# uart_tx

<file path="config.mk">
export PLATFORM = sky130hd
export DESIGN_NAME = uart_tx
export DESIGN_NICKNAME = d
export VERILOG_FILES = /design/src/rtl/uart_tx.sv
export SDC_FILE = /design/constraint.sdc
export NUM_CORES = 1
export LEC_CHECK = 0
export ABC_AREA = 1
export CAP_MARGIN = 20
export CORE_MARGIN = 1.5
export CORE_UTILIZATION = 60
export CTS_CLUSTER_SIZE = 20
export DETAILED_ROUTE_END_ITERATION = 10
export PLACE_DENSITY = 0.82
export REMOVE_ABC_BUFFERS = 1
export SLEW_MARGIN = 15
export SYNTH_ARGS = -nofsm -noshare
export SYNTH_HDL_FRONTEND = slang
export SYNTH_SLANG_ARGS = --single-unit
</file>
<file path="constraint.sdc">
create_clock -name clk -period 4.4 [get_ports clk]
set_clock_uncertainty 0.05 [all_clocks]
set_input_delay 1.1 -clock clk [delete_from_list [all_inputs] [get_ports clk]]
set_output_delay 1.1 -clock clk [all_outputs]
set_load 0.02 [all_outputs]
</file>
<file path="src/rtl/uart_tx.sv">
// 8N1 UART transmitter: takes one byte over a four-phase req/ack handshake
// and shifts it out LSB-first on a registered, idle-high tx line.
module uart_tx #(
    parameter int CLKS_PER_BIT = 10417,
    parameter int STOP_BITS    = 1
) (
    input  logic       clk,
    input  logic       rst,
    input  logic [7:0] d_out,
    input  logic       req,
    output logic       ack,
    output logic       busy,
    output logic       tx
);

    localparam int BAUD_W = $clog2(CLKS_PER_BIT * STOP_BITS);
    localparam logic [BAUD_W-1:0] BIT_END  = BAUD_W'(CLKS_PER_BIT - 1);
    localparam logic [BAUD_W-1:0] STOP_END = BAUD_W'(CLKS_PER_BIT * STOP_BITS - 1);

    typedef enum logic [2:0] {IDLE, START, DATA, STOP, DONE} state_t;

    state_t            state, state_n;
    logic [BAUD_W-1:0] baud, baud_n;
    logic [2:0]        bit_cnt, bit_cnt_n;
    logic [7:0]        shreg, shreg_n;
    logic              tx_n;

    always_ff @(posedge clk) begin
        if (rst) begin
            state   <= IDLE;
            baud    <= '0;
            bit_cnt <= '0;
            shreg   <= '0;
            tx      <= 1'b1;
        end else begin
            state   <= state_n;
            baud    <= baud_n;
            bit_cnt <= bit_cnt_n;
            shreg   <= shreg_n;
            tx      <= tx_n;
        end
    end

    always_comb begin
        state_n   = state;
        baud_n    = baud;
        bit_cnt_n = bit_cnt;
        shreg_n   = shreg;
        case (state)
            IDLE: if (req) begin
                state_n   = START;
                shreg_n   = d_out;
                baud_n    = '0;
                bit_cnt_n = '0;
            end
            START: if (baud == BIT_END) begin
                baud_n  = '0;
                state_n = DATA;
            end else begin
                baud_n = baud + 1'b1;
            end
            DATA: if (baud == BIT_END) begin
                baud_n    = '0;
                shreg_n   = {1'b0, shreg[7:1]};
                bit_cnt_n = bit_cnt + 3'd1;
                if (bit_cnt == 3'd7) state_n = STOP;
            end else begin
                baud_n = baud + 1'b1;
            end
            STOP: if (baud == STOP_END) begin
                baud_n  = '0;
                state_n = DONE;
            end else begin
                baud_n = baud + 1'b1;
            end
            DONE: if (!req) state_n = IDLE;
            default: state_n = IDLE;
        endcase

        // tx is registered from the next-state view so it changes exactly at bit boundaries
        tx_n = 1'b1;
        if (state_n == START)     tx_n = 1'b0;
        else if (state_n == DATA) tx_n = shreg_n[0];
    end

    assign ack  = (state == DONE);
    assign busy = (state != IDLE);

endmodule

</file>
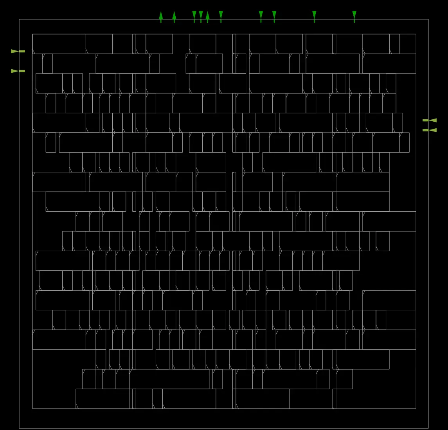
uart_tx: placement view
Seq cells: 29
flop share of the area: 29.8%
core area: 0.00273 mm²

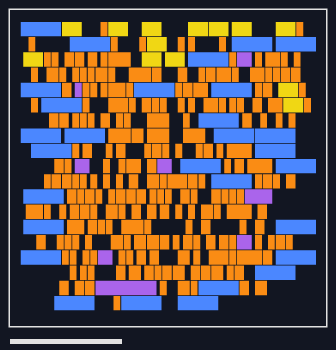
uart_tx: placement by cell class
Bar = 20 µm.
orange -> all other logic  # cells 226, share of their area 58%
yellow -> other buffers and delay cells  # cells 13, share of their area 6.8%
purple -> clock drivers and dummy loads  # cells 8, share of their area 4.5%
blue -> flip-flops  # cells 29, share of their area 30%

==> impl_metrics.tcl <==
# collected from the flow reports
set metrics [dict create \
    yosys_area_mm2 0.00171 \
    whs_ns 0.423 \
    setup_tns_ns 0 \
    yosys.area_share.simple_pct 38.5 \
    grt_pass1_vias 1521 \
    cp.arrival_ns 1.63 \
    status "complete, no violations" \
    hp-class "reg -> reg" \
    post_cts_resized 0 \
    p_leak_nw 0.802 \
    synth_warnings 0 \
    post-place-ws_ns 1.66 \
    p_total_mw 0.579 \
    gr-usage-met3_pct 7.37 \
    min_period_ns 2.78 \
    ys.flops 29 \
    top_power_group "registers" \
    cp_top_family "buffers and inverters" \
    top_layer "met4" \
    area_leaders "dfxtp_1 34%, nand2_1 11%, nor2_1 7.4%, inv_1 6.8%, nand3_1 6.1%" \
    rows 19 \
    routed_via_density 5.35 \
    gr-usage-met1_pct 35.2 \
    fin_cells 307 \
    path_class "reg -> out" \
    fin_util_pct 71.3 \
]
## final timing paths
path | from | endpoint | slack (ns) | cells after the start
worst max-delay path | state[1] | busy | 1.62 | 5
worst min-delay path | shreg[7] | shreg[7] | 0.42 | 2
worst max register to register | baud[0] | baud[8] | 2.63 | 11
worst min register to register | shreg[7] | shreg[7] | 0.42 | 2
## final cells by class
class / instances / area (µm²)
Clock buffer: 7 / 55.1
Clock inverter: 1 / 30.0
Fill cell: 243 / 785
Inverter: 40 / 153
Multi-Input combinational cell: 186 / 962
Sequential cell: 29 / 581
Tap cell: 31 / 38.8
Timing Repair Buffer: 13 / 130

# sw_debouncer

sw_debouncer, placement by cell class:
Bar = 20 µm.
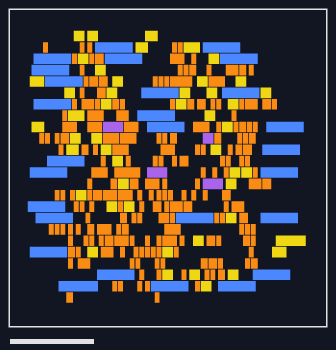
sw_debouncer, clock distribution:
Bar = 20 µm.
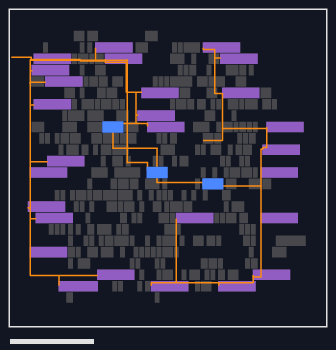
sw_debouncer, gate-type map:
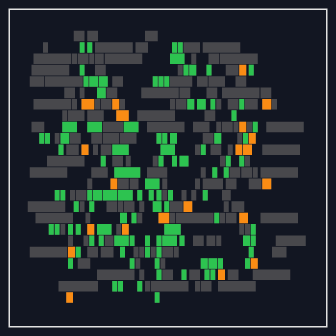
<file path="src/rtl/sw_debouncer_pkg.sv">
// Shared types and helpers for the switch debouncer front-end.
// Other button/switch front-ends use the same window derivation.
package sw_debouncer_pkg;

    typedef enum logic [1:0] {
        ST_LOW     = 2'd0,
        ST_RISING  = 2'd1,
        ST_HIGH    = 2'd2,
        ST_FALLING = 2'd3
    } db_state_t;

    // Number of consecutive confirming samples needed before the level changes.
    function automatic int stable_cycles(input int clk_hz, input int debounce_us);
        return (clk_hz / 1_000_000) * debounce_us;
    endfunction

    // Counter width wide enough to hold STABLE_CYCLES.
    function automatic int cnt_width(input int stable);
        return $clog2(stable + 1);
    endfunction

endpackage

</file>
<file path="src/rtl/sw_debouncer_channel.sv">
// One debounced switch channel: synchroniser, confirmation FSM, window
// counter and registered level / pulse / toggle outputs.
//
//  state      | meaning
//  -----------+----------------------------------------------------------
//  ST_LOW     | debounced level is 0, input agrees
//  ST_RISING  | level is 0, input has read 1 for cnt consecutive samples
//  ST_HIGH    | debounced level is 1, input agrees
//  ST_FALLING | level is 1, input has read 0 for cnt consecutive samples
module sw_debouncer_channel
    import sw_debouncer_pkg::*;
#(
    parameter int STABLE_CYCLES = 8
) (
    input  logic clk,
    input  logic reset,
    input  logic sw_in,
    output logic sw_out,
    output logic rise_pulse,
    output logic fall_pulse,
    output logic sw_toggle
);

    localparam int               CNT_W    = cnt_width(STABLE_CYCLES);
    localparam logic [CNT_W-1:0] CNT_ONE  = CNT_W'(1);
    localparam logic [CNT_W-1:0] CNT_LAST = CNT_W'(STABLE_CYCLES - 1);

    logic             s1;
    logic             s2;
    db_state_t        state;
    logic [CNT_W-1:0] cnt;

    // Two-flop synchroniser; only s2 is allowed to reach the FSM.
    always_ff @(posedge clk or negedge reset) begin
        if (!reset) begin
            s1 <= 1'b0;
            s2 <= 1'b0;
        end else begin
            s1 <= sw_in;
            s2 <= s1;
        end
    end

    // Confirmation FSM: any opposite sample inside a window restarts it from zero.
    always_ff @(posedge clk or negedge reset) begin
        if (!reset) begin
            state      <= ST_LOW;
            cnt        <= '0;
            sw_out     <= 1'b0;
            rise_pulse <= 1'b0;
            fall_pulse <= 1'b0;
            sw_toggle  <= 1'b0;
        end else begin
            rise_pulse <= 1'b0;
            fall_pulse <= 1'b0;
            case (state)
                ST_LOW: begin
                    if (s2) begin
                        state <= ST_RISING;
                        cnt   <= CNT_ONE;
                    end
                end
                ST_RISING: begin
                    if (!s2) begin
                        state <= ST_LOW;
                        cnt   <= '0;
                    end else if (cnt == CNT_LAST) begin
                        state      <= ST_HIGH;
                        cnt        <= '0;
                        sw_out     <= 1'b1;
                        rise_pulse <= 1'b1;
                        sw_toggle  <= ~sw_toggle;
                    end else begin
                        cnt <= cnt + CNT_ONE;
                    end
                end
                ST_HIGH: begin
                    if (!s2) begin
                        state <= ST_FALLING;
                        cnt   <= CNT_ONE;
                    end
                end
                ST_FALLING: begin
                    if (s2) begin
                        state <= ST_HIGH;
                        cnt   <= '0;
                    end else if (cnt == CNT_LAST) begin
                        state      <= ST_LOW;
                        cnt        <= '0;
                        sw_out     <= 1'b0;
                        fall_pulse <= 1'b1;
                    end else begin
                        cnt <= cnt + CNT_ONE;
                    end
                end
                default: begin
                    state <= ST_LOW;
                    cnt   <= '0;
                end
            endcase
        end
    end

endmodule

</file>
<file path="src/rtl/sw_debouncer.sv">
// Slide-switch front-end: NUM_SW fully independent debounce channels
// feeding the clock-divider SW select and mode logic.
module sw_debouncer
    import sw_debouncer_pkg::*;
#(
    parameter int NUM_SW      = 1,
    parameter int CLK_HZ      = 50_000_000,
    parameter int DEBOUNCE_US = 10_000
) (
    input  logic              clk,
    input  logic              reset,
    input  logic [NUM_SW-1:0] sw_in,
    output logic [NUM_SW-1:0] sw_out,
    output logic [NUM_SW-1:0] rise_pulse,
    output logic [NUM_SW-1:0] fall_pulse,
    output logic [NUM_SW-1:0] sw_toggle
);

    localparam int STABLE_CYCLES = stable_cycles(CLK_HZ, DEBOUNCE_US);

    // A window shorter than two samples cannot tell a glitch from a level.
    if (STABLE_CYCLES < 2) begin : g_bad_window
        $error("sw_debouncer: STABLE_CYCLES=%0d must be >= 2", STABLE_CYCLES);
    end

    for (genvar i = 0; i < NUM_SW; i++) begin : g_ch
        sw_debouncer_channel #(
            .STABLE_CYCLES(STABLE_CYCLES)
        ) u_ch (
            .clk       (clk),
            .reset     (reset),
            .sw_in     (sw_in[i]),
            .sw_out    (sw_out[i]),
            .rise_pulse(rise_pulse[i]),
            .fall_pulse(fall_pulse[i]),
            .sw_toggle (sw_toggle[i])
        );
    end

endmodule

</file>
<file path="config.mk">
export PLATFORM = sky130hd
export DESIGN_NAME = sw_debouncer
export DESIGN_NICKNAME = d
export VERILOG_FILES = /design/src/rtl/sw_debouncer_pkg.sv /design/src/rtl/sw_debouncer_channel.sv /design/src/rtl/sw_debouncer.sv
export SDC_FILE = /design/constraint.sdc
export NUM_CORES = 1
export LEC_CHECK = 0
export ABC_AREA = 1
export CORE_MARGIN = 4
export CORE_UTILIZATION = 35
export DETAILED_ROUTE_END_ITERATION = 10
export PLACE_DENSITY_LB_ADDON = 0.05
export SYNTH_ARGS = -nofsm -noshare
export SYNTH_HDL_FRONTEND = slang
export SYNTH_SLANG_ARGS = --single-unit
</file>
<file path="constraint.sdc">
create_clock -name clk -period 1.4 [get_ports clk]
set_input_delay 0.21 -clock clk [delete_from_list [all_inputs] [get_ports clk]]
set_output_delay 0.21 -clock clk [all_outputs]
set_load 0.02 [all_outputs]
</file>
==> impl_metrics.tcl <==
# collected from the flow reports
set metrics [dict create \
    status "finished, violations left" \
    violations "negative setup slack" \
    fin_cells 331 \
    swShare_pct 24.8 \
    timing_hold_violations_final 0 \
    maxSlewViolCount 0 \
    path_cells "ha_2, nand2_2, nor2_4, nand3_2, nor2_4, nor2_4, nand3_2, nand2_1" \
    path_common_cell "nor2_4" \
    ys_types 21 \
    clk_pin_slew_ns 0.10 \
    grt_pass1_wl_um 6900 \
    chipArea_mm2 0.00571 \
    r2r_cells 8 \
    syn-num-nets 233 \
    routed_via_density 4.65 \
    vias 1539 \
    synth.most_common_cell "nand2_1" \
    die-width_um 75.6 \
    floorplan.io_pins 7 \
    post-place-ws_ns -0.0647 \
    worstPathMaxFanout 7 \
    setup_viol 22 \
    whs_ns 0.277 \
    clkPwrFrac_pct 32.5 \
    final.setup.worst_slack_ns -0.0851 \
    peakVddDrop_mv 0.418 \
]
About 'placement by cell class' of sw_debouncer:
yellow -> other buffers and delay cells  # cells 47, share of their area 18%
orange -> all other logic  # cells 201, share of their area 48%
purple -> clock drivers and dummy loads  # cells 4, share of their area 2.3%
blue -> flip-flops  # cells 27, share of their area 32%

About 'clock distribution' of sw_debouncer:
purple -> flip-flops  # count 27
orange -> clock wires  # length 371 µm
blue -> cells driving clock nets  # count 3
routed clock nets = 4
flops lie = spread over the die

About 'gate-type map' of sw_debouncer:
orange -> inverting AOI/OAI gates  # cells 21, most used o21ai_0
green -> NAND gates  # cells 103, most used nand2_1

final cells by class:
| type | count | area [µm²] | area share (%) |
|---|---|---|---|
| multi-input combinational | 172 | 921 | 41.8 |
| sequential | 27 | 677 | 30.7 |
| timing repair buffer | 47 | 383 | 17.4 |
| inverter | 29 | 109 | 4.94 |
| tap | 52 | 65.1 | 2.95 |
| clock buffer | 3 | 41.3 | 1.87 |
| clock inverter | 1 | 7.51 | 0.341 |

# block_slider_flat

===== config.mk =====
export PLATFORM = sky130hd
export DESIGN_NAME = block_slider_flat
export DESIGN_NICKNAME = d
export VERILOG_FILES = /design/src/rtl/block_slider_pkg.sv /design/src/rtl/block_slider_if.sv /design/src/rtl/block_slider_overlap.sv /design/src/rtl/block_slider.sv /design/src/flat_wrapper.sv
export SDC_FILE = /design/constraint.sdc
export NUM_CORES = 1
export LEC_CHECK = 0
export CELL_PAD_IN_SITES_DETAIL_PLACEMENT = 1
export CELL_PAD_IN_SITES_GLOBAL_PLACEMENT = 2
export CORE_UTILIZATION = 29
export CTS_CLUSTER_DIAMETER = 50
export DETAILED_ROUTE_END_ITERATION = 12
export GPL_TIMING_DRIVEN = 0
export PLACE_DENSITY_LB_ADDON = 0.1
export SLEW_MARGIN = 30
export SYNTH_ARGS = -nofsm -noshare
export SYNTH_HDL_FRONTEND = slang
export SYNTH_HIERARCHICAL = 1
export SYNTH_SLANG_ARGS = --single-unit

===== constraint.sdc =====
create_clock -name clk -period 4.65 [get_ports clk]
set_input_delay 0.93 -clock clk [delete_from_list [all_inputs] [get_ports clk]]
set_output_delay 0.93 -clock clk [all_outputs]
set_load 0.01 [all_outputs]

===== src/rtl/block_slider_pkg.sv =====
// Shared constants and state type for the block slider and its helpers.
package block_pkg;

    localparam int POS_W   = 9;
    localparam int SIZE_W  = 4;
    // Internal position width: one bit wider so end + step never wraps.
    localparam int ARITH_W = 10;

    typedef enum logic [1:0] {
        IDLE,
        MOVE,
        CHECK,
        OVER
    } slider_state_t;

endpackage


===== src/rtl/block_slider_if.sv =====
// Bus between the input/tracker logic (master) and the block slider (slave).
interface block_slider_if;
    import block_pkg::*;

    logic              start;
    logic              tick;
    logic              stop_btn;
    logic [POS_W-1:0]  prev_block_start;
    logic [POS_W-1:0]  prev_block_end;
    logic [SIZE_W-1:0] prev_block_size;
    logic [POS_W-1:0]  curr_block_start;
    logic [POS_W-1:0]  curr_block_end;
    logic [SIZE_W-1:0] curr_block_size;
    logic              stop_true;
    logic              intersect_true;
    logic              moving;
    logic              game_over;

    modport master (
        output start, tick, stop_btn,
        output prev_block_start, prev_block_end, prev_block_size,
        input  curr_block_start, curr_block_end, curr_block_size,
        input  stop_true, intersect_true, moving, game_over
    );

    modport slave (
        input  start, tick, stop_btn,
        input  prev_block_start, prev_block_end, prev_block_size,
        output curr_block_start, curr_block_end, curr_block_size,
        output stop_true, intersect_true, moving, game_over
    );

endinterface


===== src/rtl/block_slider_overlap.sv =====
// Combinational overlap of the moving block with the placed block.
// With no placed block (prev_size 0) the moving block counts as a full hit.
module block_overlap
    import block_pkg::*;
#(
    parameter int CELL_SHIFT = 4
) (
    input  logic [POS_W-1:0]  curr_start,
    input  logic [POS_W-1:0]  curr_end,
    input  logic [POS_W-1:0]  prev_start,
    input  logic [POS_W-1:0]  prev_end,
    input  logic [SIZE_W-1:0] prev_size,
    output logic [POS_W-1:0]  lo,
    output logic [POS_W-1:0]  hi,
    output logic [SIZE_W-1:0] size,
    output logic              hit
);

    logic [ARITH_W-1:0] span;

    always_comb begin
        lo   = curr_start;
        hi   = curr_end;
        size = '0;
        hit  = 1'b0;
        span = '0;
        if (prev_size == '0) begin
            hit = 1'b1;
        end else begin
            lo  = (curr_start > prev_start) ? curr_start : prev_start;
            hi  = (curr_end < prev_end) ? curr_end : prev_end;
            hit = (lo <= hi);
        end
        // Cell-aligned edges make this shift exact.
        if (hit) begin
            span = {1'b0, hi} - {1'b0, lo} + ARITH_W'(1);
            size = SIZE_W'(span >> CELL_SHIFT);
        end
    end

endmodule


===== src/rtl/block_slider.sv =====
// Moving-block controller: slides the block, trims it on stop and reports placement.
// Optional BLOCK_SLIDER_SPEEDUP_EN: level counter that slows moves to one per (8 - level) ticks.
module block_slider
    import block_pkg::*;
#(
    parameter int SCREEN_W   = 320,
    parameter int CELL_SHIFT = 4,
    parameter int INIT_SIZE  = 4
) (
    input logic           clk,
    input logic           reset,
    block_slider_if.slave bus
);

    localparam logic [ARITH_W-1:0] STEP        = ARITH_W'(1 << CELL_SHIFT);
    localparam logic [ARITH_W-1:0] RIGHT_LIMIT = ARITH_W'(SCREEN_W - 1);

    slider_state_t     state, state_next;
    logic              dir, dir_next;
    logic [POS_W-1:0]  blk_start, blk_start_next;
    logic [POS_W-1:0]  blk_end, blk_end_next;
    logic [SIZE_W-1:0] blk_size, blk_size_next;
    logic              stop_r, stop_next;
    logic              hit_r, hit_next;
    logic              over_r, over_next;
    logic              move_event;

    logic [POS_W-1:0]   ov_lo, ov_hi;
    logic [SIZE_W-1:0]  ov_size;
    logic               ov_hit;
    logic [SIZE_W-1:0]  new_size;
    logic [ARITH_W-1:0] new_end;
    logic [ARITH_W-1:0] s10, e10;
    logic               fits_right, fits_left;

    block_overlap #(.CELL_SHIFT(CELL_SHIFT)) u_overlap (
        .curr_start (blk_start),
        .curr_end   (blk_end),
        .prev_start (bus.prev_block_start),
        .prev_end   (bus.prev_block_end),
        .prev_size  (bus.prev_block_size),
        .lo         (ov_lo),
        .hi         (ov_hi),
        .size       (ov_size),
        .hit        (ov_hit)
    );

    assign new_size   = (bus.prev_block_size == '0) ? SIZE_W'(INIT_SIZE) : bus.prev_block_size;
    assign new_end    = (ARITH_W'(new_size) << CELL_SHIFT) - ARITH_W'(1);
    assign s10        = {1'b0, blk_start};
    assign e10        = {1'b0, blk_end};
    assign fits_right = (e10 + STEP) <= RIGHT_LIMIT;
    assign fits_left  = (s10 >= STEP);

`ifdef BLOCK_SLIDER_SPEEDUP_EN
    logic [2:0] level, level_next;
    logic [2:0] presc, presc_next;

    // Count ticks and release a move event once every (8 - level) of them.
    always_comb begin
        level_next = level;
        presc_next = presc;
        move_event = 1'b0;
        if (state == IDLE && bus.start) begin
            presc_next = '0;
        end else if (state == MOVE && !bus.stop_btn && bus.tick) begin
            if ({1'b0, presc} + 4'd1 >= 4'd8 - {1'b0, level}) begin
                move_event = 1'b1;
                presc_next = '0;
            end else begin
                presc_next = presc + 3'd1;
            end
        end
        if (state == CHECK && ov_hit && level != 3'd7) begin
            level_next = level + 3'd1;
        end
    end

    always_ff @(posedge clk or posedge reset) begin
        if (reset) begin
            level <= '0;
            presc <= '0;
        end else begin
            level <= level_next;
            presc <= presc_next;
        end
    end
`else
    assign move_event = bus.tick;
`endif

    always_comb begin
        state_next     = state;
        dir_next       = dir;
        blk_start_next = blk_start;
        blk_end_next   = blk_end;
        blk_size_next  = blk_size;
        stop_next      = 1'b0;
        hit_next       = 1'b0;
        over_next      = over_r;
        case (state)
            IDLE: begin
                if (bus.start) begin
                    blk_start_next = '0;
                    blk_end_next   = POS_W'(new_end);
                    blk_size_next  = new_size;
                    dir_next       = 1'b0;
                    state_next     = MOVE;
                end
            end
            MOVE: begin
                // Stop wins over a same-cycle move; a block that fits nowhere holds.
                if (bus.stop_btn) begin
                    state_next = CHECK;
                end else if (move_event) begin
                    if ((!dir && fits_right) || (dir && !fits_left && fits_right)) begin
                        dir_next       = 1'b0;
                        blk_start_next = POS_W'(s10 + STEP);
                        blk_end_next   = POS_W'(e10 + STEP);
                    end else if (fits_left) begin
                        dir_next       = 1'b1;
                        blk_start_next = POS_W'(s10 - STEP);
                        blk_end_next   = POS_W'(e10 - STEP);
                    end
                end
            end
            CHECK: begin
                stop_next = 1'b1;
                hit_next  = ov_hit;
                if (ov_hit) begin
                    blk_start_next = ov_lo;
                    blk_end_next   = ov_hi;
                    blk_size_next  = ov_size;
                    state_next     = IDLE;
                end else begin
                    blk_size_next = '0;
                    over_next     = 1'b1;
                    state_next    = OVER;
                end
            end
            OVER: begin
                state_next = OVER;
            end
            default: begin
                state_next = IDLE;
            end
        endcase
    end

    always_ff @(posedge clk or posedge reset) begin
        if (reset) begin
            state     <= IDLE;
            dir       <= 1'b0;
            blk_start <= '0;
            blk_end   <= '0;
            blk_size  <= '0;
            stop_r    <= 1'b0;
            hit_r     <= 1'b0;
            over_r    <= 1'b0;
        end else begin
            state     <= state_next;
            dir       <= dir_next;
            blk_start <= blk_start_next;
            blk_end   <= blk_end_next;
            blk_size  <= blk_size_next;
            stop_r    <= stop_next;
            hit_r     <= hit_next;
            over_r    <= over_next;
        end
    end

    assign bus.curr_block_start = blk_start;
    assign bus.curr_block_end   = blk_end;
    assign bus.curr_block_size  = blk_size;
    assign bus.stop_true        = stop_r;
    assign bus.intersect_true   = hit_r;
    assign bus.game_over        = over_r;
    assign bus.moving           = (state == MOVE);

endmodule


===== src/flat_wrapper.sv =====
// flat-port wrapper written by rule: the top's interface ports become plain ports
module block_slider_flat import block_pkg::*;
#(
    parameter int SCREEN_W   = 320,
    parameter int CELL_SHIFT = 4,
    parameter int INIT_SIZE  = 4
)
  (clk, reset, bus_start, bus_tick, bus_stop_btn, bus_prev_block_start, bus_prev_block_end, bus_prev_block_size, bus_curr_block_start, bus_curr_block_end, bus_curr_block_size, bus_stop_true, bus_intersect_true, bus_moving, bus_game_over);
  block_slider_if bus_i ();
  input logic clk;
  input logic reset;
  input wire logic [$bits(bus_i.start)-1:0] bus_start;
  input wire logic [$bits(bus_i.tick)-1:0] bus_tick;
  input wire logic [$bits(bus_i.stop_btn)-1:0] bus_stop_btn;
  input wire logic [$bits(bus_i.prev_block_start)-1:0] bus_prev_block_start;
  input wire logic [$bits(bus_i.prev_block_end)-1:0] bus_prev_block_end;
  input wire logic [$bits(bus_i.prev_block_size)-1:0] bus_prev_block_size;
  output wire logic [$bits(bus_i.curr_block_start)-1:0] bus_curr_block_start;
  output wire logic [$bits(bus_i.curr_block_end)-1:0] bus_curr_block_end;
  output wire logic [$bits(bus_i.curr_block_size)-1:0] bus_curr_block_size;
  output wire logic [$bits(bus_i.stop_true)-1:0] bus_stop_true;
  output wire logic [$bits(bus_i.intersect_true)-1:0] bus_intersect_true;
  output wire logic [$bits(bus_i.moving)-1:0] bus_moving;
  output wire logic [$bits(bus_i.game_over)-1:0] bus_game_over;
  assign bus_i.start = bus_start;
  assign bus_i.tick = bus_tick;
  assign bus_i.stop_btn = bus_stop_btn;
  assign bus_i.prev_block_start = bus_prev_block_start;
  assign bus_i.prev_block_end = bus_prev_block_end;
  assign bus_i.prev_block_size = bus_prev_block_size;
  assign bus_curr_block_start = bus_i.curr_block_start;
  assign bus_curr_block_end = bus_i.curr_block_end;
  assign bus_curr_block_size = bus_i.curr_block_size;
  assign bus_stop_true = bus_i.stop_true;
  assign bus_intersect_true = bus_i.intersect_true;
  assign bus_moving = bus_i.moving;
  assign bus_game_over = bus_i.game_over;
  block_slider #(.SCREEN_W(SCREEN_W), .CELL_SHIFT(CELL_SHIFT), .INIT_SIZE(INIT_SIZE)) u_core (.clk(clk), .reset(reset), .bus(bus_i));
endmodule

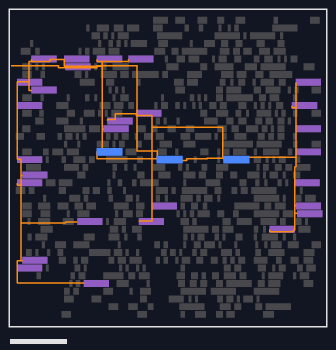
Block_slider_flat: clock distribution
Bar = 20 µm.
orange -> clock wires  # length 538 µm
purple -> flip-flops  # count 28
blue -> cells driving clock nets  # count 3
routed clock nets = 4

==> impl_metrics.tcl <==
# collected from the flow reports
set metrics [dict create \
    violations "design-rule violations, negative setup slack" \
    cts_buffers 3 \
    setup_viol 3 \
    drcViolationCount 2 \
    pwr-share-comb_pct 80.1 \
    yosysTopAreaCellShare_pct 20.3 \
    status "finished, violations left" \
    final.setup.worst_slack_ns -0.0271 \
    clk_pin_slew_ns 0.08 \
    met1_length_um 5420 \
    chipArea_mm2 0.0123 \
    r2r_cells 22 \
    max_cap_viol_count 0 \
    io_buffers 52 \
    ys.flops 28 \
    antenna_found_initial 0 \
    antenna_cells 0 \
    top_layer "met4" \
]
-- sequential cells by signal, indices dropped and copies added, names as in the netlist --
name	flops
u_core/bus.game_over	1
u_core/bus.curr_block_end	9
u_core/state	2
u_core/bus.stop_true	1
u_core/bus.curr_block_size	4
u_core/dir	1
u_core/bus.curr_block_start	9
u_core/bus.intersect_true	1
-- cell type report --
class / instances / area, µm²
multi-input cells: 339 / 3050
plain buffers: 15 / 145
clock buffers: 3 / 75.1
inverters: 55 / 221
fillers: 1342 / 6180
flip-flops and latches: 28 / 701
well taps: 143 / 179
repair buffers: 107 / 931
clock inverters: 1 / 30.0

# fault_qualifier

## config.mk

```make
export PLATFORM = sky130hd
export DESIGN_NAME = fault_qualifier
export DESIGN_NICKNAME = d
export VERILOG_FILES = /design/src/rtl/fault_qual_pkg.sv /design/src/rtl/fault_qual_ch.sv /design/src/rtl/fault_qualifier.sv
export SDC_FILE = /design/constraint.sdc
export NUM_CORES = 1
export LEC_CHECK = 0
export CELL_PAD_IN_SITES_DETAIL_PLACEMENT = 0
export CELL_PAD_IN_SITES_GLOBAL_PLACEMENT = 1
export CORE_MARGIN = 1.5
export CORE_UTILIZATION = 30
export DETAILED_ROUTE_END_ITERATION = 16
export HOLD_SLACK_MARGIN = 0.02
export PLACE_DENSITY = 0.57
export SETUP_SLACK_MARGIN = 0.05
export SLEW_MARGIN = 20
export SYNTH_ARGS = -nofsm -noshare
export SYNTH_HDL_FRONTEND = slang
export SYNTH_HIERARCHICAL = 1
export SYNTH_SLANG_ARGS = --single-unit
```

## constraint.sdc

```tcl
create_clock -name clk -period 4.6 [get_ports clk]
set_clock_uncertainty 0.2 [all_clocks]
set_input_delay 0.69 -clock clk [delete_from_list [all_inputs] [get_ports clk]]
set_output_delay 0.69 -clock clk [all_outputs]
set_load 0.005 [all_outputs]
```

## src/rtl/fault_qual_pkg.sv

```systemverilog
// Shared types and constants for the fault input qualifier.
// Optional build macro: FAULT_QUAL_SYNC_EN (2-flop input synchronizer per channel).
package fault_qual_pkg;

  typedef enum logic [1:0] {
    CLEAR     = 2'd0,
    ARMING    = 2'd1,
    ACTIVE    = 2'd2,
    RELEASING = 2'd3
  } qual_state_t;

  localparam int FQ_ON_CYCLES  = 16;
  localparam int FQ_OFF_CYCLES = 4;

  // Counter width: enough to hold the larger threshold, plus one bit of headroom.
  function automatic int fq_cnt_w(input int on_cycles, input int off_cycles);
    int max_v;
    max_v = (on_cycles > off_cycles) ? on_cycles : off_cycles;
    return $clog2(max_v) + 1;
  endfunction

  // First-fault index width, never narrower than one bit.
  function automatic int fq_idx_w(input int n_ch);
    return (n_ch > 1) ? $clog2(n_ch) : 1;
  endfunction

endpackage

```

## src/rtl/fault_qual_ch.sv

```systemverilog
// One fault channel: optional synchronizer, assert/release debounce FSM and run counter.
// Optional build macro: FAULT_QUAL_SYNC_EN adds a 2-flop synchronizer in front of the FSM.
module fault_qual_ch
  import fault_qual_pkg::*;
#(
  parameter int ON_CYCLES  = FQ_ON_CYCLES,
  parameter int OFF_CYCLES = FQ_OFF_CYCLES,
  parameter int CNT_W      = fq_cnt_w(FQ_ON_CYCLES, FQ_OFF_CYCLES)
) (
  input  logic clk,
  input  logic reset,
  input  logic raw,
  output logic q,
  output logic rise
);

  logic             sample_s;
  qual_state_t      state_r;
  qual_state_t      state_nxt_s;
  logic [CNT_W-1:0] cnt_r;
  logic [CNT_W-1:0] cnt_nxt_s;
  logic [CNT_W-1:0] cnt_inc_s;
  logic             q_r;
  logic             q_nxt_s;

`ifdef FAULT_QUAL_SYNC_EN
  logic sync1_r;
  logic sync2_r;

  // Two-flop synchronizer for the possibly asynchronous comparator input.
  always_ff @(posedge clk) begin
    if (reset) begin
      sync1_r <= 1'b0;
      sync2_r <= 1'b0;
    end else begin
      sync1_r <= raw;
      sync2_r <= sync1_r;
    end
  end

  assign sample_s = sync2_r;
`else
  assign sample_s = raw;
`endif

  assign cnt_inc_s = cnt_r + {{(CNT_W-1){1'b0}}, 1'b1};

  // Next-state and counter logic; a broken run always restarts from zero.
  always_comb begin
    state_nxt_s = state_r;
    cnt_nxt_s   = cnt_r;
    case (state_r)
      CLEAR: begin
        if (sample_s) begin
          if (ON_CYCLES == 1) begin
            state_nxt_s = ACTIVE;
            cnt_nxt_s   = {CNT_W{1'b0}};
          end else begin
            state_nxt_s = ARMING;
            cnt_nxt_s   = {{(CNT_W-1){1'b0}}, 1'b1};
          end
        end else begin
          state_nxt_s = CLEAR;
          cnt_nxt_s   = {CNT_W{1'b0}};
        end
      end
      ARMING: begin
        if (sample_s) begin
          if (cnt_inc_s == CNT_W'(ON_CYCLES)) begin
            state_nxt_s = ACTIVE;
            cnt_nxt_s   = {CNT_W{1'b0}};
          end else begin
            state_nxt_s = ARMING;
            cnt_nxt_s   = cnt_inc_s;
          end
        end else begin
          state_nxt_s = CLEAR;
          cnt_nxt_s   = {CNT_W{1'b0}};
        end
      end
      ACTIVE: begin
        if (!sample_s) begin
          if (OFF_CYCLES == 1) begin
            state_nxt_s = CLEAR;
            cnt_nxt_s   = {CNT_W{1'b0}};
          end else begin
            state_nxt_s = RELEASING;
            cnt_nxt_s   = {{(CNT_W-1){1'b0}}, 1'b1};
          end
        end else begin
          state_nxt_s = ACTIVE;
          cnt_nxt_s   = {CNT_W{1'b0}};
        end
      end
      RELEASING: begin
        if (!sample_s) begin
          if (cnt_inc_s == CNT_W'(OFF_CYCLES)) begin
            state_nxt_s = CLEAR;
            cnt_nxt_s   = {CNT_W{1'b0}};
          end else begin
            state_nxt_s = RELEASING;
            cnt_nxt_s   = cnt_inc_s;
          end
        end else begin
          state_nxt_s = ACTIVE;
          cnt_nxt_s   = {CNT_W{1'b0}};
        end
      end
      default: begin
        state_nxt_s = CLEAR;
        cnt_nxt_s   = {CNT_W{1'b0}};
      end
    endcase
  end

  assign q_nxt_s = (state_nxt_s == ACTIVE) || (state_nxt_s == RELEASING);

  // State, counter and the registered qualified level.
  always_ff @(posedge clk) begin
    if (reset) begin
      state_r <= CLEAR;
      cnt_r   <= {CNT_W{1'b0}};
      q_r     <= 1'b0;
    end else begin
      state_r <= state_nxt_s;
      cnt_r   <= cnt_nxt_s;
      q_r     <= q_nxt_s;
    end
  end

  assign q    = q_r;
  // Rise flags the edge on which q is about to go 0->1, so capture lands on that same edge.
  assign rise = ~reset & q_nxt_s & ~q_r;

endmodule

```

## src/rtl/fault_qualifier.sv

```systemverilog
// Fault input qualifier top: per-channel debounce, any-fault summary, first-fault capture.
// Optional build macro: FAULT_QUAL_SYNC_EN (2-flop synchronizer on every raw input).
module fault_qualifier
  import fault_qual_pkg::*;
#(
  parameter  int N_CH       = 8,
  parameter  int ON_CYCLES  = FQ_ON_CYCLES,
  parameter  int OFF_CYCLES = FQ_OFF_CYCLES,
  localparam int CNT_W      = fq_cnt_w(ON_CYCLES, OFF_CYCLES),
  localparam int IDX_W      = fq_idx_w(N_CH)
) (
  input  logic             clk,
  input  logic             reset,
  input  logic [N_CH-1:0]  raw_in,
  input  logic             ff_clr,
  output logic [N_CH-1:0]  qual_out,
  output logic             any_fault,
  output logic             ff_valid,
  output logic [IDX_W-1:0] ff_idx
);

  logic [N_CH-1:0]  rise_s;
  logic [IDX_W-1:0] low_idx_s;
  logic             capture_s;
  logic             any_fault_r;
  logic             ff_valid_r;
  logic [IDX_W-1:0] ff_idx_r;

  for (genvar g = 0; g < N_CH; g++) begin : g_ch
    fault_qual_ch #(
      .ON_CYCLES  (ON_CYCLES),
      .OFF_CYCLES (OFF_CYCLES),
      .CNT_W      (CNT_W)
    ) u_ch (
      .clk   (clk),
      .reset (reset),
      .raw   (raw_in[g]),
      .q     (qual_out[g]),
      .rise  (rise_s[g])
    );
  end

  // Lowest-numbered channel rising on this edge wins the first-fault slot.
  always_comb begin
    low_idx_s = {IDX_W{1'b0}};
    for (int i = N_CH - 1; i >= 0; i--) begin
      low_idx_s = rise_s[i] ? IDX_W'(i) : low_idx_s;
    end
  end

  assign capture_s = (~ff_valid_r | ff_clr) & (|rise_s);

  // Summary flag, one cycle behind the qualified levels.
  always_ff @(posedge clk) begin
    if (reset) begin
      any_fault_r <= 1'b0;
    end else begin
      any_fault_r <= |qual_out;
    end
  end

  // First-fault capture; a clear coinciding with a rise re-arms and captures at once.
  always_ff @(posedge clk) begin
    if (reset) begin
      ff_valid_r <= 1'b0;
      ff_idx_r   <= {IDX_W{1'b0}};
    end else if (capture_s) begin
      ff_valid_r <= 1'b1;
      ff_idx_r   <= low_idx_s;
    end else if (ff_clr) begin
      ff_valid_r <= 1'b0;
    end
  end

  assign any_fault = any_fault_r;
  assign ff_valid  = ff_valid_r;
  assign ff_idx    = ff_idx_r;

endmodule

```

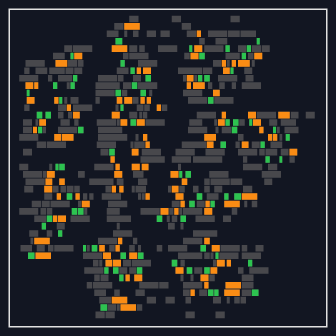
fault_qualifier: gate-type map
green -> NAND gates  # cells 76, most used nand2b_1, where spread over the die
orange -> inverting AOI/OAI gates  # cells 103, most used o21ai_0

==> impl_metrics.tcl <==
# collected from the flow reports
set metrics [dict create \
    drive_gt1_share_pct 13.2 \
    startpoint "g_ch[7].u_ch/cnt_r[0]" \
    nNonClkBuffers 24 \
    synth.avg_cell_area_um2 9.04 \
    grt_max_degree 43 \
    postCtsHoldBufs 0 \
    core_mm2 0.0126 \
    fin_cells 634 \
    yosys_area_mm2 0.00384 \
    cts.htree.levels 3 \
    timing_hold_violations_final 0 \
    die-width_um 116 \
    grt_use_total_pct 13.8 \
    maxSlewViolCount 0 \
    async_flop_share_pct 0 \
    clk_pin_slew_ns 0.05 \
    area_leaders "dfxtp_1 32%, nand2b_1 5.7%, ha_1 5.2%, nor2b_1 3.6%, xor2_1 3.2%" \
    yosys-stat-cells 425 \
    warnings 34 \
    crit_slowest_cell "nor3_1" \
    met1_length_um 4160 \
    floorplan.io_pins 24 \
    path_cells "ha_1, nor4b_2, nand2_1, o21a_2, nor3_1, or4_4, nor2_4, or4_1, o21ai_0" \
    drt-initial-drc-count 200 \
    ys.flops 61 \
    final-seq-area_mm2 0.00122 \
    fin_util_pct 36.5 \
    gr-usage-met1_pct 18.0 \
    fin_area_mm2 0.00458 \
    holdPathStages 2 \
    status "complete, no violations" \
]
[power by group]
group | switching [mW] | internal (mW)
registers | 0.0166 | 0.541
logic | 0.0374 | 0.0311
clock network | 0.231 | 0.502
total | 0.285 | 1.07
[cells by family after synthesis]
| kind of cell | synth area share [%] |
|---|---|
| mux | 0.781 |
| buf+inv | 2.15 |
| flops | 31.8 |
| compound gates | 24.0 |
| xor+xnor | 4.33 |
| fa+ha+maj | 5.21 |
| simple gates | 31.8 |
[tightest hold or removal path: stages (launching register included)]
cell	delay, ns
dfxtp_1	0.34
o21ai_2	0.06
a21oi_1	0.05

# hamming_tx_serial_flat

hamming_tx_serial_flat, gate-type map:
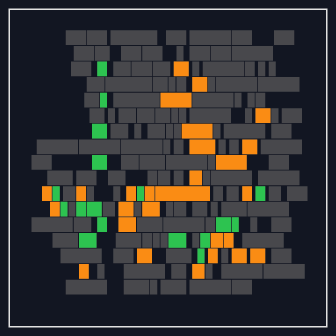
hamming_tx_serial_flat, placement by cell class:
Bar = 20 µm.
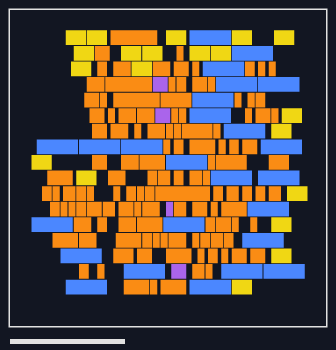
--- config.mk ---
export PLATFORM = sky130hd
export DESIGN_NAME = hamming_tx_serial_flat
export DESIGN_NICKNAME = d
export VERILOG_FILES = /design/src/rtl/hamming_tx_serial_if.sv /design/src/rtl/hamming_tx_serial.sv /design/src/flat_wrapper.sv
export SDC_FILE = /design/constraint.sdc
export NUM_CORES = 1
export LEC_CHECK = 0
export CAP_MARGIN = 20
export CORE_MARGIN = 3
export CORE_UTILIZATION = 57
export DETAILED_ROUTE_END_ITERATION = 16
export PLACE_DENSITY = 0.95
export SLEW_MARGIN = 10
export SYNTH_ARGS = -nofsm -noshare
export SYNTH_HDL_FRONTEND = slang
export SYNTH_SLANG_ARGS = --single-unit
export TNS_END_PERCENT = 30
--- constraint.sdc ---
create_clock -name clk_i -period 3 [get_ports clk_i]
set_clock_uncertainty 0.15 [all_clocks]
set_input_delay 0.6 -clock clk_i [delete_from_list [all_inputs] [get_ports clk_i]]
set_output_delay 0.6 -clock clk_i [all_outputs]
set_load 0.005 [all_outputs]
--- src/rtl/hamming_tx_serial_if.sv ---
// rtl/hamming_tx_serial_if.sv - nibble handshake between sender and Hamming(7,4) serial transmitter
interface hamming_tx_serial_if;
    logic [3:0] dato_i;
    logic [2:0] error_pos_i;
    logic       valido_i;
    logic       listo_o;

    modport master (
        output dato_i,
        output error_pos_i,
        output valido_i,
        input  listo_o
    );

    modport slave (
        input  dato_i,
        input  error_pos_i,
        input  valido_i,
        output listo_o
    );
endinterface

--- src/rtl/hamming_tx_serial.sv ---
// rtl/hamming_tx_serial.sv - Hamming(7,4) encoder with error injection and UART-style serial output
module hamming_tx_serial #(
    parameter int CICLOS_POR_BIT = 4
) (
    input  logic                clk_i,
    input  logic                rst_i,
    hamming_tx_serial_if.slave  bus,
    output logic [6:0]          palabra_o,
    output logic                tx_o,
    output logic                ocupado_o,
    output logic                hecho_o
);
    localparam int BAUD_W = (CICLOS_POR_BIT > 1) ? $clog2(CICLOS_POR_BIT) : 1;
    localparam logic [BAUD_W-1:0] BAUD_ULT = BAUD_W'(CICLOS_POR_BIT - 1);

    typedef enum logic [1:0] {REPOSO, INICIO, DATOS, PARADA} estado_t;

    estado_t           estado;
    logic [BAUD_W-1:0] baud;
    logic [2:0]        bit_idx;
    logic [6:0]        shift;
    logic              listo;

    logic       p1, p2, p3;
    logic [6:0] codigo;
    logic [6:0] mascara;
    logic [6:0] palabra_nueva;

    // Index = Hamming position - 1, so a syndrome points straight at the flipped bit.
    always_comb begin
        p1 = bus.dato_i[0] ^ bus.dato_i[1] ^ bus.dato_i[3];
        p2 = bus.dato_i[0] ^ bus.dato_i[2] ^ bus.dato_i[3];
        p3 = bus.dato_i[1] ^ bus.dato_i[2] ^ bus.dato_i[3];
        codigo = {bus.dato_i[3], bus.dato_i[2], bus.dato_i[1], p3, bus.dato_i[0], p2, p1};
        mascara = '0;
        if (bus.error_pos_i != 3'd0)
            mascara = 7'b1 << (bus.error_pos_i - 3'd1);
        palabra_nueva = codigo ^ mascara;
    end

    assign bus.listo_o = listo;

    always_ff @(posedge clk_i) begin
        if (rst_i) begin
            estado    <= REPOSO;
            baud      <= '0;
            bit_idx   <= '0;
            shift     <= '0;
            palabra_o <= '0;
            tx_o      <= 1'b1;
            listo     <= 1'b1;
            ocupado_o <= 1'b0;
            hecho_o   <= 1'b0;
        end else begin
            hecho_o <= 1'b0;
            case (estado)
                REPOSO: begin
                    if (bus.valido_i && listo) begin
                        palabra_o <= palabra_nueva;
                        shift     <= palabra_nueva;
                        estado    <= INICIO;
                        baud      <= '0;
                        tx_o      <= 1'b0;
                        listo     <= 1'b0;
                        ocupado_o <= 1'b1;
                    end
                end
                INICIO: begin
                    if (baud == BAUD_ULT) begin
                        baud    <= '0;
                        bit_idx <= '0;
                        estado  <= DATOS;
                        tx_o    <= shift[0];
                    end else begin
                        baud <= baud + 1'b1;
                    end
                end
                DATOS: begin
                    if (baud == BAUD_ULT) begin
                        baud <= '0;
                        if (bit_idx == 3'd6) begin
                            estado <= PARADA;
                            tx_o   <= 1'b1;
                        end else begin
                            bit_idx <= bit_idx + 1'b1;
                            shift   <= {1'b0, shift[6:1]};
                            tx_o    <= shift[1];
                        end
                    end else begin
                        baud <= baud + 1'b1;
                    end
                end
                PARADA: begin
                    if (baud == BAUD_ULT) begin
                        baud      <= '0;
                        estado    <= REPOSO;
                        listo     <= 1'b1;
                        ocupado_o <= 1'b0;
                        hecho_o   <= 1'b1;
                    end else begin
                        baud <= baud + 1'b1;
                    end
                end
                default: begin
                    estado <= REPOSO;
                    tx_o   <= 1'b1;
                    listo  <= 1'b1;
                end
            endcase
        end
    end
endmodule

--- src/flat_wrapper.sv ---
// flat-port wrapper written by rule: the top's interface ports become plain ports
module hamming_tx_serial_flat 
#(
    parameter int CICLOS_POR_BIT = 4
)
  (clk_i, rst_i, palabra_o, tx_o, ocupado_o, hecho_o, bus_dato_i, bus_error_pos_i, bus_valido_i, bus_listo_o);
  hamming_tx_serial_if bus_i ();
  input  logic clk_i;
  input  logic rst_i;
  output logic [6:0] palabra_o;
  output logic tx_o;
  output logic ocupado_o;
  output logic hecho_o;
  input wire logic [$bits(bus_i.dato_i)-1:0] bus_dato_i;
  input wire logic [$bits(bus_i.error_pos_i)-1:0] bus_error_pos_i;
  input wire logic [$bits(bus_i.valido_i)-1:0] bus_valido_i;
  output wire logic [$bits(bus_i.listo_o)-1:0] bus_listo_o;
  assign bus_i.dato_i = bus_dato_i;
  assign bus_i.error_pos_i = bus_error_pos_i;
  assign bus_i.valido_i = bus_valido_i;
  assign bus_listo_o = bus_i.listo_o;
  hamming_tx_serial #(.CICLOS_POR_BIT(CICLOS_POR_BIT)) u_core (.clk_i(clk_i), .rst_i(rst_i), .bus(bus_i), .palabra_o(palabra_o), .tx_o(tx_o), .ocupado_o(ocupado_o), .hecho_o(hecho_o));
endmodule
==> impl_metrics.tcl <==
# collected from the flow reports
set metrics [dict create \
    aoi_share_pct 18.3 \
    adder_share_pct 8.17 \
    status "complete, no violations" \
    cts_max_path_buffers 2 \
    end_kind "register" \
    chipArea_mm2 0.00304 \
    warnings 32 \
    buf_share_pct 12.4 \
    postPlaceCellArea_mm2 0.00159 \
    postCtsHoldBufs 0 \
    p_leak_nw 0.613 \
    post-place-ws_ns 0.459 \
    wl_per_cell_um 14.4 \
    peakVddDrop_mv 0.532 \
    rows 17 \
    area_growth_pct 17.3 \
    wirelength_um 2860 \
    grt_max_degree 26 \
    final-seq-area_um2 500 \
    synth.avg_cell_area_um2 9.00 \
    met1_length_um 1340 \
    crit_end "u_core.shift[4]" \
    r2r_cells 6 \
    area_leaders "dfxtp_1 36%, ha_1 8.2%, nor2_1 7.6%, xnor3_1 4.9%, nor3_1 3.6%" \
    setup_tns_ns 0 \
    max_cap_viol_count 0 \
    timing_hold_violations_final 0 \
    synth_warnings 0 \
    yosys-stat-cells 153 \
    yosys.area_share.simple_pct 23.7 \
    clk_pin_slew_ns 0.13 \
    top_cells_by_count "28 x nor2_1, 25 x dfxtp_1, 10 x nor3_1, 9 x ha_1, 7 x a21oi_1" \
    worst_pin_slew_ns 0.934 \
    worstPathMaxFanout 7 \
    dr_wl_met2_um 1360 \
    drt-initial-drc-count 16 \
    gr-usage-met3_pct 4.83 \
]
## Picture notes: 'gate-type map' of hamming_tx_serial_flat
orange -> inverting AOI/OAI gates  # cells 27, most used a21oi_1
green -> NAND gates  # cells 17, most used nand2_1

## Picture notes: 'placement by cell class' of hamming_tx_serial_flat
orange -> all other logic  # cells 122, share of their area 54%
yellow -> other buffers and delay cells  # cells 20, share of their area 13%
blue -> flip-flops  # cells 25, share of their area 32%
purple -> clock drivers and dummy loads  # cells 4, share of their area 1.7%

-- power by group --
group / internal [mW] / switching, mW / total, mW
registers: 0.442 / 0.0786 / 0.520
clock network: 0.0521 / 0.0980 / 0.150
logic: 0.333 / 0.367 / 0.699
-- sequential cells by signal, indices dropped and copies added (netlist names) --
name,cells
u_core.palabra_o,7
u_core.shift,7
u_core.bit_idx,3
u_core.baud,2
u_core.estado,2
u_core.bus.listo_o,1
u_core.hecho_o,1
u_core.ocupado_o,1
u_core.tx_o,1

# irq_controller

==> src/rtl/irq_controller.sv <==
// Edge-latching interrupt controller: pending/mask registers on the peripheral bus and a
// fixed-priority (lowest index wins) req/ack/EOI handshake towards the CPU.
module irq_controller #(
  parameter int N_SRC = 8,
  parameter int ID_W  = 3
) (
  input  logic             clk,
  input  logic             reset,
  input  logic             MemRead,
  input  logic             MemWrite,
  input  logic [1:0]       address,
  input  logic [31:0]      write_data,
  output logic [31:0]      read_data,
  input  logic [N_SRC-1:0] irq_src,
  output logic             cpu_irq,
  output logic [ID_W-1:0]  irq_id,
  input  logic             cpu_ack
);

  typedef enum logic [1:0] {
    IDLE    = 2'd0,
    REQ     = 2'd1,
    SERVICE = 2'd2
  } state_e;

  state_e             state_q, state_d;
  logic [N_SRC-1:0]   src_q;
  logic [N_SRC-1:0]   pending_q, pending_d;
  logic [N_SRC-1:0]   mask_q, mask_d;
  logic [ID_W-1:0]    id_q, id_d;

  logic [N_SRC-1:0]   rise;
  logic [N_SRC-1:0]   eligible;
  logic [N_SRC-1:0]   one_hot_id;
  logic [N_SRC-1:0]   clr_sw;
  logic [N_SRC-1:0]   clr_ack;
  logic [ID_W-1:0]    lowest_id;
  logic               id_eligible;
  logic               ack_take;
  logic               wr_pending, wr_mask, wr_eoi;
  logic               unused_wdata;

  assign wr_pending = MemWrite && (address == 2'd0);
  assign wr_mask    = MemWrite && (address == 2'd1);
  assign wr_eoi     = MemWrite && (address == 2'd3);

  // Only the low N_SRC bits of a write are meaningful; the rest are deliberately dropped.
  assign unused_wdata = ^write_data;

  assign rise        = irq_src & ~src_q;
  assign eligible    = pending_q & mask_q;
  assign one_hot_id  = N_SRC'(1) << id_q;
  assign id_eligible = |(eligible & one_hot_id);

  // Scanning from the top down lets the lowest set index overwrite the result last.
  always_comb begin
    // NOTE: every variable written here gets a default first, so no latch is inferred.
    lowest_id = '0;
    for (int i = N_SRC - 1; i >= 0; i--) begin
      if (eligible[i]) lowest_id = ID_W'(i);
    end
  end

  always_comb begin
    state_d  = state_q;
    id_d     = id_q;
    ack_take = 1'b0;
    unique case (state_q)
      IDLE: begin
        if (|eligible) begin
          state_d = REQ;
          id_d    = lowest_id;
        end
      end
      REQ: begin
        // The id is frozen while requesting; only ack or withdrawal moves us on.
        if (cpu_ack) begin
          state_d  = SERVICE;
          ack_take = 1'b1;
        end else if (!id_eligible) begin
          state_d = IDLE;
        end
      end
      SERVICE: begin
        if (wr_eoi) state_d = IDLE;
      end
      default: state_d = IDLE;
    endcase
  end

  assign clr_sw  = wr_pending ? write_data[N_SRC-1:0] : '0;
  assign clr_ack = ack_take ? one_hot_id : '0;

  // A new rising edge wins over a clear landing on the same bit in the same cycle.
  assign pending_d = (pending_q & ~clr_sw & ~clr_ack) | rise;
  assign mask_d    = wr_mask ? write_data[N_SRC-1:0] : mask_q;

  always_ff @(posedge clk or negedge reset) begin
    if (!reset) begin
      state_q   <= IDLE;
      src_q     <= '0;
      pending_q <= '0;
      mask_q    <= '0;
      id_q      <= '0;
    end else begin
      // NOTE: sequential state uses non-blocking assignments so all registers update together.
      state_q   <= state_d;
      src_q     <= irq_src;
      pending_q <= pending_d;
      mask_q    <= mask_d;
      id_q      <= id_d;
    end
  end

  assign cpu_irq = (state_q == REQ);
  assign irq_id  = id_q;

  always_comb begin
    read_data = '0;
    if (MemRead) begin
      unique case (address)
        2'd0:    read_data = 32'(pending_q);
        2'd1:    read_data = 32'(mask_q);
        2'd2:    read_data = (32'(state_q) << 8) | 32'(id_q);
        default: read_data = '0;
      endcase
    end
  end

endmodule

==> config.mk <==
export PLATFORM = sky130hd
export DESIGN_NAME = irq_controller
export DESIGN_NICKNAME = d
export VERILOG_FILES = /design/src/rtl/irq_controller.sv
export SDC_FILE = /design/constraint.sdc
export NUM_CORES = 1
export LEC_CHECK = 0
export CAP_MARGIN = 20
export CORE_ASPECT_RATIO = 1.75
export CORE_UTILIZATION = 44
export DETAILED_ROUTE_END_ITERATION = 8
export PLACE_DENSITY = 0.84
export REMOVE_ABC_BUFFERS = 1
export SLEW_MARGIN = 10
export SYNTH_ARGS = -nofsm -noshare
export SYNTH_HDL_FRONTEND = slang
export SYNTH_SLANG_ARGS = --single-unit
==> constraint.sdc <==
create_clock -name clk -period 2.5 [get_ports clk]
set_clock_uncertainty 0.1 [all_clocks]
set_input_delay 0.75 -clock clk [delete_from_list [all_inputs] [get_ports clk]]
set_output_delay 0.75 -clock clk [all_outputs]
set_load 0.02 [all_outputs]
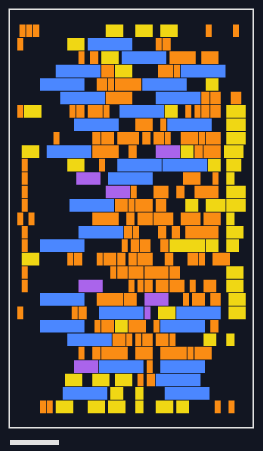
irq_controller: placement by cell class
Bar = 10 µm.
purple -> clock drivers and dummy loads  # cells 7, share of their area 4.0%
orange -> all other logic  # cells 139, share of their area 41%
yellow -> other buffers and delay cells  # cells 48, share of their area 21%
blue -> flip-flops  # cells 29, share of their area 34%

worst paths after layout:
kind / from / to / slack [ns] / depth (start not counted)
min: src_q[2] / pending_q[2] / 0.32 / 1
min reg2reg: src_q[2] / pending_q[2] / 0.32 / 1
max reg2reg: mask_q[7] / irq_id[0] / 0.91 / 4
max: address[1] / read_data[2] / 0.13 / 6
max in group asynchronous: reset / mask_q[3] / 1.25 / 2
min in group asynchronous: reset / mask_q[7] / 0.78 / 2
registers in the layout, summed over array words and instances (netlist names):
signal,cells
mask_q,8
pending_q,8
src_q,8
irq_id,3
state_q,2
==> impl_metrics.tcl <==
# collected from the flow reports
set metrics [dict create \
    worst_setup_path_start_kind "input port" \
    final-seq-area_um2 726 \
    grt_pass1_vias 1414 \
    synth.avg_cell_area_um2 9.82 \
    grt_pass1_wl_um 6480 \
    max_cap_viol_count 0 \
    cp_top_family "buffers and inverters" \
    power.share.sequential_pct 36.8 \
    rsz0062_at_grt "no" \
    aoi_share_pct 14.6 \
    largest_cell_class "combinational gates" \
    wl_per_cell_um 14.4 \
    peakVddDrop_mv 0.437 \
    antenna_found_initial 0 \
    yosysTopAreaCellShare_pct 42.5 \
    drcViolationCount 0 \
    chipArea_mm2 0.00415 \
    xor_area_share_pct 0 \
    max_freq_mhz 423 \
    status "complete, no violations" \
]

# serial_addsub

serial_addsub, the metal 2 layer:
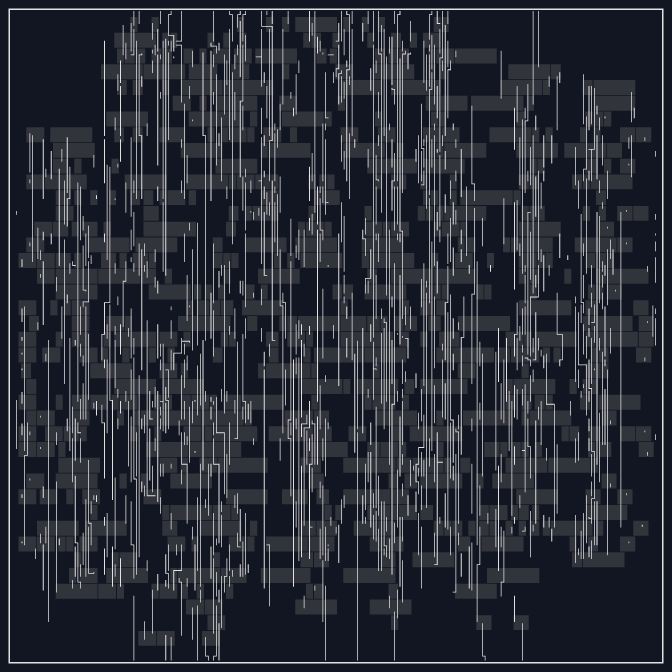
serial_addsub, placement by cell class:
Bar = 20 µm.
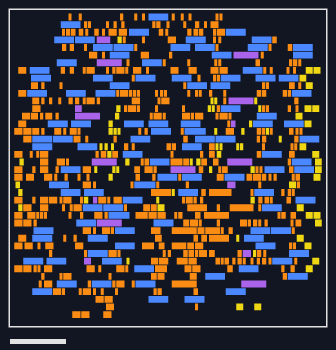
serial_addsub, gate-type map:
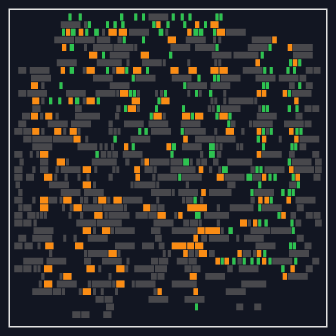
### config.mk
export PLATFORM = sky130hd
export DESIGN_NAME = serial_addsub
export DESIGN_NICKNAME = d
export VERILOG_FILES = /design/src/rtl/addsub_pkg.sv /design/src/rtl/chunk_adder.sv /design/src/rtl/serial_addsub.sv
export SDC_FILE = /design/constraint.sdc
export NUM_CORES = 1
export LEC_CHECK = 0
export CAP_MARGIN = 0
export CORE_UTILIZATION = 40
export CTS_CLUSTER_DIAMETER = 150
export CTS_CLUSTER_SIZE = 40
export DETAILED_ROUTE_END_ITERATION = 16
export DONT_BUFFER_PORTS = 1
export GPL_TIMING_DRIVEN = 0
export PLACE_DENSITY_LB_ADDON = 0.08
export SLEW_MARGIN = 10
export SYNTH_ARGS = -nofsm -noshare
export SYNTH_HDL_FRONTEND = slang
export SYNTH_SLANG_ARGS = --single-unit
### constraint.sdc
create_clock -name clk -period 3.1 [get_ports clk]
set_clock_uncertainty 0.15 [all_clocks]
set_input_delay 0.62 -clock clk [delete_from_list [all_inputs] [get_ports clk]]
set_output_delay 0.62 -clock clk [all_outputs]
set_load 0.05 [all_outputs]
### src/rtl/addsub_pkg.sv
`default_nettype none
// ============================================================================
// Module      : addsub_pkg
// Description : Shared constants for the serial add/subtract unit.
//               - OP_ADD / OP_SUB : encodings of the op input
//               - ST_IDLE / ST_RUN / ST_DONE : controller state encoding
// Revision    : 1.0 - initial release
// ============================================================================
package addsub_pkg;

  localparam logic OP_ADD = 1'b0;
  localparam logic OP_SUB = 1'b1;

  localparam int         STATE_W = 2;
  localparam logic [1:0] ST_IDLE = 2'd0;
  localparam logic [1:0] ST_RUN  = 2'd1;
  localparam logic [1:0] ST_DONE = 2'd2;

endpackage
`default_nettype wire

### src/rtl/chunk_adder.sv
`default_nettype none
// ============================================================================
// Module      : chunk_adder
// Description : Combinational CHUNK-bit ripple slice.
//               Ports:
//                 x, y   in  CHUNK  slice operands
//                 ci     in  1      slice carry-in
//                 sum    out CHUNK  slice sum
//                 co     out 1      carry out of the top bit
//                 c_msb  out 1      carry into the top bit (for overflow)
// Revision    : 1.0 - initial release
// ============================================================================
module chunk_adder #(
  parameter int CHUNK = 8
) (
  input  logic [CHUNK-1:0] x,
  input  logic [CHUNK-1:0] y,
  input  logic             ci,
  output logic [CHUNK-1:0] sum,
  output logic             co,
  output logic             c_msb
);

  // The low CHUNK-1 bits are added separately so the carry into the top
  // bit is visible; signed overflow needs it on the most-significant slice.
  generate
    if (CHUNK > 1) begin : g_multi_bit
      assign {c_msb, sum[CHUNK-2:0]} = {1'b0, x[CHUNK-2:0]}
                                     + {1'b0, y[CHUNK-2:0]}
                                     + {{(CHUNK-1){1'b0}}, ci};
    end else begin : g_single_bit
      assign c_msb = ci;
    end
  endgenerate

  assign {co, sum[CHUNK-1]} = {1'b0, x[CHUNK-1]} + {1'b0, y[CHUNK-1]} + {1'b0, c_msb};

endmodule
`default_nettype wire

### src/rtl/serial_addsub.sv
`default_nettype none
// ============================================================================
// Module      : serial_addsub
// Description : Multi-cycle WIDTH-bit add/subtract unit. One CHUNK-bit slice
//               adder is reused for WIDTH/CHUNK cycles. Subtraction is done as
//               a + ~b + ~bin, with borrow reported on cout.
//               Ports:
//                 clk, rst            clock / synchronous active-high reset
//                 in_valid, in_ready  operand handshake (ready in IDLE only)
//                 a, b, op, cin       operands, 0=ADD 1=SUB, carry/borrow in
//                 out_valid,out_ready result handshake
//                 s, cout, ovf, zero  result and flags (registered)
// Revision    : 1.0 - initial release
// ============================================================================
module serial_addsub
  import addsub_pkg::*;
#(
  parameter int WIDTH = 32,
  parameter int CHUNK = 8
) (
  input  logic             clk,
  input  logic             rst,
  input  logic             in_valid,
  output logic             in_ready,
  input  logic [WIDTH-1:0] a,
  input  logic [WIDTH-1:0] b,
  input  logic             op,
  input  logic             cin,
  output logic             out_valid,
  input  logic             out_ready,
  output logic [WIDTH-1:0] s,
  output logic             cout,
  output logic             ovf,
  output logic             zero
);

  localparam int             NCHUNK     = WIDTH / CHUNK;
  localparam int             CNT_W      = (NCHUNK > 1) ? $clog2(NCHUNK) : 1;
  localparam logic [CNT_W-1:0] LAST_CHUNK = CNT_W'(NCHUNK - 1);

  generate
    if ((CHUNK < 1) || (WIDTH % CHUNK != 0)) begin : g_bad_chunk
      $error("serial_addsub: WIDTH must be a positive multiple of CHUNK");
    end
  endgenerate

  // --------------------------------------------------------------------------
  // Registers
  // --------------------------------------------------------------------------
  logic [STATE_W-1:0] state_q, state_d;
  logic [CNT_W-1:0]   cnt_q,   cnt_d;
  logic [WIDTH-1:0]   a_q,     a_d;      // shifted right one slice per RUN cycle
  logic [WIDTH-1:0]   b_q,     b_d;      // already inverted for SUB
  logic               carry_q, carry_d;
  logic               op_q,    op_d;
  logic [WIDTH-1:0]   s_q,     s_d;
  logic               cout_q,  cout_d;
  logic               ovf_q,   ovf_d;
  logic               zero_q,  zero_d;

  // --------------------------------------------------------------------------
  // Shared slice adder
  // --------------------------------------------------------------------------
  logic [CHUNK-1:0] slice_sum;
  logic             slice_co;
  logic             slice_c_msb;

  chunk_adder #(.CHUNK(CHUNK)) u_chunk_adder (
    .x     (a_q[CHUNK-1:0]),
    .y     (b_q[CHUNK-1:0]),
    .ci    (carry_q),
    .sum   (slice_sum),
    .co    (slice_co),
    .c_msb (slice_c_msb)
  );

  // Result is assembled by shifting each new slice in from the top, so after
  // NCHUNK cycles slice 0 has arrived at the bottom.
  logic [WIDTH-1:0] sum_ext;
  logic [WIDTH-1:0] s_shift;

  always_comb begin
    sum_ext                = '0;
    sum_ext[CHUNK-1:0]     = slice_sum;
    s_shift                = (s_q >> CHUNK) | (sum_ext << (WIDTH - CHUNK));
  end

  // --------------------------------------------------------------------------
  // State register
  // --------------------------------------------------------------------------
  always_ff @(posedge clk) begin
    if (rst) begin
      state_q <= ST_IDLE;
      cnt_q   <= '0;
      a_q     <= '0;
      b_q     <= '0;
      carry_q <= 1'b0;
      op_q    <= OP_ADD;
      s_q     <= '0;
      cout_q  <= 1'b0;
      ovf_q   <= 1'b0;
      zero_q  <= 1'b0;
    end else begin
      state_q <= state_d;
      cnt_q   <= cnt_d;
      a_q     <= a_d;
      b_q     <= b_d;
      carry_q <= carry_d;
      op_q    <= op_d;
      s_q     <= s_d;
      cout_q  <= cout_d;
      ovf_q   <= ovf_d;
      zero_q  <= zero_d;
    end
  end

  // --------------------------------------------------------------------------
  // Next-state logic
  // --------------------------------------------------------------------------
  always_comb begin
    state_d = state_q;
    case (state_q)
      ST_IDLE: if (in_valid)               state_d = ST_RUN;
      ST_RUN:  if (cnt_q == LAST_CHUNK)    state_d = ST_DONE;
      ST_DONE: if (out_ready)              state_d = ST_IDLE;
      default:                             state_d = ST_IDLE;
    endcase
  end

  // --------------------------------------------------------------------------
  // Datapath next values
  // --------------------------------------------------------------------------
  always_comb begin
    cnt_d   = cnt_q;
    a_d     = a_q;
    b_d     = b_q;
    carry_d = carry_q;
    op_d    = op_q;
    s_d     = s_q;
    cout_d  = cout_q;
    ovf_d   = ovf_q;
    zero_d  = zero_q;

    case (state_q)
      ST_IDLE: begin
        if (in_valid) begin
          a_d     = a;
          b_d     = (op == OP_SUB) ? ~b   : b;
          carry_d = (op == OP_SUB) ? ~cin : cin;
          op_d    = op;
          cnt_d   = '0;
        end
      end
      ST_RUN: begin
        a_d     = a_q >> CHUNK;
        b_d     = b_q >> CHUNK;
        carry_d = slice_co;
        s_d     = s_shift;
        cnt_d   = cnt_q + CNT_W'(1);
        if (cnt_q == LAST_CHUNK) begin
          // Final slice: the adder carry is inverted back into a borrow for SUB.
          cout_d = (op_q == OP_SUB) ? ~slice_co : slice_co;
          ovf_d  = slice_c_msb ^ slice_co;
          zero_d = (s_shift == '0);
        end
      end
      default: ;
    endcase
  end

  // --------------------------------------------------------------------------
  // Outputs
  // --------------------------------------------------------------------------
  always_comb begin
    in_ready  = (state_q == ST_IDLE);
    out_valid = (state_q == ST_DONE);
  end

  assign s    = s_q;
  assign cout = cout_q;
  assign ovf  = ovf_q;
  assign zero = zero_q;

endmodule
`default_nettype wire
==> impl_metrics.tcl <==
# collected from the flow reports
set metrics [dict create \
    grt-busiest-layer "met2" \
    dpl.hpwl_um 10300 \
    io_buffers 0 \
    r2r_cells 11 \
    antenna_cells 0 \
    min_period_ns 3.01 \
    cts_tree "done" \
    end_kind "register" \
    clock_latency_ns 0.35 \
    post_cts_resized 2 \
    synth_area_leader_cell "dfxtp_1" \
    vias 4120 \
    pg_seq_mw 1.51 \
    routed_via_density 5.38 \
    maxSlewViolCount 0 \
    fin_cells 766 \
    taps 147 \
    grt_overflow 0 \
    antenna_found_initial 0 \
    yosys.area_share.simple_pct 20.7 \
    status "complete, no violations" \
    wl_met3_um 686 \
    use_met2_pct 36.5 \
    warnings 27 \
    async_flop_share_pct 0 \
    crit_end "zero" \
    aoi_share_pct 18.8 \
]
About 'the metal 2 layer' of serial_addsub:
share of all routed wire = 47%
wire length on this layer = 6300 µm

About 'placement by cell class' of serial_addsub:
purple -> clock drivers and dummy loads  # cells 16, share of their area 5.4%
blue -> flip-flops  # cells 105, share of their area 40%
yellow -> other buffers and delay cells  # cells 72, share of their area 7.3%
orange -> all other logic  # cells 426, share of their area 47%

About 'gate-type map' of serial_addsub:
orange -> inverting AOI/OAI gates  # cells 117, most used a21oi_1, where spread over the die
green -> NAND gates  # cells 133, most used nand2_1, where spread over the die

[cell usage in the layout (no fill, tap or decap), types with 3 or more instances in the layout]
master	synthesis	layout
nor2b_1	5	5
buf_1	7	7
a311oi_1	24	24
clkbuf_1	23	23
clkbuf_16	0	9
o21a_1	3	3
a21oi_1	46	45
ha_1	7	4
buf_4	24	25
xnor2_1	34	34
nor2_1	95	95
dfxtp_1	105	102
dfxtp_2	0	3
nand2b_1	4	4
inv_1	5	5
nor4_1	4	4
ha_4	0	3
a211oi_1	12	12
nand3_1	10	10
a221oi_1	24	24
nand2_1	117	117
buf_2	17	17

# aes_inv_mix_seq

aes_inv_mix_seq, clock distribution:
Bar = 50 µm.
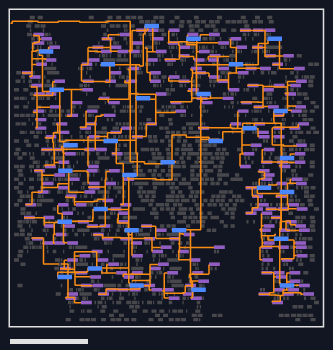
File: config.mk
export PLATFORM = sky130hd
export DESIGN_NAME = aes_inv_mix_seq
export DESIGN_NICKNAME = d
export VERILOG_FILES = /design/src/rtl/aes_inv_mix_seq.sv
export SDC_FILE = /design/constraint.sdc
export NUM_CORES = 1
export LEC_CHECK = 0
export CAP_MARGIN = 20
export CORE_AREA = 2 2 198 200
export DETAILED_ROUTE_END_ITERATION = 8
export DIE_AREA = 0 0 200 202
export PLACE_DENSITY_LB_ADDON = 0.12
export SETUP_SLACK_MARGIN = 0.15
export SLEW_MARGIN = 25
export SYNTH_ARGS = -nofsm -noshare
export SYNTH_HDL_FRONTEND = slang
export SYNTH_SLANG_ARGS = --single-unit
File: constraint.sdc
create_clock -name clk -period 7 [get_ports clk]
set_clock_uncertainty 0.15 [all_clocks]
set_input_delay 1.4 -clock clk [delete_from_list [all_inputs] [get_ports clk]]
set_output_delay 1.4 -clock clk [all_outputs]
set_load 0.01 [all_outputs]
File: src/rtl/aes_inv_mix_seq.sv
// AES InvMixColumns, sequential: captures a 16-byte state, transforms
// COLS_PER_CYCLE columns per clock, then holds the result until accepted.
module aes_inv_mix_seq #(
  parameter int unsigned COLS_PER_CYCLE = 1
) (
  input  logic             clk,
  input  logic             rst_n,
  input  logic             in_valid,
  output logic             in_ready,
  input  logic [15:0][7:0] in_state,
  output logic             out_valid,
  input  logic             out_ready,
  output logic [15:0][7:0] out_state,
  output logic             busy
);

  if (!(COLS_PER_CYCLE == 1 || COLS_PER_CYCLE == 2 || COLS_PER_CYCLE == 4)) begin : gen_bad_cols
    $error("aes_inv_mix_seq: COLS_PER_CYCLE must be 1, 2 or 4");
  end

  // Column step wraps to 0 when all four columns are done in one cycle.
  localparam logic [1:0] ColStep = 2'(COLS_PER_CYCLE % 4);
  localparam logic [1:0] LastCol = 2'(4 - COLS_PER_CYCLE);

  typedef enum logic [1:0] {StIdle, StRun, StDone} state_e;

  state_e           state_q;
  logic [1:0]       col_q;
  logic [3:0][31:0] cap_q;
  logic [3:0][31:0] out_q, out_d;
  logic             in_ready_q, out_valid_q, busy_q;
  logic [1:0]       col_sel;

  function automatic logic [7:0] xtime(input logic [7:0] x);
    return {x[6:0], 1'b0} ^ (x[7] ? 8'h1b : 8'h00);
  endfunction

  // 0x09, 0x0B, 0x0D, 0x0E built from x*2, x*4, x*8.
  function automatic logic [7:0] mul9(input logic [7:0] x);
    return xtime(xtime(xtime(x))) ^ x;
  endfunction

  function automatic logic [7:0] mulb(input logic [7:0] x);
    return xtime(xtime(xtime(x))) ^ xtime(x) ^ x;
  endfunction

  function automatic logic [7:0] muld(input logic [7:0] x);
    return xtime(xtime(xtime(x))) ^ xtime(xtime(x)) ^ x;
  endfunction

  function automatic logic [7:0] mule(input logic [7:0] x);
    return xtime(xtime(xtime(x))) ^ xtime(xtime(x)) ^ xtime(x);
  endfunction

  // Column word is {a, b, c, d} with a in the most significant byte.
  function automatic logic [31:0] inv_mix_col(input logic [31:0] w);
    logic [7:0] a, b, c, d;
    {a, b, c, d} = w;
    return {mule(a) ^ mulb(b) ^ muld(c) ^ mul9(d),
            mul9(a) ^ mule(b) ^ mulb(c) ^ muld(d),
            muld(a) ^ mul9(b) ^ mule(c) ^ mulb(d),
            mulb(a) ^ muld(b) ^ mul9(c) ^ mule(d)};
  endfunction

  // Next out_state: overwrite the columns handled this cycle.
  // Column i lives in packed word 3-i, i.e. index ~i.
  always_comb begin
    out_d   = out_q;
    col_sel = col_q;
    for (int k = 0; k < int'(COLS_PER_CYCLE); k++) begin
      col_sel         = col_q + 2'(k);
      out_d[~col_sel] = inv_mix_col(cap_q[~col_sel]);
    end
  end

  // Control FSM with registered handshake/status outputs.
  always_ff @(posedge clk) begin
    if (!rst_n) begin
      state_q     <= StIdle;
      col_q       <= 2'd0;
      cap_q       <= '0;
      out_q       <= '0;
      in_ready_q  <= 1'b0;
      out_valid_q <= 1'b0;
      busy_q      <= 1'b0;
    end else begin
      unique case (state_q)
        StIdle: begin
          in_ready_q <= 1'b1;
          if (in_valid && in_ready_q) begin
            cap_q      <= in_state;
            col_q      <= 2'd0;
            state_q    <= StRun;
            in_ready_q <= 1'b0;
            busy_q     <= 1'b1;
          end
        end
        StRun: begin
          out_q <= out_d;
          col_q <= col_q + ColStep;
          if (col_q == LastCol) begin
            state_q     <= StDone;
            busy_q      <= 1'b0;
            out_valid_q <= 1'b1;
          end
        end
        StDone: begin
          if (out_ready) begin
            state_q     <= StIdle;
            out_valid_q <= 1'b0;
            in_ready_q  <= 1'b1;
          end
        end
        default: state_q <= StIdle;
      endcase
    end
  end

  assign in_ready  = in_ready_q;
  assign out_valid = out_valid_q;
  assign busy      = busy_q;
  assign out_state = out_q;

endmodule

==> impl_metrics.tcl <==
# collected from the flow reports
set metrics [dict create \
    area_leaders "dfxtp_1 42%, nand2_1 12%, a21boi_0 10%, xnor2_1 9.1%, mux4_2 5.1%" \
    whs_ns 0.303 \
    first_pass_iters 4 \
    largest_cell_class "combinational gates" \
    top_layer "met5" \
    clockRootBuffer "clkbuf_16" \
    r2r_setup_slack_ns 2.92 \
    use_met2_pct 30.1 \
    yosysTopAreaCellShare_pct 42.2 \
    die-width_um 200 \
    dr_wl_met2_um 17300 \
    slew_headroom_pct 33.8 \
    max_cap_viol_count 0 \
    status "complete, no violations" \
    hp-class "reg -> reg" \
    gp_congestion 0.874 \
    wirelength_um 37900 \
    post_cts_buffers 0 \
    critical_path_depth 8 \
]
## Picture notes: 'clock distribution' of aes_inv_mix_seq
purple -> flip-flops  # count 263
orange -> clock wires  # length 3790 µm
blue -> cells driving clock nets  # count 30
flops lie = spread over the die

[where the power goes]
group	internal [mW]	switching [mW]
Sequential	1.57	0.0427
Clock	0.891	0.625
Combinational	0.522	0.702
Total	2.98	1.37
[registers in the layout, indices dropped and copies added (netlist names)]
signal,flops
state_q,2
col_q,2
in_ready,1
cap_q,128
out_valid,1
out_state,128
busy,1
[cell families after synthesis]
logic type / synth area share (%)
AND/OR/NAND/NOR: 15.2
AND-OR/OR-AND: 14.7
flip-flops: 42.2
XOR/XNOR: 17.6
buffers and inverters: 3.93
multiplexers: 5.90
adder cells (fa/ha/maj): 0.401

# matmul_sequencer

===== src/rtl/matmul_sequencer.sv =====
// -----------------------------------------------------------------------------
// matmul_sequencer
//   Controller for an NxN by NxN matrix product C = A x B. Operands are read
//   from external synchronous RAMs (one cycle read latency). A single shift-add
//   multiplier is reused for all N^3 partial products. The products are summed
//   per C element, and each finished element is offered on a valid/ready port.
//
// Ports
//   clk, rst_n        rising-edge clock, asynchronous active-low reset
//   start             begin a full product (only looked at in IDLE)
//   busy              high while a product is in flight (through DONE)
//   done              one-cycle pulse after the last C element was accepted
//   a_addr / a_rdata  A read port, address i*N+k, data one cycle later
//   b_addr / b_rdata  B read port, address k*N+j, data one cycle later
//   c_valid / c_ready C write handshake
//   c_addr / c_data   C element address i*N+j and value (zero when not valid)
// -----------------------------------------------------------------------------
module matmul_sequencer #(
  parameter int N  = 3,
  parameter int DW = 16,
  parameter int FW = 12,
  parameter int CW = 32,
  parameter int AW = 4
) (
  input  logic          clk,
  input  logic          rst_n,
  input  logic          start,
  output logic          busy,
  output logic          done,
  output logic [AW-1:0] a_addr,
  output logic [AW-1:0] b_addr,
  input  logic [DW-1:0] a_rdata,
  input  logic [DW-1:0] b_rdata,
  output logic          c_valid,
  input  logic          c_ready,
  output logic [AW-1:0] c_addr,
  output logic [CW-1:0] c_data
);

  typedef enum logic [2:0] {
    IDLE, FETCH, LOAD, MUL, ACC, WRITE, DONE
  } state_t;

  localparam int              CNTW     = (FW > 1) ? $clog2(FW) : 1;
  localparam logic [AW-1:0]   N_A      = AW'(N);
  localparam logic [AW-1:0]   LAST     = AW'(N - 1);
  localparam logic [AW-1:0]   ONE_A    = AW'(1);
  localparam logic [CNTW-1:0] CNT_LAST = CNTW'(FW - 1);
  localparam logic [CNTW-1:0] ONE_C    = CNTW'(1);

  state_t              state_q, state_d;
  logic [AW-1:0]       i_q, j_q, k_q;
  logic [CW-1:0]       acc_q;
  logic [2*FW-1:0]     mcand_q, prod_q;
  logic [FW-1:0]       mplier_q;
  logic [CNTW-1:0]     cnt_q;
  logic                last_elem;

  assign last_elem = (i_q == LAST) && (j_q == LAST);

  // Operand bits above FW never reach the multiplier.
  if (FW < DW) begin : g_unused_hi
    logic unused_hi;
    assign unused_hi = ^{a_rdata[DW-1:FW], b_rdata[DW-1:FW]};
  end

  // NOTE: state and datapath registers use non-blocking assignments so every
  // flop samples the pre-edge values, independent of statement order.
  always_ff @(posedge clk or negedge rst_n) begin
    if (!rst_n) state_q <= IDLE;
    else        state_q <= state_d;
  end

  // NOTE: every output of this block gets a default before the case, so no
  // path leaves a signal unassigned and no latch is inferred.
  always_comb begin
    state_d = state_q;
    busy    = (state_q != IDLE);
    done    = (state_q == DONE);
    c_valid = (state_q == WRITE);
    c_addr  = '0;
    c_data  = '0;
    if (state_q == WRITE) begin
      c_addr = i_q * N_A + j_q;
      c_data = acc_q;
    end
    case (state_q)
      IDLE:    if (start) state_d = FETCH;
      FETCH:   state_d = LOAD;
      LOAD:    state_d = MUL;
      MUL:     if (cnt_q == CNT_LAST) state_d = ACC;
      ACC:     state_d = (k_q == LAST) ? WRITE : FETCH;
      WRITE:   if (c_ready) state_d = last_elem ? DONE : FETCH;
      DONE:    state_d = IDLE;
      default: state_d = IDLE;
    endcase
  end

  // Loop indices, read addresses and the multiply/accumulate datapath.
  // Read addresses are loaded on the edge entering FETCH so the RAM sees them
  // during FETCH and its data is present throughout LOAD.
  always_ff @(posedge clk or negedge rst_n) begin
    if (!rst_n) begin
      i_q      <= '0;
      j_q      <= '0;
      k_q      <= '0;
      acc_q    <= '0;
      a_addr   <= '0;
      b_addr   <= '0;
      mcand_q  <= '0;
      mplier_q <= '0;
      prod_q   <= '0;
      cnt_q    <= '0;
    end else begin
      case (state_q)
        IDLE: begin
          if (start) begin
            i_q    <= '0;
            j_q    <= '0;
            k_q    <= '0;
            acc_q  <= '0;
            a_addr <= '0;
            b_addr <= '0;
          end
        end
        LOAD: begin
          mcand_q  <= {{FW{1'b0}}, b_rdata[FW-1:0]};
          mplier_q <= a_rdata[FW-1:0];
          prod_q   <= '0;
          cnt_q    <= '0;
        end
        MUL: begin
          // Shifting the operands instead of indexing by cnt keeps this a
          // plain adder rather than a barrel shifter.
          if (mplier_q[0]) prod_q <= prod_q + mcand_q;
          mcand_q  <= mcand_q << 1;
          mplier_q <= mplier_q >> 1;
          cnt_q    <= cnt_q + ONE_C;
        end
        ACC: begin
          acc_q <= acc_q + CW'(prod_q);
          if (k_q != LAST) begin
            k_q    <= k_q + ONE_A;
            a_addr <= i_q * N_A + k_q + ONE_A;
            b_addr <= (k_q + ONE_A) * N_A + j_q;
          end
        end
        WRITE: begin
          if (c_ready) begin
            acc_q <= '0;
            k_q   <= '0;
            if (!last_elem) begin
              if (j_q == LAST) begin
                j_q    <= '0;
                i_q    <= i_q + ONE_A;
                a_addr <= (i_q + ONE_A) * N_A;
                b_addr <= '0;
              end else begin
                j_q    <= j_q + ONE_A;
                a_addr <= i_q * N_A;
                b_addr <= j_q + ONE_A;
              end
            end
          end
        end
        default: ;
      endcase
    end
  end

endmodule


===== config.mk =====
export PLATFORM = sky130hd
export DESIGN_NAME = matmul_sequencer
export DESIGN_NICKNAME = d
export VERILOG_FILES = /design/src/rtl/matmul_sequencer.sv
export SDC_FILE = /design/constraint.sdc
export NUM_CORES = 1
export LEC_CHECK = 0
export CORE_ASPECT_RATIO = 1.25
export CORE_MARGIN = 10
export CORE_UTILIZATION = 50
export CTS_CLUSTER_DIAMETER = 60
export CTS_CLUSTER_SIZE = 30
export DETAILED_ROUTE_END_ITERATION = 8
export GPL_ROUTABILITY_DRIVEN = 1
export PLACE_DENSITY = 0.81
export SETUP_SLACK_MARGIN = 0.1
export SLEW_MARGIN = 20
export SYNTH_ARGS = -nofsm -noshare
export SYNTH_HDL_FRONTEND = slang
export SYNTH_SLANG_ARGS = --single-unit

===== constraint.sdc =====
create_clock -name clk -period 3.3 [get_ports clk]
set_input_delay 0.99 -clock clk [delete_from_list [all_inputs] [get_ports clk]]
set_output_delay 0.99 -clock clk [all_outputs]
set_load 0.01 [all_outputs]

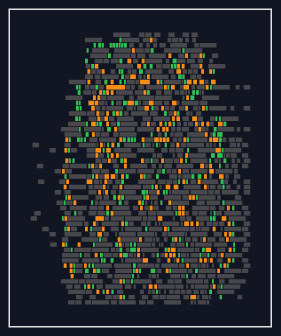
matmul_sequencer: gate-type map
orange -> inverting AOI/OAI gates  # cells 213, most used o21ai_0
green -> NAND gates  # cells 211, most used nand2_1

==> impl_metrics.tcl <==
# collected from the flow reports
set metrics [dict create \
    status "complete, no violations" \
    dr_wl_met2_um 10300 \
    postPlaceCellArea_mm2 0.00931 \
    hold_start "mplier_q[2]" \
    cts.htree.levels 4 \
    rows 52 \
    die-width_um 135 \
    clk_share_pct 5.61 \
    post_cts_buffers 0 \
    grt-busiest-layer "met2" \
    worst_setup_path_start_kind "register" \
    holdPathStages 2 \
    edf_count 0 \
    drive_gt1_share_pct 7.77 \
    hp-class "reg -> reg" \
    chipArea_mm2 0.0221 \
    n_fill_cell 1343 \
    flops 119 \
    comb_area_share_pct 50.6 \
    final-seq-area_mm2 0.00298 \
    taps 216 \
]
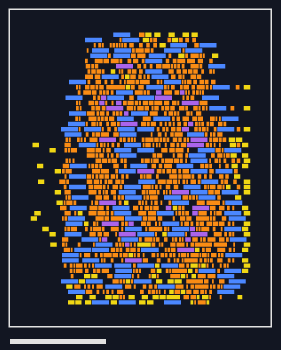
matmul_sequencer: placement by cell class
Bar = 50 µm.
orange -> all other logic  # cells 793, share of their area 53%
purple -> clock drivers and dummy loads  # cells 32, share of their area 5.8%
blue -> flip-flops  # cells 119, share of their area 31%
yellow -> other buffers and delay cells  # cells 99, share of their area 9.8%

how the worst max path moves through the flow:
| stage | startpoint | to | slack, ns | cells past startpoint |
|---|---|---|---|---|
| after floorplan | i_q[0] | c_addr[3] | 0.44 | 6 |
| after global placement | i_q[0] | c_addr[3] | 0.08 | 7 |
| after detailed placement | i_q[0] | c_addr[3] | 0.05 | 7 |
| after CTS | i_q[1] | c_addr[3] | 0.01 | 7 |
| after global routing | i_q[0] | c_addr[3] | 0.02 | 7 |
| final | i_q[0] | c_addr[3] | 0.07 | 7 |
where the power goes:
group	internal, mW	switching, mW
sequential	2.04	0.601
clock	0.987	0.791
combinational	2.10	2.78

# sram_word_display

`src/rtl/seg_pkg.sv`:
```
// Shared constants for the multiplexed 7-segment word display:
// blank/off codes and the active-low hex glyph table.
package seg_pkg;
  localparam logic [7:0] SEG_BLANK = 8'hFF;
  localparam logic [7:0] AN_OFF    = 8'hFF;

  // Entry n is the active-low {dp,g,f,e,d,c,b,a} pattern for hex digit n.
  localparam logic [15:0][7:0] HEX_SEG = {
    8'h8E, 8'h86, 8'hA1, 8'hC6, 8'h83, 8'h88, 8'h90, 8'h80,
    8'hF8, 8'h82, 8'h92, 8'h99, 8'hB0, 8'hA4, 8'hF9, 8'hC0
  };

  function automatic logic [7:0] an_sel(input logic [2:0] idx);
    return ~(8'h01 << idx);
  endfunction
endpackage

```
`src/rtl/hex7seg_decode.sv`:
```
// Combinational nibble-to-segment lookup; dp stays dark in every glyph.
module hex7seg_decode
  import seg_pkg::*;
(
  input  logic [3:0] i_nib,
  output logic [7:0] o_seg
);
  assign o_seg = HEX_SEG[i_nib];
endmodule

```
`src/rtl/sram_word_display.sv`:
```
// Captures each word from the SRAM read controller on the rising edge of its
// valid and scans it out as 8 hex digits, with leading-zero blanking and a new-data LED.
module sram_word_display
  import seg_pkg::*;
#(
  parameter int SCAN_DIV    = 100000,
  parameter int HOLD_CYCLES = 50000000,
  parameter bit BLANK_LZ    = 1'b1
) (
  input  logic        clk,
  input  logic        rst,
  input  logic [31:0] data_in,
  input  logic        data_vld,
  output logic [7:0]  an,
  output logic [7:0]  seg,
  output logic        new_led
);
  localparam int SCW = $clog2(SCAN_DIV);
  localparam int HCW = (HOLD_CYCLES > 1) ? $clog2(HOLD_CYCLES) : 1;
  localparam logic [SCW-1:0] SCAN_LAST = SCW'(SCAN_DIV - 1);
  localparam logic [HCW-1:0] HOLD_LOAD = HCW'(HOLD_CYCLES - 1);

  logic            r_vld_d;
  logic [31:0]     r_word;
  logic [SCW-1:0]  r_scan_cnt;
  logic [2:0]      r_idx;
  logic [HCW-1:0]  r_hold_cnt;
  logic            r_new_led;
  logic [7:0]      r_an;
  logic [7:0]      r_seg;

  logic            w_rise;
  logic            w_wrap;
  logic [31:0]     w_shifted;
  logic            w_blank;
  logic [7:0]      w_dec_seg;

  assign w_rise = data_vld & ~r_vld_d;
  assign w_wrap = (r_scan_cnt == SCAN_LAST);

  // One shifter serves both the nibble select and the leading-zero test.
  assign w_shifted = r_word >> {r_idx, 2'b00};
  assign w_blank   = BLANK_LZ && (r_idx != 3'd0) && (w_shifted == 32'd0);

  hex7seg_decode u_dec (
    .i_nib (w_shifted[3:0]),
    .o_seg (w_dec_seg)
  );

  always_ff @(posedge clk or posedge rst) begin
    if (rst) begin
      r_vld_d <= 1'b0;
      r_word  <= 32'd0;
    end else begin
      r_vld_d <= data_vld;
      if (w_rise) r_word <= data_in;
    end
  end

  always_ff @(posedge clk or posedge rst) begin
    if (rst) begin
      r_scan_cnt <= '0;
      r_idx      <= 3'd0;
    end else if (w_wrap) begin
      r_scan_cnt <= '0;
      r_idx      <= r_idx + 3'd1;
    end else begin
      r_scan_cnt <= r_scan_cnt + 1'b1;
    end
  end

  // A capture always reloads, so back-to-back captures keep the LED lit without a gap.
  always_ff @(posedge clk or posedge rst) begin
    if (rst) begin
      r_new_led  <= 1'b0;
      r_hold_cnt <= '0;
    end else if (w_rise) begin
      r_new_led  <= 1'b1;
      r_hold_cnt <= HOLD_LOAD;
    end else if (r_new_led) begin
      if (r_hold_cnt == '0) r_new_led  <= 1'b0;
      else                  r_hold_cnt <= r_hold_cnt - 1'b1;
    end
  end

  always_ff @(posedge clk or posedge rst) begin
    if (rst) begin
      r_an  <= AN_OFF;
      r_seg <= SEG_BLANK;
    end else begin
      r_an  <= an_sel(r_idx);
      r_seg <= w_blank ? SEG_BLANK : w_dec_seg;
    end
  end

  assign an      = r_an;
  assign seg     = r_seg;
  assign new_led = r_new_led;
endmodule

```
`config.mk`:
```
export PLATFORM = sky130hd
export DESIGN_NAME = sram_word_display
export DESIGN_NICKNAME = d
export VERILOG_FILES = /design/src/rtl/seg_pkg.sv /design/src/rtl/hex7seg_decode.sv /design/src/rtl/sram_word_display.sv
export SDC_FILE = /design/constraint.sdc
export NUM_CORES = 1
export LEC_CHECK = 0
export CORE_UTILIZATION = 57
export DETAILED_ROUTE_END_ITERATION = 7
export PLACE_DENSITY_LB_ADDON = 0.2
export SKIP_CTS_REPAIR_TIMING = 1
export SYNTH_ARGS = -nofsm -noshare
export SYNTH_HDL_FRONTEND = slang
export SYNTH_SLANG_ARGS = --single-unit
```
`constraint.sdc`:
```
create_clock -name clk -period 4.3 [get_ports clk]
set_input_delay 0.43 -clock clk [delete_from_list [all_inputs] [get_ports clk]]
set_output_delay 0.43 -clock clk [all_outputs]
set_load 0.005 [all_outputs]
```
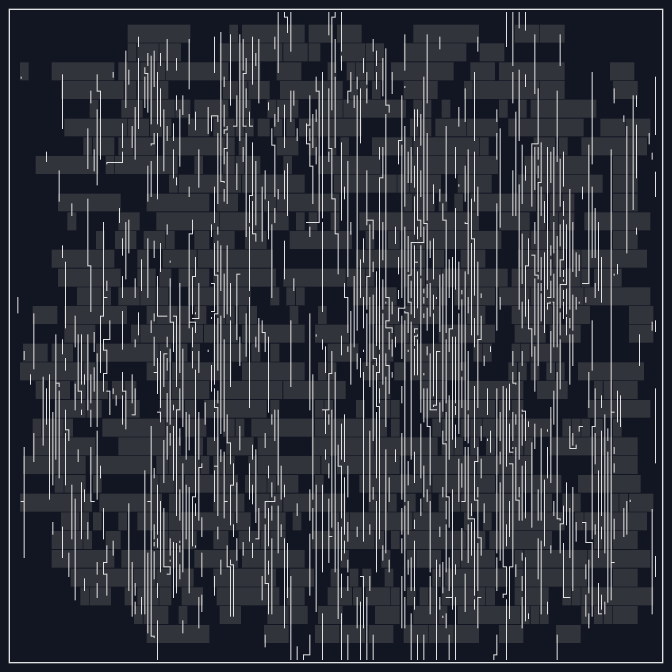
sram_word_display: the metal 2 layer
share of all routed wire = 51%
main direction = vertical

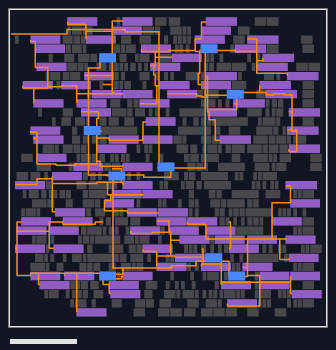
sram_word_display: clock distribution
Bar = 20 µm.
purple -> flip-flops  # count 95
orange -> clock wires  # length 1110 µm
blue -> cells driving clock nets  # count 9
flops lie = spread over the die

==> worst min-delay path by stage <==
stage | slack [ns] | from | end
after floorplan | 0.44 | r_word[0] | r_word[0]
after global placement | 0.47 | r_scan_cnt[0] | r_scan_cnt[0]
after detailed placement | 0.47 | r_word[1] | r_word[1]
after CTS | 0.46 | rst | r_scan_cnt[6]
after global routing | 0.51 | rst | r_scan_cnt[6]
final | 0.45 | rst | r_scan_cnt[12]
==> registers in the layout, indices dropped and copies added (netlist names) <==
register,cells
seg,7
r_vld_d,1
an,8
r_word,32
new_led,1
r_hold_cnt,26
r_scan_cnt,17
r_idx,3
==> impl_metrics.tcl <==
# collected from the flow reports
set metrics [dict create \
    fp_util_pct 59.1 \
    end_kind "register" \
    status "complete, no violations" \
    wirelength_um 9880 \
    dr_wl_met2_um 5010 \
    finClkSkew_ns 0.0111 \
    power.share.sequential_pct 52.9 \
    worst_setup_path_start_kind "register" \
    p_comb_mw 0.287 \
    timing_hold_violations_final 0 \
    cp.required_ns 4.56 \
    async_flop_share_pct 100 \
    hp-class "in -> async" \
    fin_area_mm2 0.00564 \
    top_cells_by_count "148 x nand2_1, 80 x dfrtp_1, 38 x nor2_1, 23 x xnor2_1, 22 x nor3_1" \
    ys.flops 95 \
    clk_pin_slew_ns 0.09 \
    yosysSeqAreaShare_pct 49.1 \
    routed_via_density 5.63 \
    use_met2_pct 42.3 \
    comb_area_share_pct 41.2 \
    post-place-ws_ns 1.35 \
    die_h_um 94.6 \
    cts_max_path_buffers 2 \
    ys_top_logic_family "simple AND/OR/NAND/NOR gates" \
    drt-initial-drc-count 200 \
    final-seq-area_mm2 0.00240 \
    p_leak_nw 2.41 \
    swShare_pct 26.5 \
    pwr-share-comb_pct 14.7 \
    ant_nets 0 \
]

# mem_port_arbiter_flat

mem_port_arbiter_flat, the metal 2 layer:
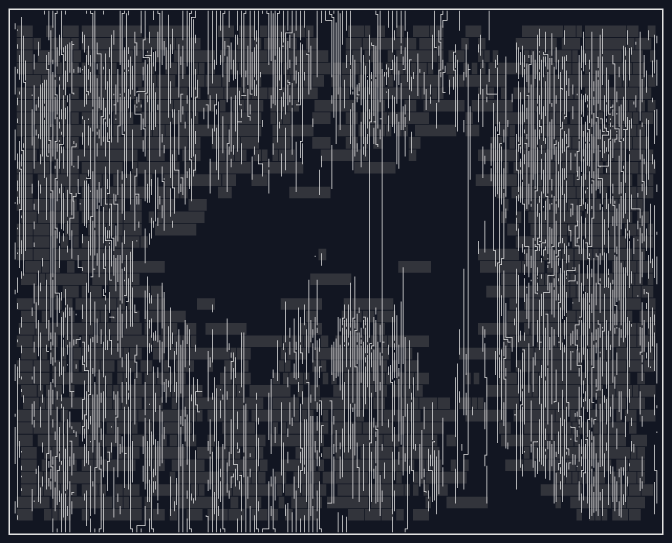
### config.mk
export PLATFORM = sky130hd
export DESIGN_NAME = mem_port_arbiter_flat
export DESIGN_NICKNAME = d
export VERILOG_FILES = /design/src/rtl/mem_port_arbiter_pkg.sv /design/src/rtl/mem_port_arbiter_if.sv /design/src/rtl/mem_port_arbiter_watchdog.sv /design/src/rtl/mem_port_arbiter.sv /design/src/flat_wrapper.sv
export SDC_FILE = /design/constraint.sdc
export NUM_CORES = 1
export LEC_CHECK = 0
export ABC_AREA = 1
export CAP_MARGIN = 20
export CORE_ASPECT_RATIO = 0.8
export CORE_MARGIN = 1
export CORE_UTILIZATION = 40
export CTS_BUF_LIST = sky130_fd_sc_hd__clkbuf_2
export DETAILED_ROUTE_END_ITERATION = 7
export PLACE_DENSITY = 0.84
export REMOVE_ABC_BUFFERS = 1
export SYNTH_ARGS = -nofsm -noshare
export SYNTH_HDL_FRONTEND = slang
export SYNTH_SLANG_ARGS = --single-unit
### constraint.sdc
create_clock -name clk -period 1.8 [get_ports clk]
set_clock_uncertainty 0.1 [all_clocks]
set_input_delay 0.36 -clock clk [delete_from_list [all_inputs] [get_ports clk]]
set_output_delay 0.36 -clock clk [all_outputs]
set_load 0.01 [all_outputs]
### src/rtl/mem_port_arbiter_pkg.sv
// Shared types and constants for the fetch/data memory port arbiter.
package mem_arb_pkg;

    typedef enum logic [1:0] {
        IDLE = 2'd0,
        BUSY = 2'd1,
        RESP = 2'd2
    } arb_state_e;

    localparam logic OWN_IF       = 1'b0;
    localparam logic OWN_D        = 1'b1;
    localparam logic TIMEOUT_FILL = 1'b0;

    // Round-robin pick: data wins unless fetch also waits and data was served last.
    function automatic logic pick_data(input logic if_req, input logic d_req, input logic last_d);
        return d_req & (~if_req | ~last_d);
    endfunction

endpackage

### src/rtl/mem_port_arbiter_if.sv
// Bundles the fetch, data and memory handshakes seen by the arbiter.
interface mem_port_arbiter_if #(
    parameter int ADDR_W = 32,
    parameter int DATA_W = 32
);
    logic              if_req;
    logic [ADDR_W-1:0] if_addr;
    logic [DATA_W-1:0] if_rdata;
    logic              if_done;
    logic              d_req;
    logic              d_we;
    logic [ADDR_W-1:0] d_addr;
    logic [DATA_W-1:0] d_wdata;
    logic [DATA_W-1:0] d_rdata;
    logic              d_done;
    logic              mem_req;
    logic              mem_we;
    logic [ADDR_W-1:0] mem_addr;
    logic [DATA_W-1:0] mem_wdata;
    logic [DATA_W-1:0] mem_rdata;
    logic              mem_ready;
    logic              stall_if;
    logic              stall_mem;
    logic              err;

    // Arbiter side: serves the pipeline and drives the memory port.
    modport slave (
        input  if_req, if_addr, d_req, d_we, d_addr, d_wdata, mem_rdata, mem_ready,
        output if_rdata, if_done, d_rdata, d_done, mem_req, mem_we, mem_addr, mem_wdata,
        output stall_if, stall_mem, err
    );

    // Pipeline plus memory side.
    modport master (
        output if_req, if_addr, d_req, d_we, d_addr, d_wdata, mem_rdata, mem_ready,
        input  if_rdata, if_done, d_rdata, d_done, mem_req, mem_we, mem_addr, mem_wdata,
        input  stall_if, stall_mem, err
    );
endinterface

### src/rtl/mem_port_arbiter_watchdog.sv
// Counts BUSY cycles without mem_ready; expired flags the last allowed cycle.
module arb_watchdog #(
    parameter int TIMEOUT = 255
) (
    input  logic clk,
    input  logic rst_n,
    input  logic clr,
    input  logic en,
    output logic expired
);
    localparam int CNT_W = $clog2(TIMEOUT + 1);
    localparam logic [CNT_W-1:0] LAST_CNT = CNT_W'(TIMEOUT - 1);

    logic [CNT_W-1:0] cnt_r;

    // Wait counter, cleared whenever no access is outstanding
    always_ff @(posedge clk or negedge rst_n) begin
        if (!rst_n) begin
            cnt_r <= {CNT_W{1'b0}};
        end else if (clr) begin
            cnt_r <= {CNT_W{1'b0}};
        end else if (en && !expired) begin
            cnt_r <= cnt_r + CNT_W'(1);
        end
    end

    assign expired = (cnt_r == LAST_CNT);
endmodule

### src/rtl/mem_port_arbiter.sv
// Grants the single memory port to fetch or data, one access at a time,
// with round-robin on contention and a watchdog that forces completion.
module mem_port_arbiter
    import mem_arb_pkg::*;
#(
    parameter int ADDR_W  = 32,
    parameter int DATA_W  = 32,
    parameter int TIMEOUT = 255
) (
    input logic                clk,
    input logic                rst,
    mem_port_arbiter_if.slave  bus
);
    localparam logic [DATA_W-1:0] FILL_WORD = {DATA_W{TIMEOUT_FILL}};

    arb_state_e        state_r, state_s;
    logic              owner_r, last_d_r;
    logic              mem_req_r, mem_we_r;
    logic [ADDR_W-1:0] mem_addr_r;
    logic [DATA_W-1:0] mem_wdata_r, if_rdata_r, d_rdata_r;
    logic              if_done_r, d_done_r, err_r;
    logic              grant_d_s, start_s, ready_s, timeout_s, finish_s;
    logic              wd_clr_s, wd_en_s, expired_s;

    assign grant_d_s = pick_data(bus.if_req, bus.d_req, last_d_r);
    assign finish_s  = ready_s | timeout_s;
    assign wd_clr_s  = (state_r != BUSY);
    assign wd_en_s   = (state_r == BUSY) & ~bus.mem_ready;

    generate
        if (TIMEOUT > 0) begin : g_wdog
            arb_watchdog #(.TIMEOUT(TIMEOUT)) u_wdog (
                .clk     (clk),
                .rst_n   (rst),
                .clr     (wd_clr_s),
                .en      (wd_en_s),
                .expired (expired_s)
            );
        end else begin : g_no_wdog
            assign expired_s = 1'b0;
        end
    endgenerate

    // FSM state register
    always_ff @(posedge clk or negedge rst) begin
        if (!rst) begin
            state_r <= IDLE;
        end else begin
            state_r <= state_s;
        end
    end

    // FSM next-state logic
    always_comb begin
        state_s = state_r;
        case (state_r)
            IDLE: begin
                if (bus.if_req || bus.d_req) state_s = BUSY;
                else                         state_s = IDLE;
            end
            BUSY: begin
                if (bus.mem_ready || expired_s) state_s = RESP;
                else                            state_s = BUSY;
            end
            RESP:    state_s = IDLE;
            default: state_s = IDLE;
        endcase
    end

    // FSM event decode; mem_ready beats a same-cycle watchdog expiry
    always_comb begin
        start_s   = 1'b0;
        ready_s   = 1'b0;
        timeout_s = 1'b0;
        case (state_r)
            IDLE: begin
                if (bus.if_req || bus.d_req) start_s = 1'b1;
                else                         start_s = 1'b0;
            end
            BUSY: begin
                if (bus.mem_ready)  ready_s   = 1'b1;
                else if (expired_s) timeout_s = 1'b1;
                else                ready_s   = 1'b0;
            end
            RESP:    start_s = 1'b0;
            default: start_s = 1'b0;
        endcase
    end

    // Grant latches, read-data capture, done pulses and sticky error
    always_ff @(posedge clk or negedge rst) begin
        if (!rst) begin
            owner_r     <= OWN_IF;
            last_d_r    <= 1'b0;
            mem_req_r   <= 1'b0;
            mem_we_r    <= 1'b0;
            mem_addr_r  <= {ADDR_W{1'b0}};
            mem_wdata_r <= {DATA_W{1'b0}};
            if_rdata_r  <= {DATA_W{1'b0}};
            d_rdata_r   <= {DATA_W{1'b0}};
            if_done_r   <= 1'b0;
            d_done_r    <= 1'b0;
            err_r       <= 1'b0;
        end else begin
            if (start_s) begin
                owner_r     <= grant_d_s ? OWN_D : OWN_IF;
                mem_req_r   <= 1'b1;
                mem_we_r    <= grant_d_s & bus.d_we;
                mem_addr_r  <= grant_d_s ? bus.d_addr : bus.if_addr;
                mem_wdata_r <= grant_d_s ? bus.d_wdata : {DATA_W{1'b0}};
            end else if (finish_s) begin
                mem_req_r <= 1'b0;
                last_d_r  <= owner_r;
            end
            if (ready_s) begin
                if (owner_r == OWN_IF)  if_rdata_r <= bus.mem_rdata;
                else if (!mem_we_r)     d_rdata_r  <= bus.mem_rdata;
            end else if (timeout_s) begin
                if (owner_r == OWN_IF)  if_rdata_r <= FILL_WORD;
                else                    d_rdata_r  <= FILL_WORD;
                err_r <= 1'b1;
            end
            if_done_r <= finish_s & (owner_r == OWN_IF);
            d_done_r  <= finish_s & (owner_r == OWN_D);
        end
    end

    assign bus.mem_req   = mem_req_r;
    assign bus.mem_we    = mem_we_r;
    assign bus.mem_addr  = mem_addr_r;
    assign bus.mem_wdata = mem_wdata_r;
    assign bus.if_rdata  = if_rdata_r;
    assign bus.d_rdata   = d_rdata_r;
    assign bus.if_done   = if_done_r;
    assign bus.d_done    = d_done_r;
    assign bus.err       = err_r;
    assign bus.stall_if  = bus.if_req & ~if_done_r;
    assign bus.stall_mem = bus.d_req & ~d_done_r;
endmodule
### src/flat_wrapper.sv
// flat-port wrapper written by rule: the top's interface ports become plain ports
module mem_port_arbiter_flat import mem_arb_pkg::*;
#(
    parameter int ADDR_W  = 32,
    parameter int DATA_W  = 32,
    parameter int TIMEOUT = 255
)
  (clk, rst, bus_if_req, bus_if_addr, bus_d_req, bus_d_we, bus_d_addr, bus_d_wdata, bus_mem_rdata, bus_mem_ready, bus_if_rdata, bus_if_done, bus_d_rdata, bus_d_done, bus_mem_req, bus_mem_we, bus_mem_addr, bus_mem_wdata, bus_stall_if, bus_stall_mem, bus_err);
  mem_port_arbiter_if #(.ADDR_W(ADDR_W), .DATA_W(DATA_W)) bus_i ();
  input logic clk;
  input logic rst;
  input wire logic [$bits(bus_i.if_req)-1:0] bus_if_req;
  input wire logic [$bits(bus_i.if_addr)-1:0] bus_if_addr;
  input wire logic [$bits(bus_i.d_req)-1:0] bus_d_req;
  input wire logic [$bits(bus_i.d_we)-1:0] bus_d_we;
  input wire logic [$bits(bus_i.d_addr)-1:0] bus_d_addr;
  input wire logic [$bits(bus_i.d_wdata)-1:0] bus_d_wdata;
  input wire logic [$bits(bus_i.mem_rdata)-1:0] bus_mem_rdata;
  input wire logic [$bits(bus_i.mem_ready)-1:0] bus_mem_ready;
  output wire logic [$bits(bus_i.if_rdata)-1:0] bus_if_rdata;
  output wire logic [$bits(bus_i.if_done)-1:0] bus_if_done;
  output wire logic [$bits(bus_i.d_rdata)-1:0] bus_d_rdata;
  output wire logic [$bits(bus_i.d_done)-1:0] bus_d_done;
  output wire logic [$bits(bus_i.mem_req)-1:0] bus_mem_req;
  output wire logic [$bits(bus_i.mem_we)-1:0] bus_mem_we;
  output wire logic [$bits(bus_i.mem_addr)-1:0] bus_mem_addr;
  output wire logic [$bits(bus_i.mem_wdata)-1:0] bus_mem_wdata;
  output wire logic [$bits(bus_i.stall_if)-1:0] bus_stall_if;
  output wire logic [$bits(bus_i.stall_mem)-1:0] bus_stall_mem;
  output wire logic [$bits(bus_i.err)-1:0] bus_err;
  assign bus_i.if_req = bus_if_req;
  assign bus_i.if_addr = bus_if_addr;
  assign bus_i.d_req = bus_d_req;
  assign bus_i.d_we = bus_d_we;
  assign bus_i.d_addr = bus_d_addr;
  assign bus_i.d_wdata = bus_d_wdata;
  assign bus_i.mem_rdata = bus_mem_rdata;
  assign bus_i.mem_ready = bus_mem_ready;
  assign bus_if_rdata = bus_i.if_rdata;
  assign bus_if_done = bus_i.if_done;
  assign bus_d_rdata = bus_i.d_rdata;
  assign bus_d_done = bus_i.d_done;
  assign bus_mem_req = bus_i.mem_req;
  assign bus_mem_we = bus_i.mem_we;
  assign bus_mem_addr = bus_i.mem_addr;
  assign bus_mem_wdata = bus_i.mem_wdata;
  assign bus_stall_if = bus_i.stall_if;
  assign bus_stall_mem = bus_i.stall_mem;
  assign bus_err = bus_i.err;
  mem_port_arbiter #(.ADDR_W(ADDR_W), .DATA_W(DATA_W), .TIMEOUT(TIMEOUT)) u_core (.clk(clk), .rst(rst), .bus(bus_i));
endmodule
==> impl_metrics.tcl <==
# collected from the flow reports
set metrics [dict create \
    status "finished, violations left" \
    violations "design-rule violations, negative setup slack" \
    top_cells_by_count "280 x nand2_1, 145 x dfrtp_1, 75 x nor2_1, 72 x o21ai_0, 46 x inv_1" \
    grt-busiest-layer "met2" \
    pg_seq_mw 5.45 \
    drcViolationCount 2 \
    rsz0062_at_grt "yes" \
    setup_viol 14 \
    antenna_found_initial 0 \
    yosys-stat-cells 763 \
    final.setup.worst_slack_ns -0.0789 \
    synth.most_common_cell "nand2_1" \
    fp_util_pct 41.7 \
    dpl.hpwl_um 13800 \
    end_kind "output pin" \
    core_mm2 0.0153 \
    power.share.sequential_pct 34.6 \
    rows 40 \
    reg2reg_from "u_core.g_wdog.u_wdog.cnt_r[0]" \
    syn-instance-count 763 \
    edf_count 0 \
]
## Picture notes: 'the metal 2 layer' of mem_port_arbiter_flat
share of all routed wire = 50%
nets with wire on the layer = 1068
longest straight run = 85.5 µm
main direction = vertical

## cell type report
type / count / area, µm²
Antenna cell: 1 / 2.50
Tap cell: 210 / 263
Fill cell: 1084 / 4770
Clock inverter: 15 / 205
Inverter: 48 / 183
Clock buffer: 17 / 85.1
Multi-Input combinational cell: 523 / 2390
Timing Repair Buffer: 419 / 3730
Sequential cell: 145 / 3630
## timing repair
action,CTS,global route
gates cloned,0,3
pin swaps,2,13
buffers inserted,53,50
hold endpoints to repair,151,4
setup endpoints to repair,135,205
resized,594,40
hold buffers,9,4

# programm_lader

programm_lader, clock distribution:
Bar = 50 µm.
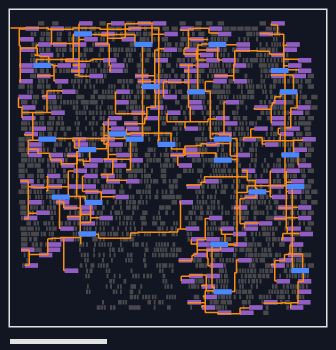
programm_lader, placement view:
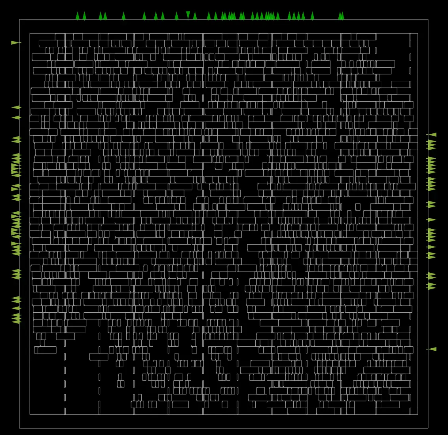
programm_lader, gate-type map:
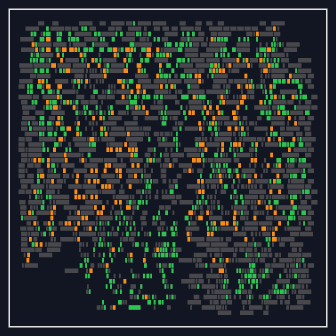
**config.mk**
```make
export PLATFORM = sky130hd
export DESIGN_NAME = programm_lader
export DESIGN_NICKNAME = d
export VERILOG_FILES = /design/src/rtl/lader_pkg.sv /design/src/rtl/wort_sammler.sv /design/src/rtl/programm_lader.sv
export SDC_FILE = /design/constraint.sdc
export NUM_CORES = 1
export LEC_CHECK = 0
export ABC_AREA = 1
export CAP_MARGIN = 40
export CORE_MARGIN = 4
export CORE_UTILIZATION = 50
export CTS_CLUSTER_SIZE = 25
export DETAILED_ROUTE_END_ITERATION = 12
export PLACE_DENSITY = 0.72
export SYNTH_ARGS = -nofsm -noshare
export SYNTH_HDL_FRONTEND = slang
export SYNTH_SLANG_ARGS = --single-unit
```
**constraint.sdc**
```tcl
create_clock -name Clock -period 3.7 [get_ports Clock]
set_clock_uncertainty 0.1 [all_clocks]
set_input_delay 0.37 -clock Clock [delete_from_list [all_inputs] [get_ports Clock]]
set_output_delay 0.37 -clock Clock [all_outputs]
set_load 0.02 [all_outputs]
```
**src/rtl/lader_pkg.sv**
```systemverilog
// Shared definitions for the boot loader: sequencer state encodings and image header size.
package lader_pkg;

    localparam int HEADER_LAENGE = 4;

    typedef enum logic [2:0] {
        RESET            = 3'd0,
        GROESSELADEN     = 3'd1,
        AUFGROESSEWARTEN = 3'd2,
        PRUEFEN          = 3'd3,
        RAMLADEN         = 3'd4,
        RAMLADENBEENDEN  = 3'd5,
        LAEUFT           = 3'd6,
        FEHLER           = 3'd7
    } zustand_t;

endpackage

```
**src/rtl/wort_sammler.sv**
```systemverilog
// Packs little-endian payload bytes into 32-bit RAM words; a short final word
// is emitted with its missing upper bytes as zero.
module wort_sammler (
    input  logic        Clock,
    input  logic        Reset,
    input  logic        byteStrobe,
    input  logic [7:0]  datenByte,
    input  logic        letztesByte,
    output logic [31:0] wort,
    output logic        wortGueltig
);

    logic [31:0] puffer;
    logic [31:0] gemischt;
    logic [1:0]  index;

    // NOTE: default assignment first keeps this block purely combinational (no latch).
    always_comb begin
        gemischt = puffer;
        gemischt[{index, 3'b000} +: 8] = datenByte;
    end

    always_ff @(posedge Clock) begin
        if (Reset) begin
            puffer      <= 32'd0;
            index       <= 2'd0;
            wort        <= 32'd0;
            wortGueltig <= 1'b0;
        end else begin
            wortGueltig <= 1'b0;
            if (byteStrobe) begin
                if (index == 2'd3 || letztesByte) begin
                    // Buffer restarts at zero, which is what pads a short last word.
                    wort        <= gemischt;
                    wortGueltig <= 1'b1;
                    puffer      <= 32'd0;
                    index       <= 2'd0;
                end else begin
                    puffer <= gemischt;
                    index  <= index + 2'd1;
                end
            end
        end
    end

endmodule

```
**src/rtl/programm_lader.sv**
```systemverilog
// Boot sequencer: reads a length-prefixed image from the SD reader into RAM,
// then releases the CPU from reset (or parks in FEHLER on a bad header).
module programm_lader
    import lader_pkg::*;
#(
    parameter int          ADRESSBREITE = 16,
    parameter int          PAUSE        = 16,
    parameter logic [31:0] STARTADRESSE = 32'd0
) (
    input  logic                    Clock,
    input  logic                    Reset,
    output logic                    SDLesen,
    output logic [31:0]             SDAdresse,
    input  logic [7:0]              SDDaten,
    input  logic                    SDFertig,
    input  logic                    SDBusy,
    output logic                    RAMSchreibenAn,
    output logic [ADRESSBREITE-1:0] RAMAdresse,
    output logic [31:0]             RAMDatenRein,
    output logic                    CPUReset,
    output logic                    Fertig,
    output logic                    Fehler,
    output logic [2:0]              Zustand
);

    localparam logic [63:0] KAPAZITAET = 64'd4 << ADRESSBREITE;

    zustand_t    zustand;
    logic        anfrageOffen;
    logic [31:0] pauseZaehler;
    logic [31:0] groesse;
    logic [2:0]  kopfZaehler;
    logic [31:0] byteZaehler;
    logic        wortGueltig;

    // A response only counts if this block has a request outstanding.
    wire darfAnfragen = (pauseZaehler == 32'd0) && !SDBusy;
    wire byteStrobe   = (zustand == RAMLADEN) && anfrageOffen && SDFertig;
    wire letztesByte  = (byteZaehler == groesse - 32'd1);

    wort_sammler sammler (
        .Clock       (Clock),
        .Reset       (Reset),
        .byteStrobe  (byteStrobe),
        .datenByte   (SDDaten),
        .letztesByte (letztesByte),
        .wort        (RAMDatenRein),
        .wortGueltig (wortGueltig)
    );

    assign RAMSchreibenAn = wortGueltig && (zustand != LAEUFT);
    assign Zustand        = zustand;

    // NOTE: all state and registered outputs use non-blocking assignments so every
    // decision below sees the values from before the clock edge.
    always_ff @(posedge Clock) begin
        if (Reset) begin
            zustand      <= RESET;
            SDLesen      <= 1'b0;
            SDAdresse    <= STARTADRESSE;
            RAMAdresse   <= '0;
            CPUReset     <= 1'b1;
            Fertig       <= 1'b0;
            Fehler       <= 1'b0;
            anfrageOffen <= 1'b0;
            pauseZaehler <= 32'd0;
            groesse      <= 32'd0;
            kopfZaehler  <= 3'd0;
            byteZaehler  <= 32'd0;
        end else begin
            SDLesen <= 1'b0;
            if (pauseZaehler != 32'd0) pauseZaehler <= pauseZaehler - 32'd1;
            if (RAMSchreibenAn) RAMAdresse <= RAMAdresse + ADRESSBREITE'(1);

            case (zustand)
                RESET: zustand <= GROESSELADEN;

                GROESSELADEN: if (darfAnfragen) begin
                    SDLesen      <= 1'b1;
                    anfrageOffen <= 1'b1;
                    SDAdresse    <= STARTADRESSE + 32'(kopfZaehler);
                    zustand      <= AUFGROESSEWARTEN;
                end

                AUFGROESSEWARTEN: if (anfrageOffen && SDFertig) begin
                    groesse      <= {SDDaten, groesse[31:8]};
                    anfrageOffen <= 1'b0;
                    pauseZaehler <= 32'(PAUSE);
                    kopfZaehler  <= kopfZaehler + 3'd1;
                    zustand      <= (kopfZaehler == 3'(HEADER_LAENGE - 1)) ? PRUEFEN : GROESSELADEN;
                end

                PRUEFEN: if (groesse == 32'd0 || {32'd0, groesse} > KAPAZITAET) begin
                    zustand <= FEHLER;
                    Fehler  <= 1'b1;
                end else begin
                    zustand <= RAMLADEN;
                end

                RAMLADEN: begin
                    if (!anfrageOffen && byteZaehler != groesse && darfAnfragen) begin
                        SDLesen      <= 1'b1;
                        anfrageOffen <= 1'b1;
                        SDAdresse    <= STARTADRESSE + 32'(HEADER_LAENGE) + byteZaehler;
                    end
                    if (byteStrobe) begin
                        anfrageOffen <= 1'b0;
                        pauseZaehler <= 32'(PAUSE);
                        byteZaehler  <= byteZaehler + 32'd1;
                    end
                    // Leave only once the strobe for the final word is on the port.
                    if (wortGueltig && byteZaehler == groesse) zustand <= RAMLADENBEENDEN;
                end

                RAMLADENBEENDEN: begin
                    zustand  <= LAEUFT;
                    CPUReset <= 1'b0;
                    Fertig   <= 1'b1;
                end

                default: ;
            endcase
        end
    end

endmodule

```
==> impl_metrics.tcl <==
# collected from the flow reports
set metrics [dict create \
    antenna_cells 0 \
    postPlaceCellArea_mm2 0.0133 \
    cp_top_family "simple AND/OR/NAND/NOR gates" \
    cts_max_path_buffers 3 \
    post-place-ws_ns 0.757 \
    lay_top_cells "319 x nand2_1, 304 x nor2_1, 222 x dfxtp_1" \
    worstPathMaxFanout 38 \
    r2r_cells 11 \
    period_used_pct 80.4 \
    area_leaders "dfxtp_1 37%, nand2_1 9.9%, nor2_1 9.5%, a21oi_1 6.0%, nand3_1 5.1%" \
    end_kind "register" \
    status "complete, no violations" \
    pwr-share-comb_pct 36.8 \
    crit_end "SDAdresse[22]" \
    grt_max_degree 71 \
    worst_pin_slew_ns 0.781 \
    whs_ns 0.345 \
    ys_types 48 \
    drive_gt1_share_pct 4.64 \
    slowest_delay_ns 0.52 \
    synth.most_common_cell "nand2_1" \
    yosysSeqAreaShare_pct 36.9 \
    synth.avg_cell_area_um2 6.78 \
    wirelength_um 35000 \
    cts_buffers 24 \
    edf_count 0 \
    power.share.sequential_pct 34.8 \
    grt_pass1_vias 11028 \
    fp_util_pct 51.1 \
    grt_overflow 0 \
    clk_pin_slew_ns 0.06 \
]
About 'clock distribution' of programm_lader:
orange -> clock wires  # length 2810 µm
blue -> cells driving clock nets  # count 24
purple -> flip-flops  # count 222
routed clock nets = 25

About 'placement view' of programm_lader:
post-route insts no fill: 2173
Tapcells: 319

About 'gate-type map' of programm_lader:
green -> NAND gates  # cells 538, most used nand2_1, where spread over the die
orange -> inverting AOI/OAI gates  # cells 269, most used a21oi_1

[flip-flops by register name (all words and copies together) (netlist names)]
name,cells
SDLesen,1
SDAdresse,32
anfrageOffen,1
sammler.wort,32
groesse,32
sammler.wortGueltig,1
Fertig,1
kopfZaehler,3
byteZaehler,32
sammler.puffer,32
sammler.index,2
pauseZaehler,32
RAMAdresse,16
Zustand,3
Fehler,1
CPUReset,1
[cell type report]
cell class              instances  area [µm²]
clock buffers                  35         723
fillers                      2242        9590
repair buffers                115        1150
multi-input cells            1317        6680
well taps                     319         399
clock inverters                 4        22.5
inverters                     161         606
flip-flops and latches        222        4440

# uart_rx

uart_rx, gate-type map:
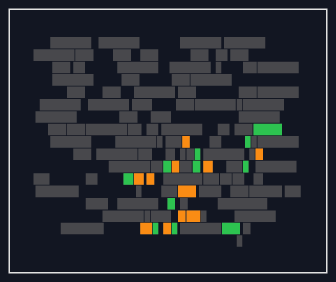
$ cat src/rtl/uart_rx.sv
// 8N1 UART receiver running on an OVS x baud oversample clock.
// Mid-bit sampling after a 2-flop synchronizer; a low stop bit parks the FSM in BREAK until the line idles.
module uart_rx #(
    parameter int OVS = 16
) (
    input  logic       clk_s,
    input  logic       rst_n,
    input  logic       rx,
    output logic [7:0] data_out,
    output logic       valid,
    output logic       busy,
    output logic       frame_err,
    output logic       led_rx
);

    localparam int CW = (OVS > 1) ? $clog2(OVS) : 1;

    localparam logic [2:0] IDLE  = 3'd0;
    localparam logic [2:0] START = 3'd1;
    localparam logic [2:0] DATA  = 3'd2;
    localparam logic [2:0] STOP  = 3'd3;
    localparam logic [2:0] BREAK = 3'd4;

    // cnt lags t by one inside START, so the mid-start compare uses OVS/2-1
    localparam logic [CW-1:0] HALF = CW'(OVS / 2 - 1);
    localparam logic [CW-1:0] LAST = CW'(OVS - 1);

    logic [1:0]    sync;
    logic          rxs;
    logic [2:0]    state;
    logic [CW-1:0] cnt;
    logic [2:0]    bit_cnt;
    logic [7:0]    shreg;
    logic          stop_pend;
    logic          stop_bit;

    assign rxs  = sync[1];
    assign busy = (state != IDLE);

    always_ff @(posedge clk_s or negedge rst_n) begin
        if (!rst_n) begin
            sync <= 2'b11;
        end else begin
            sync <= {sync[0], rx};
        end
    end

    always_ff @(posedge clk_s or negedge rst_n) begin
        if (!rst_n) begin
            state     <= IDLE;
            cnt       <= '0;
            bit_cnt   <= '0;
            shreg     <= '0;
            stop_pend <= 1'b0;
            stop_bit  <= 1'b0;
            data_out  <= 8'h00;
            valid     <= 1'b0;
            frame_err <= 1'b0;
            led_rx    <= 1'b0;
        end else begin
            valid     <= 1'b0;
            frame_err <= 1'b0;
            case (state)
                IDLE: begin
                    if (!rxs) begin
                        state   <= START;
                        cnt     <= '0;
                        bit_cnt <= '0;
                    end
                end
                START: begin
                    if (cnt == HALF) begin
                        cnt   <= '0;
                        state <= rxs ? IDLE : DATA;
                    end else begin
                        cnt <= cnt + 1'b1;
                    end
                end
                DATA: begin
                    if (cnt == LAST) begin
                        cnt     <= '0;
                        shreg   <= {rxs, shreg[7:1]};
                        bit_cnt <= bit_cnt + 3'd1;
                        if (bit_cnt == 3'd7) state <= STOP;
                    end else begin
                        cnt <= cnt + 1'b1;
                    end
                end
                STOP: begin
                    // stop level is captured first and acted on one cycle later
                    if (stop_pend) begin
                        stop_pend <= 1'b0;
                        cnt       <= '0;
                        if (stop_bit) begin
                            data_out <= shreg;
                            valid    <= 1'b1;
                            led_rx   <= ~led_rx;
                            state    <= IDLE;
                        end else begin
                            frame_err <= 1'b1;
                            state     <= BREAK;
                        end
                    end else if (cnt == LAST) begin
                        stop_bit  <= rxs;
                        stop_pend <= 1'b1;
                    end else begin
                        cnt <= cnt + 1'b1;
                    end
                end
                BREAK: begin
                    if (rxs) state <= IDLE;
                end
                default: state <= IDLE;
            endcase
        end
    end

endmodule

$ cat config.mk
export PLATFORM = sky130hd
export DESIGN_NAME = uart_rx
export DESIGN_NICKNAME = d
export VERILOG_FILES = /design/src/rtl/uart_rx.sv
export SDC_FILE = /design/constraint.sdc
export NUM_CORES = 1
export LEC_CHECK = 0
export CAP_MARGIN = 40
export CORE_ASPECT_RATIO = 0.8
export CORE_MARGIN = 5
export CORE_UTILIZATION = 51
export DETAILED_ROUTE_END_ITERATION = 10
export DONT_BUFFER_PORTS = 1
export PLACE_DENSITY = 0.66
export SYNTH_ARGS = -nofsm -noshare
export SYNTH_HDL_FRONTEND = slang
export SYNTH_SLANG_ARGS = --single-unit
$ cat constraint.sdc
create_clock -name clk_s -period 2.1 [get_ports clk_s]
set_input_delay 0.315 -clock clk_s [delete_from_list [all_inputs] [get_ports clk_s]]
set_output_delay 0.315 -clock clk_s [all_outputs]
set_load 0.03 [all_outputs]
==> impl_metrics.tcl <==
# collected from the flow reports
set metrics [dict create \
    wl_met3_um 118 \
    p_leak_nw 0.795 \
    cp.required_ns 2.32 \
    cts_max_path_buffers 2 \
    clk_share_pct 5.34 \
    path_class "reg -> reg" \
    power.share.sequential_pct 48.6 \
    rsz0062_at_grt "no" \
    cts_tree "done" \
    grt_max_degree 34 \
    syn-cell-area_mm2 0.00144 \
    yosysSeqAreaShare_pct 57.6 \
    setup_tns_ns 0 \
    clkPwrFrac_pct 31.1 \
    finClkSkew_ns 0.00402 \
    pg_seq_mw 0.764 \
    worst_setup_path_start_kind "register" \
    pwr-share-comb_pct 20.3 \
    syn-instance-count 107 \
    reg2reg_from "cnt[0]" \
    met1_length_um 1150 \
    nNonClkBuffers 4 \
    cp_top_family "simple AND/OR/NAND/NOR gates" \
    critical_path_depth 5 \
    routed_via_density 5.39 \
    timing_hold_violations_final 0 \
    buf_share_pct 2.98 \
    ys.flops 33 \
    top_layer "met4" \
    setup_viol 0 \
    drt-initial-drc-count 51 \
    hold-path-endpoint "sync[1]" \
    antenna_cells 0 \
    aoi_share_pct 7.30 \
    status "complete, no violations" \
    cp.arrival_ns 2.03 \
    crit_end "bit_cnt[0]" \
    dp_cells 143 \
    grt-busiest-layer "met1" \
    clock_latency_ns 0.33 \
    p_comb_mw 0.319 \
    io_buffers 0 \
    hp-class "reg -> reg" \
]
Notes on 'gate-type map' of uart_rx above:
green -> NAND gates  # cells 11, most used nand2_1
orange -> inverting AOI/OAI gates  # cells 11, most used a21oi_1

-- through the flow --
stage / total power, mW / setup slack, ns / hold WS (ns) / utilization (%)
after global routing: 1.67 / 0.181 / 0.374 / 58.5
after CTS: 1.59 / 0.146 / 0.366 / 58.5
after detailed placement: 1.08 / 0.158 / 0.0204 / 53.9
after global placement: 1.07 / 0.229 / 0.0204 / 53.9
after floorplan: 1.03 / 0.456 / 0.0194 / -
final: 1.57 / 0.288 / 0.363 / 58.5
-- flip-flops by register name, summed over array words and instances, names as in the netlist, 2 cells and up --
signal    cells
data_out      8
shreg         8
cnt           4
bit_cnt       3
state         3
sync          2


==> screenshots <==
Placement by cell class.
picture 1
Bar = 50 µm.
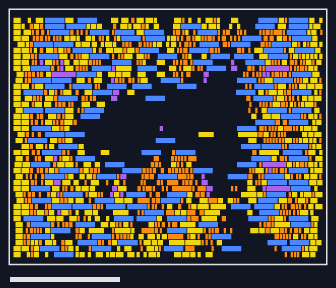
picture 2
Bar = 20 µm.
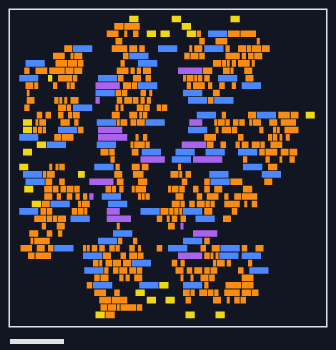
picture 3
Bar = 20 µm.
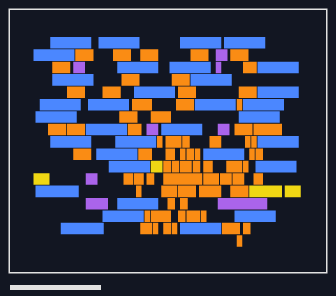
picture 4
Bar = 20 µm.
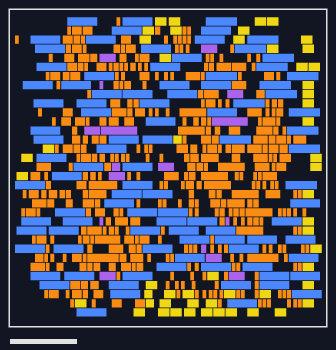
picture 5
Bar = 50 µm.
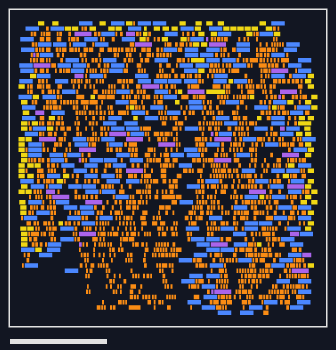
picture 6
Bar = 20 µm.
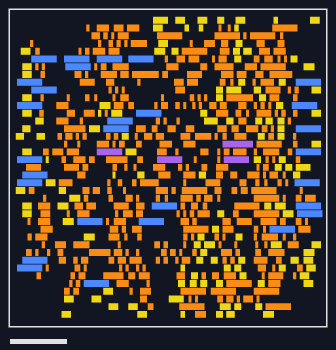
fault_qualifier: picture 2
programm_lader: picture 5
block_slider_flat: picture 6
sram_word_display: picture 4
mem_port_arbiter_flat: picture 1
uart_rx: picture 3

Key to picture 6:
purple -> clock drivers and dummy loads  # cells 4, share of their area 2.0%
yellow -> other buffers and delay cells  # cells 122, share of their area 21%
blue -> flip-flops  # cells 28, share of their area 14%
orange -> all other logic  # cells 394, share of their area 63%


==> layout pictures side by side <==
Placement view.
panel A
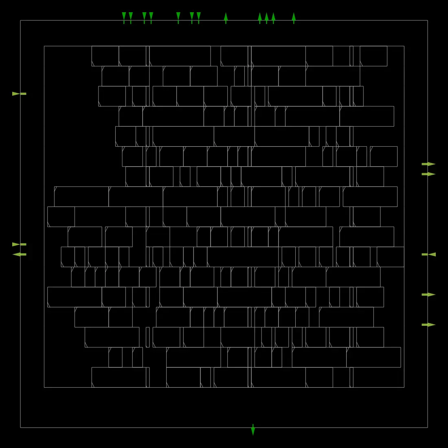
panel B
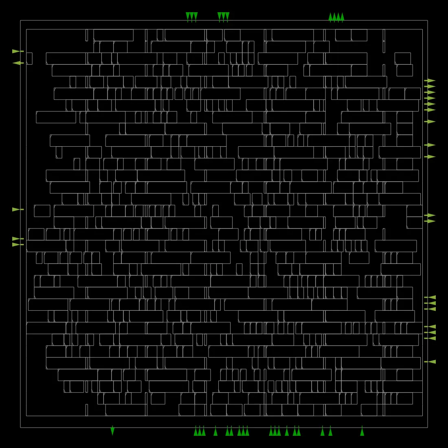
panel C
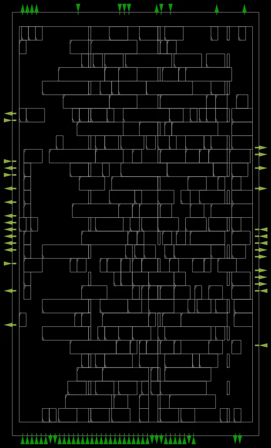
panel D
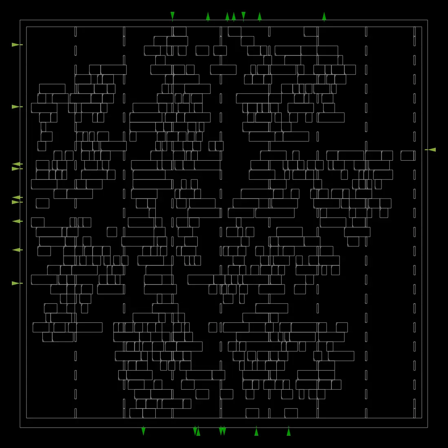
panel E
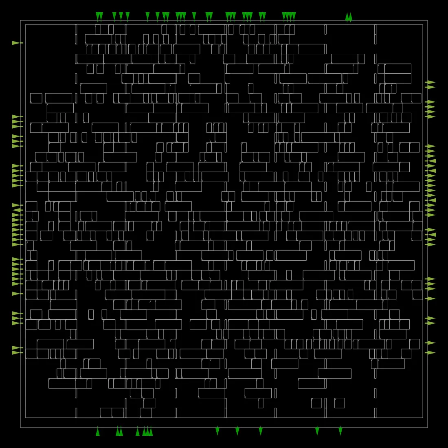
panel F
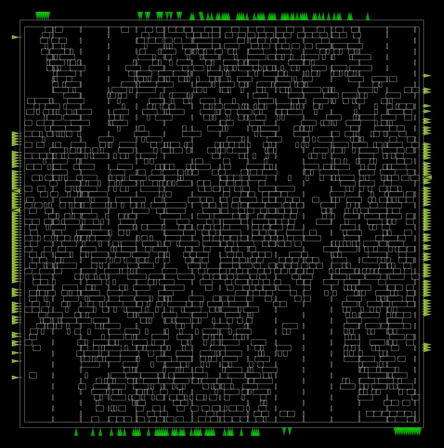
Panel D comes from fault_qualifier.
Panel A comes from hamming_tx_serial_flat.
Panel C comes from irq_controller.
Panel F comes from aes_inv_mix_seq.
Panel B comes from sram_word_display.
Panel E comes from serial_addsub.
- most cells: panel F

Power and IR drop assume default switching activity.
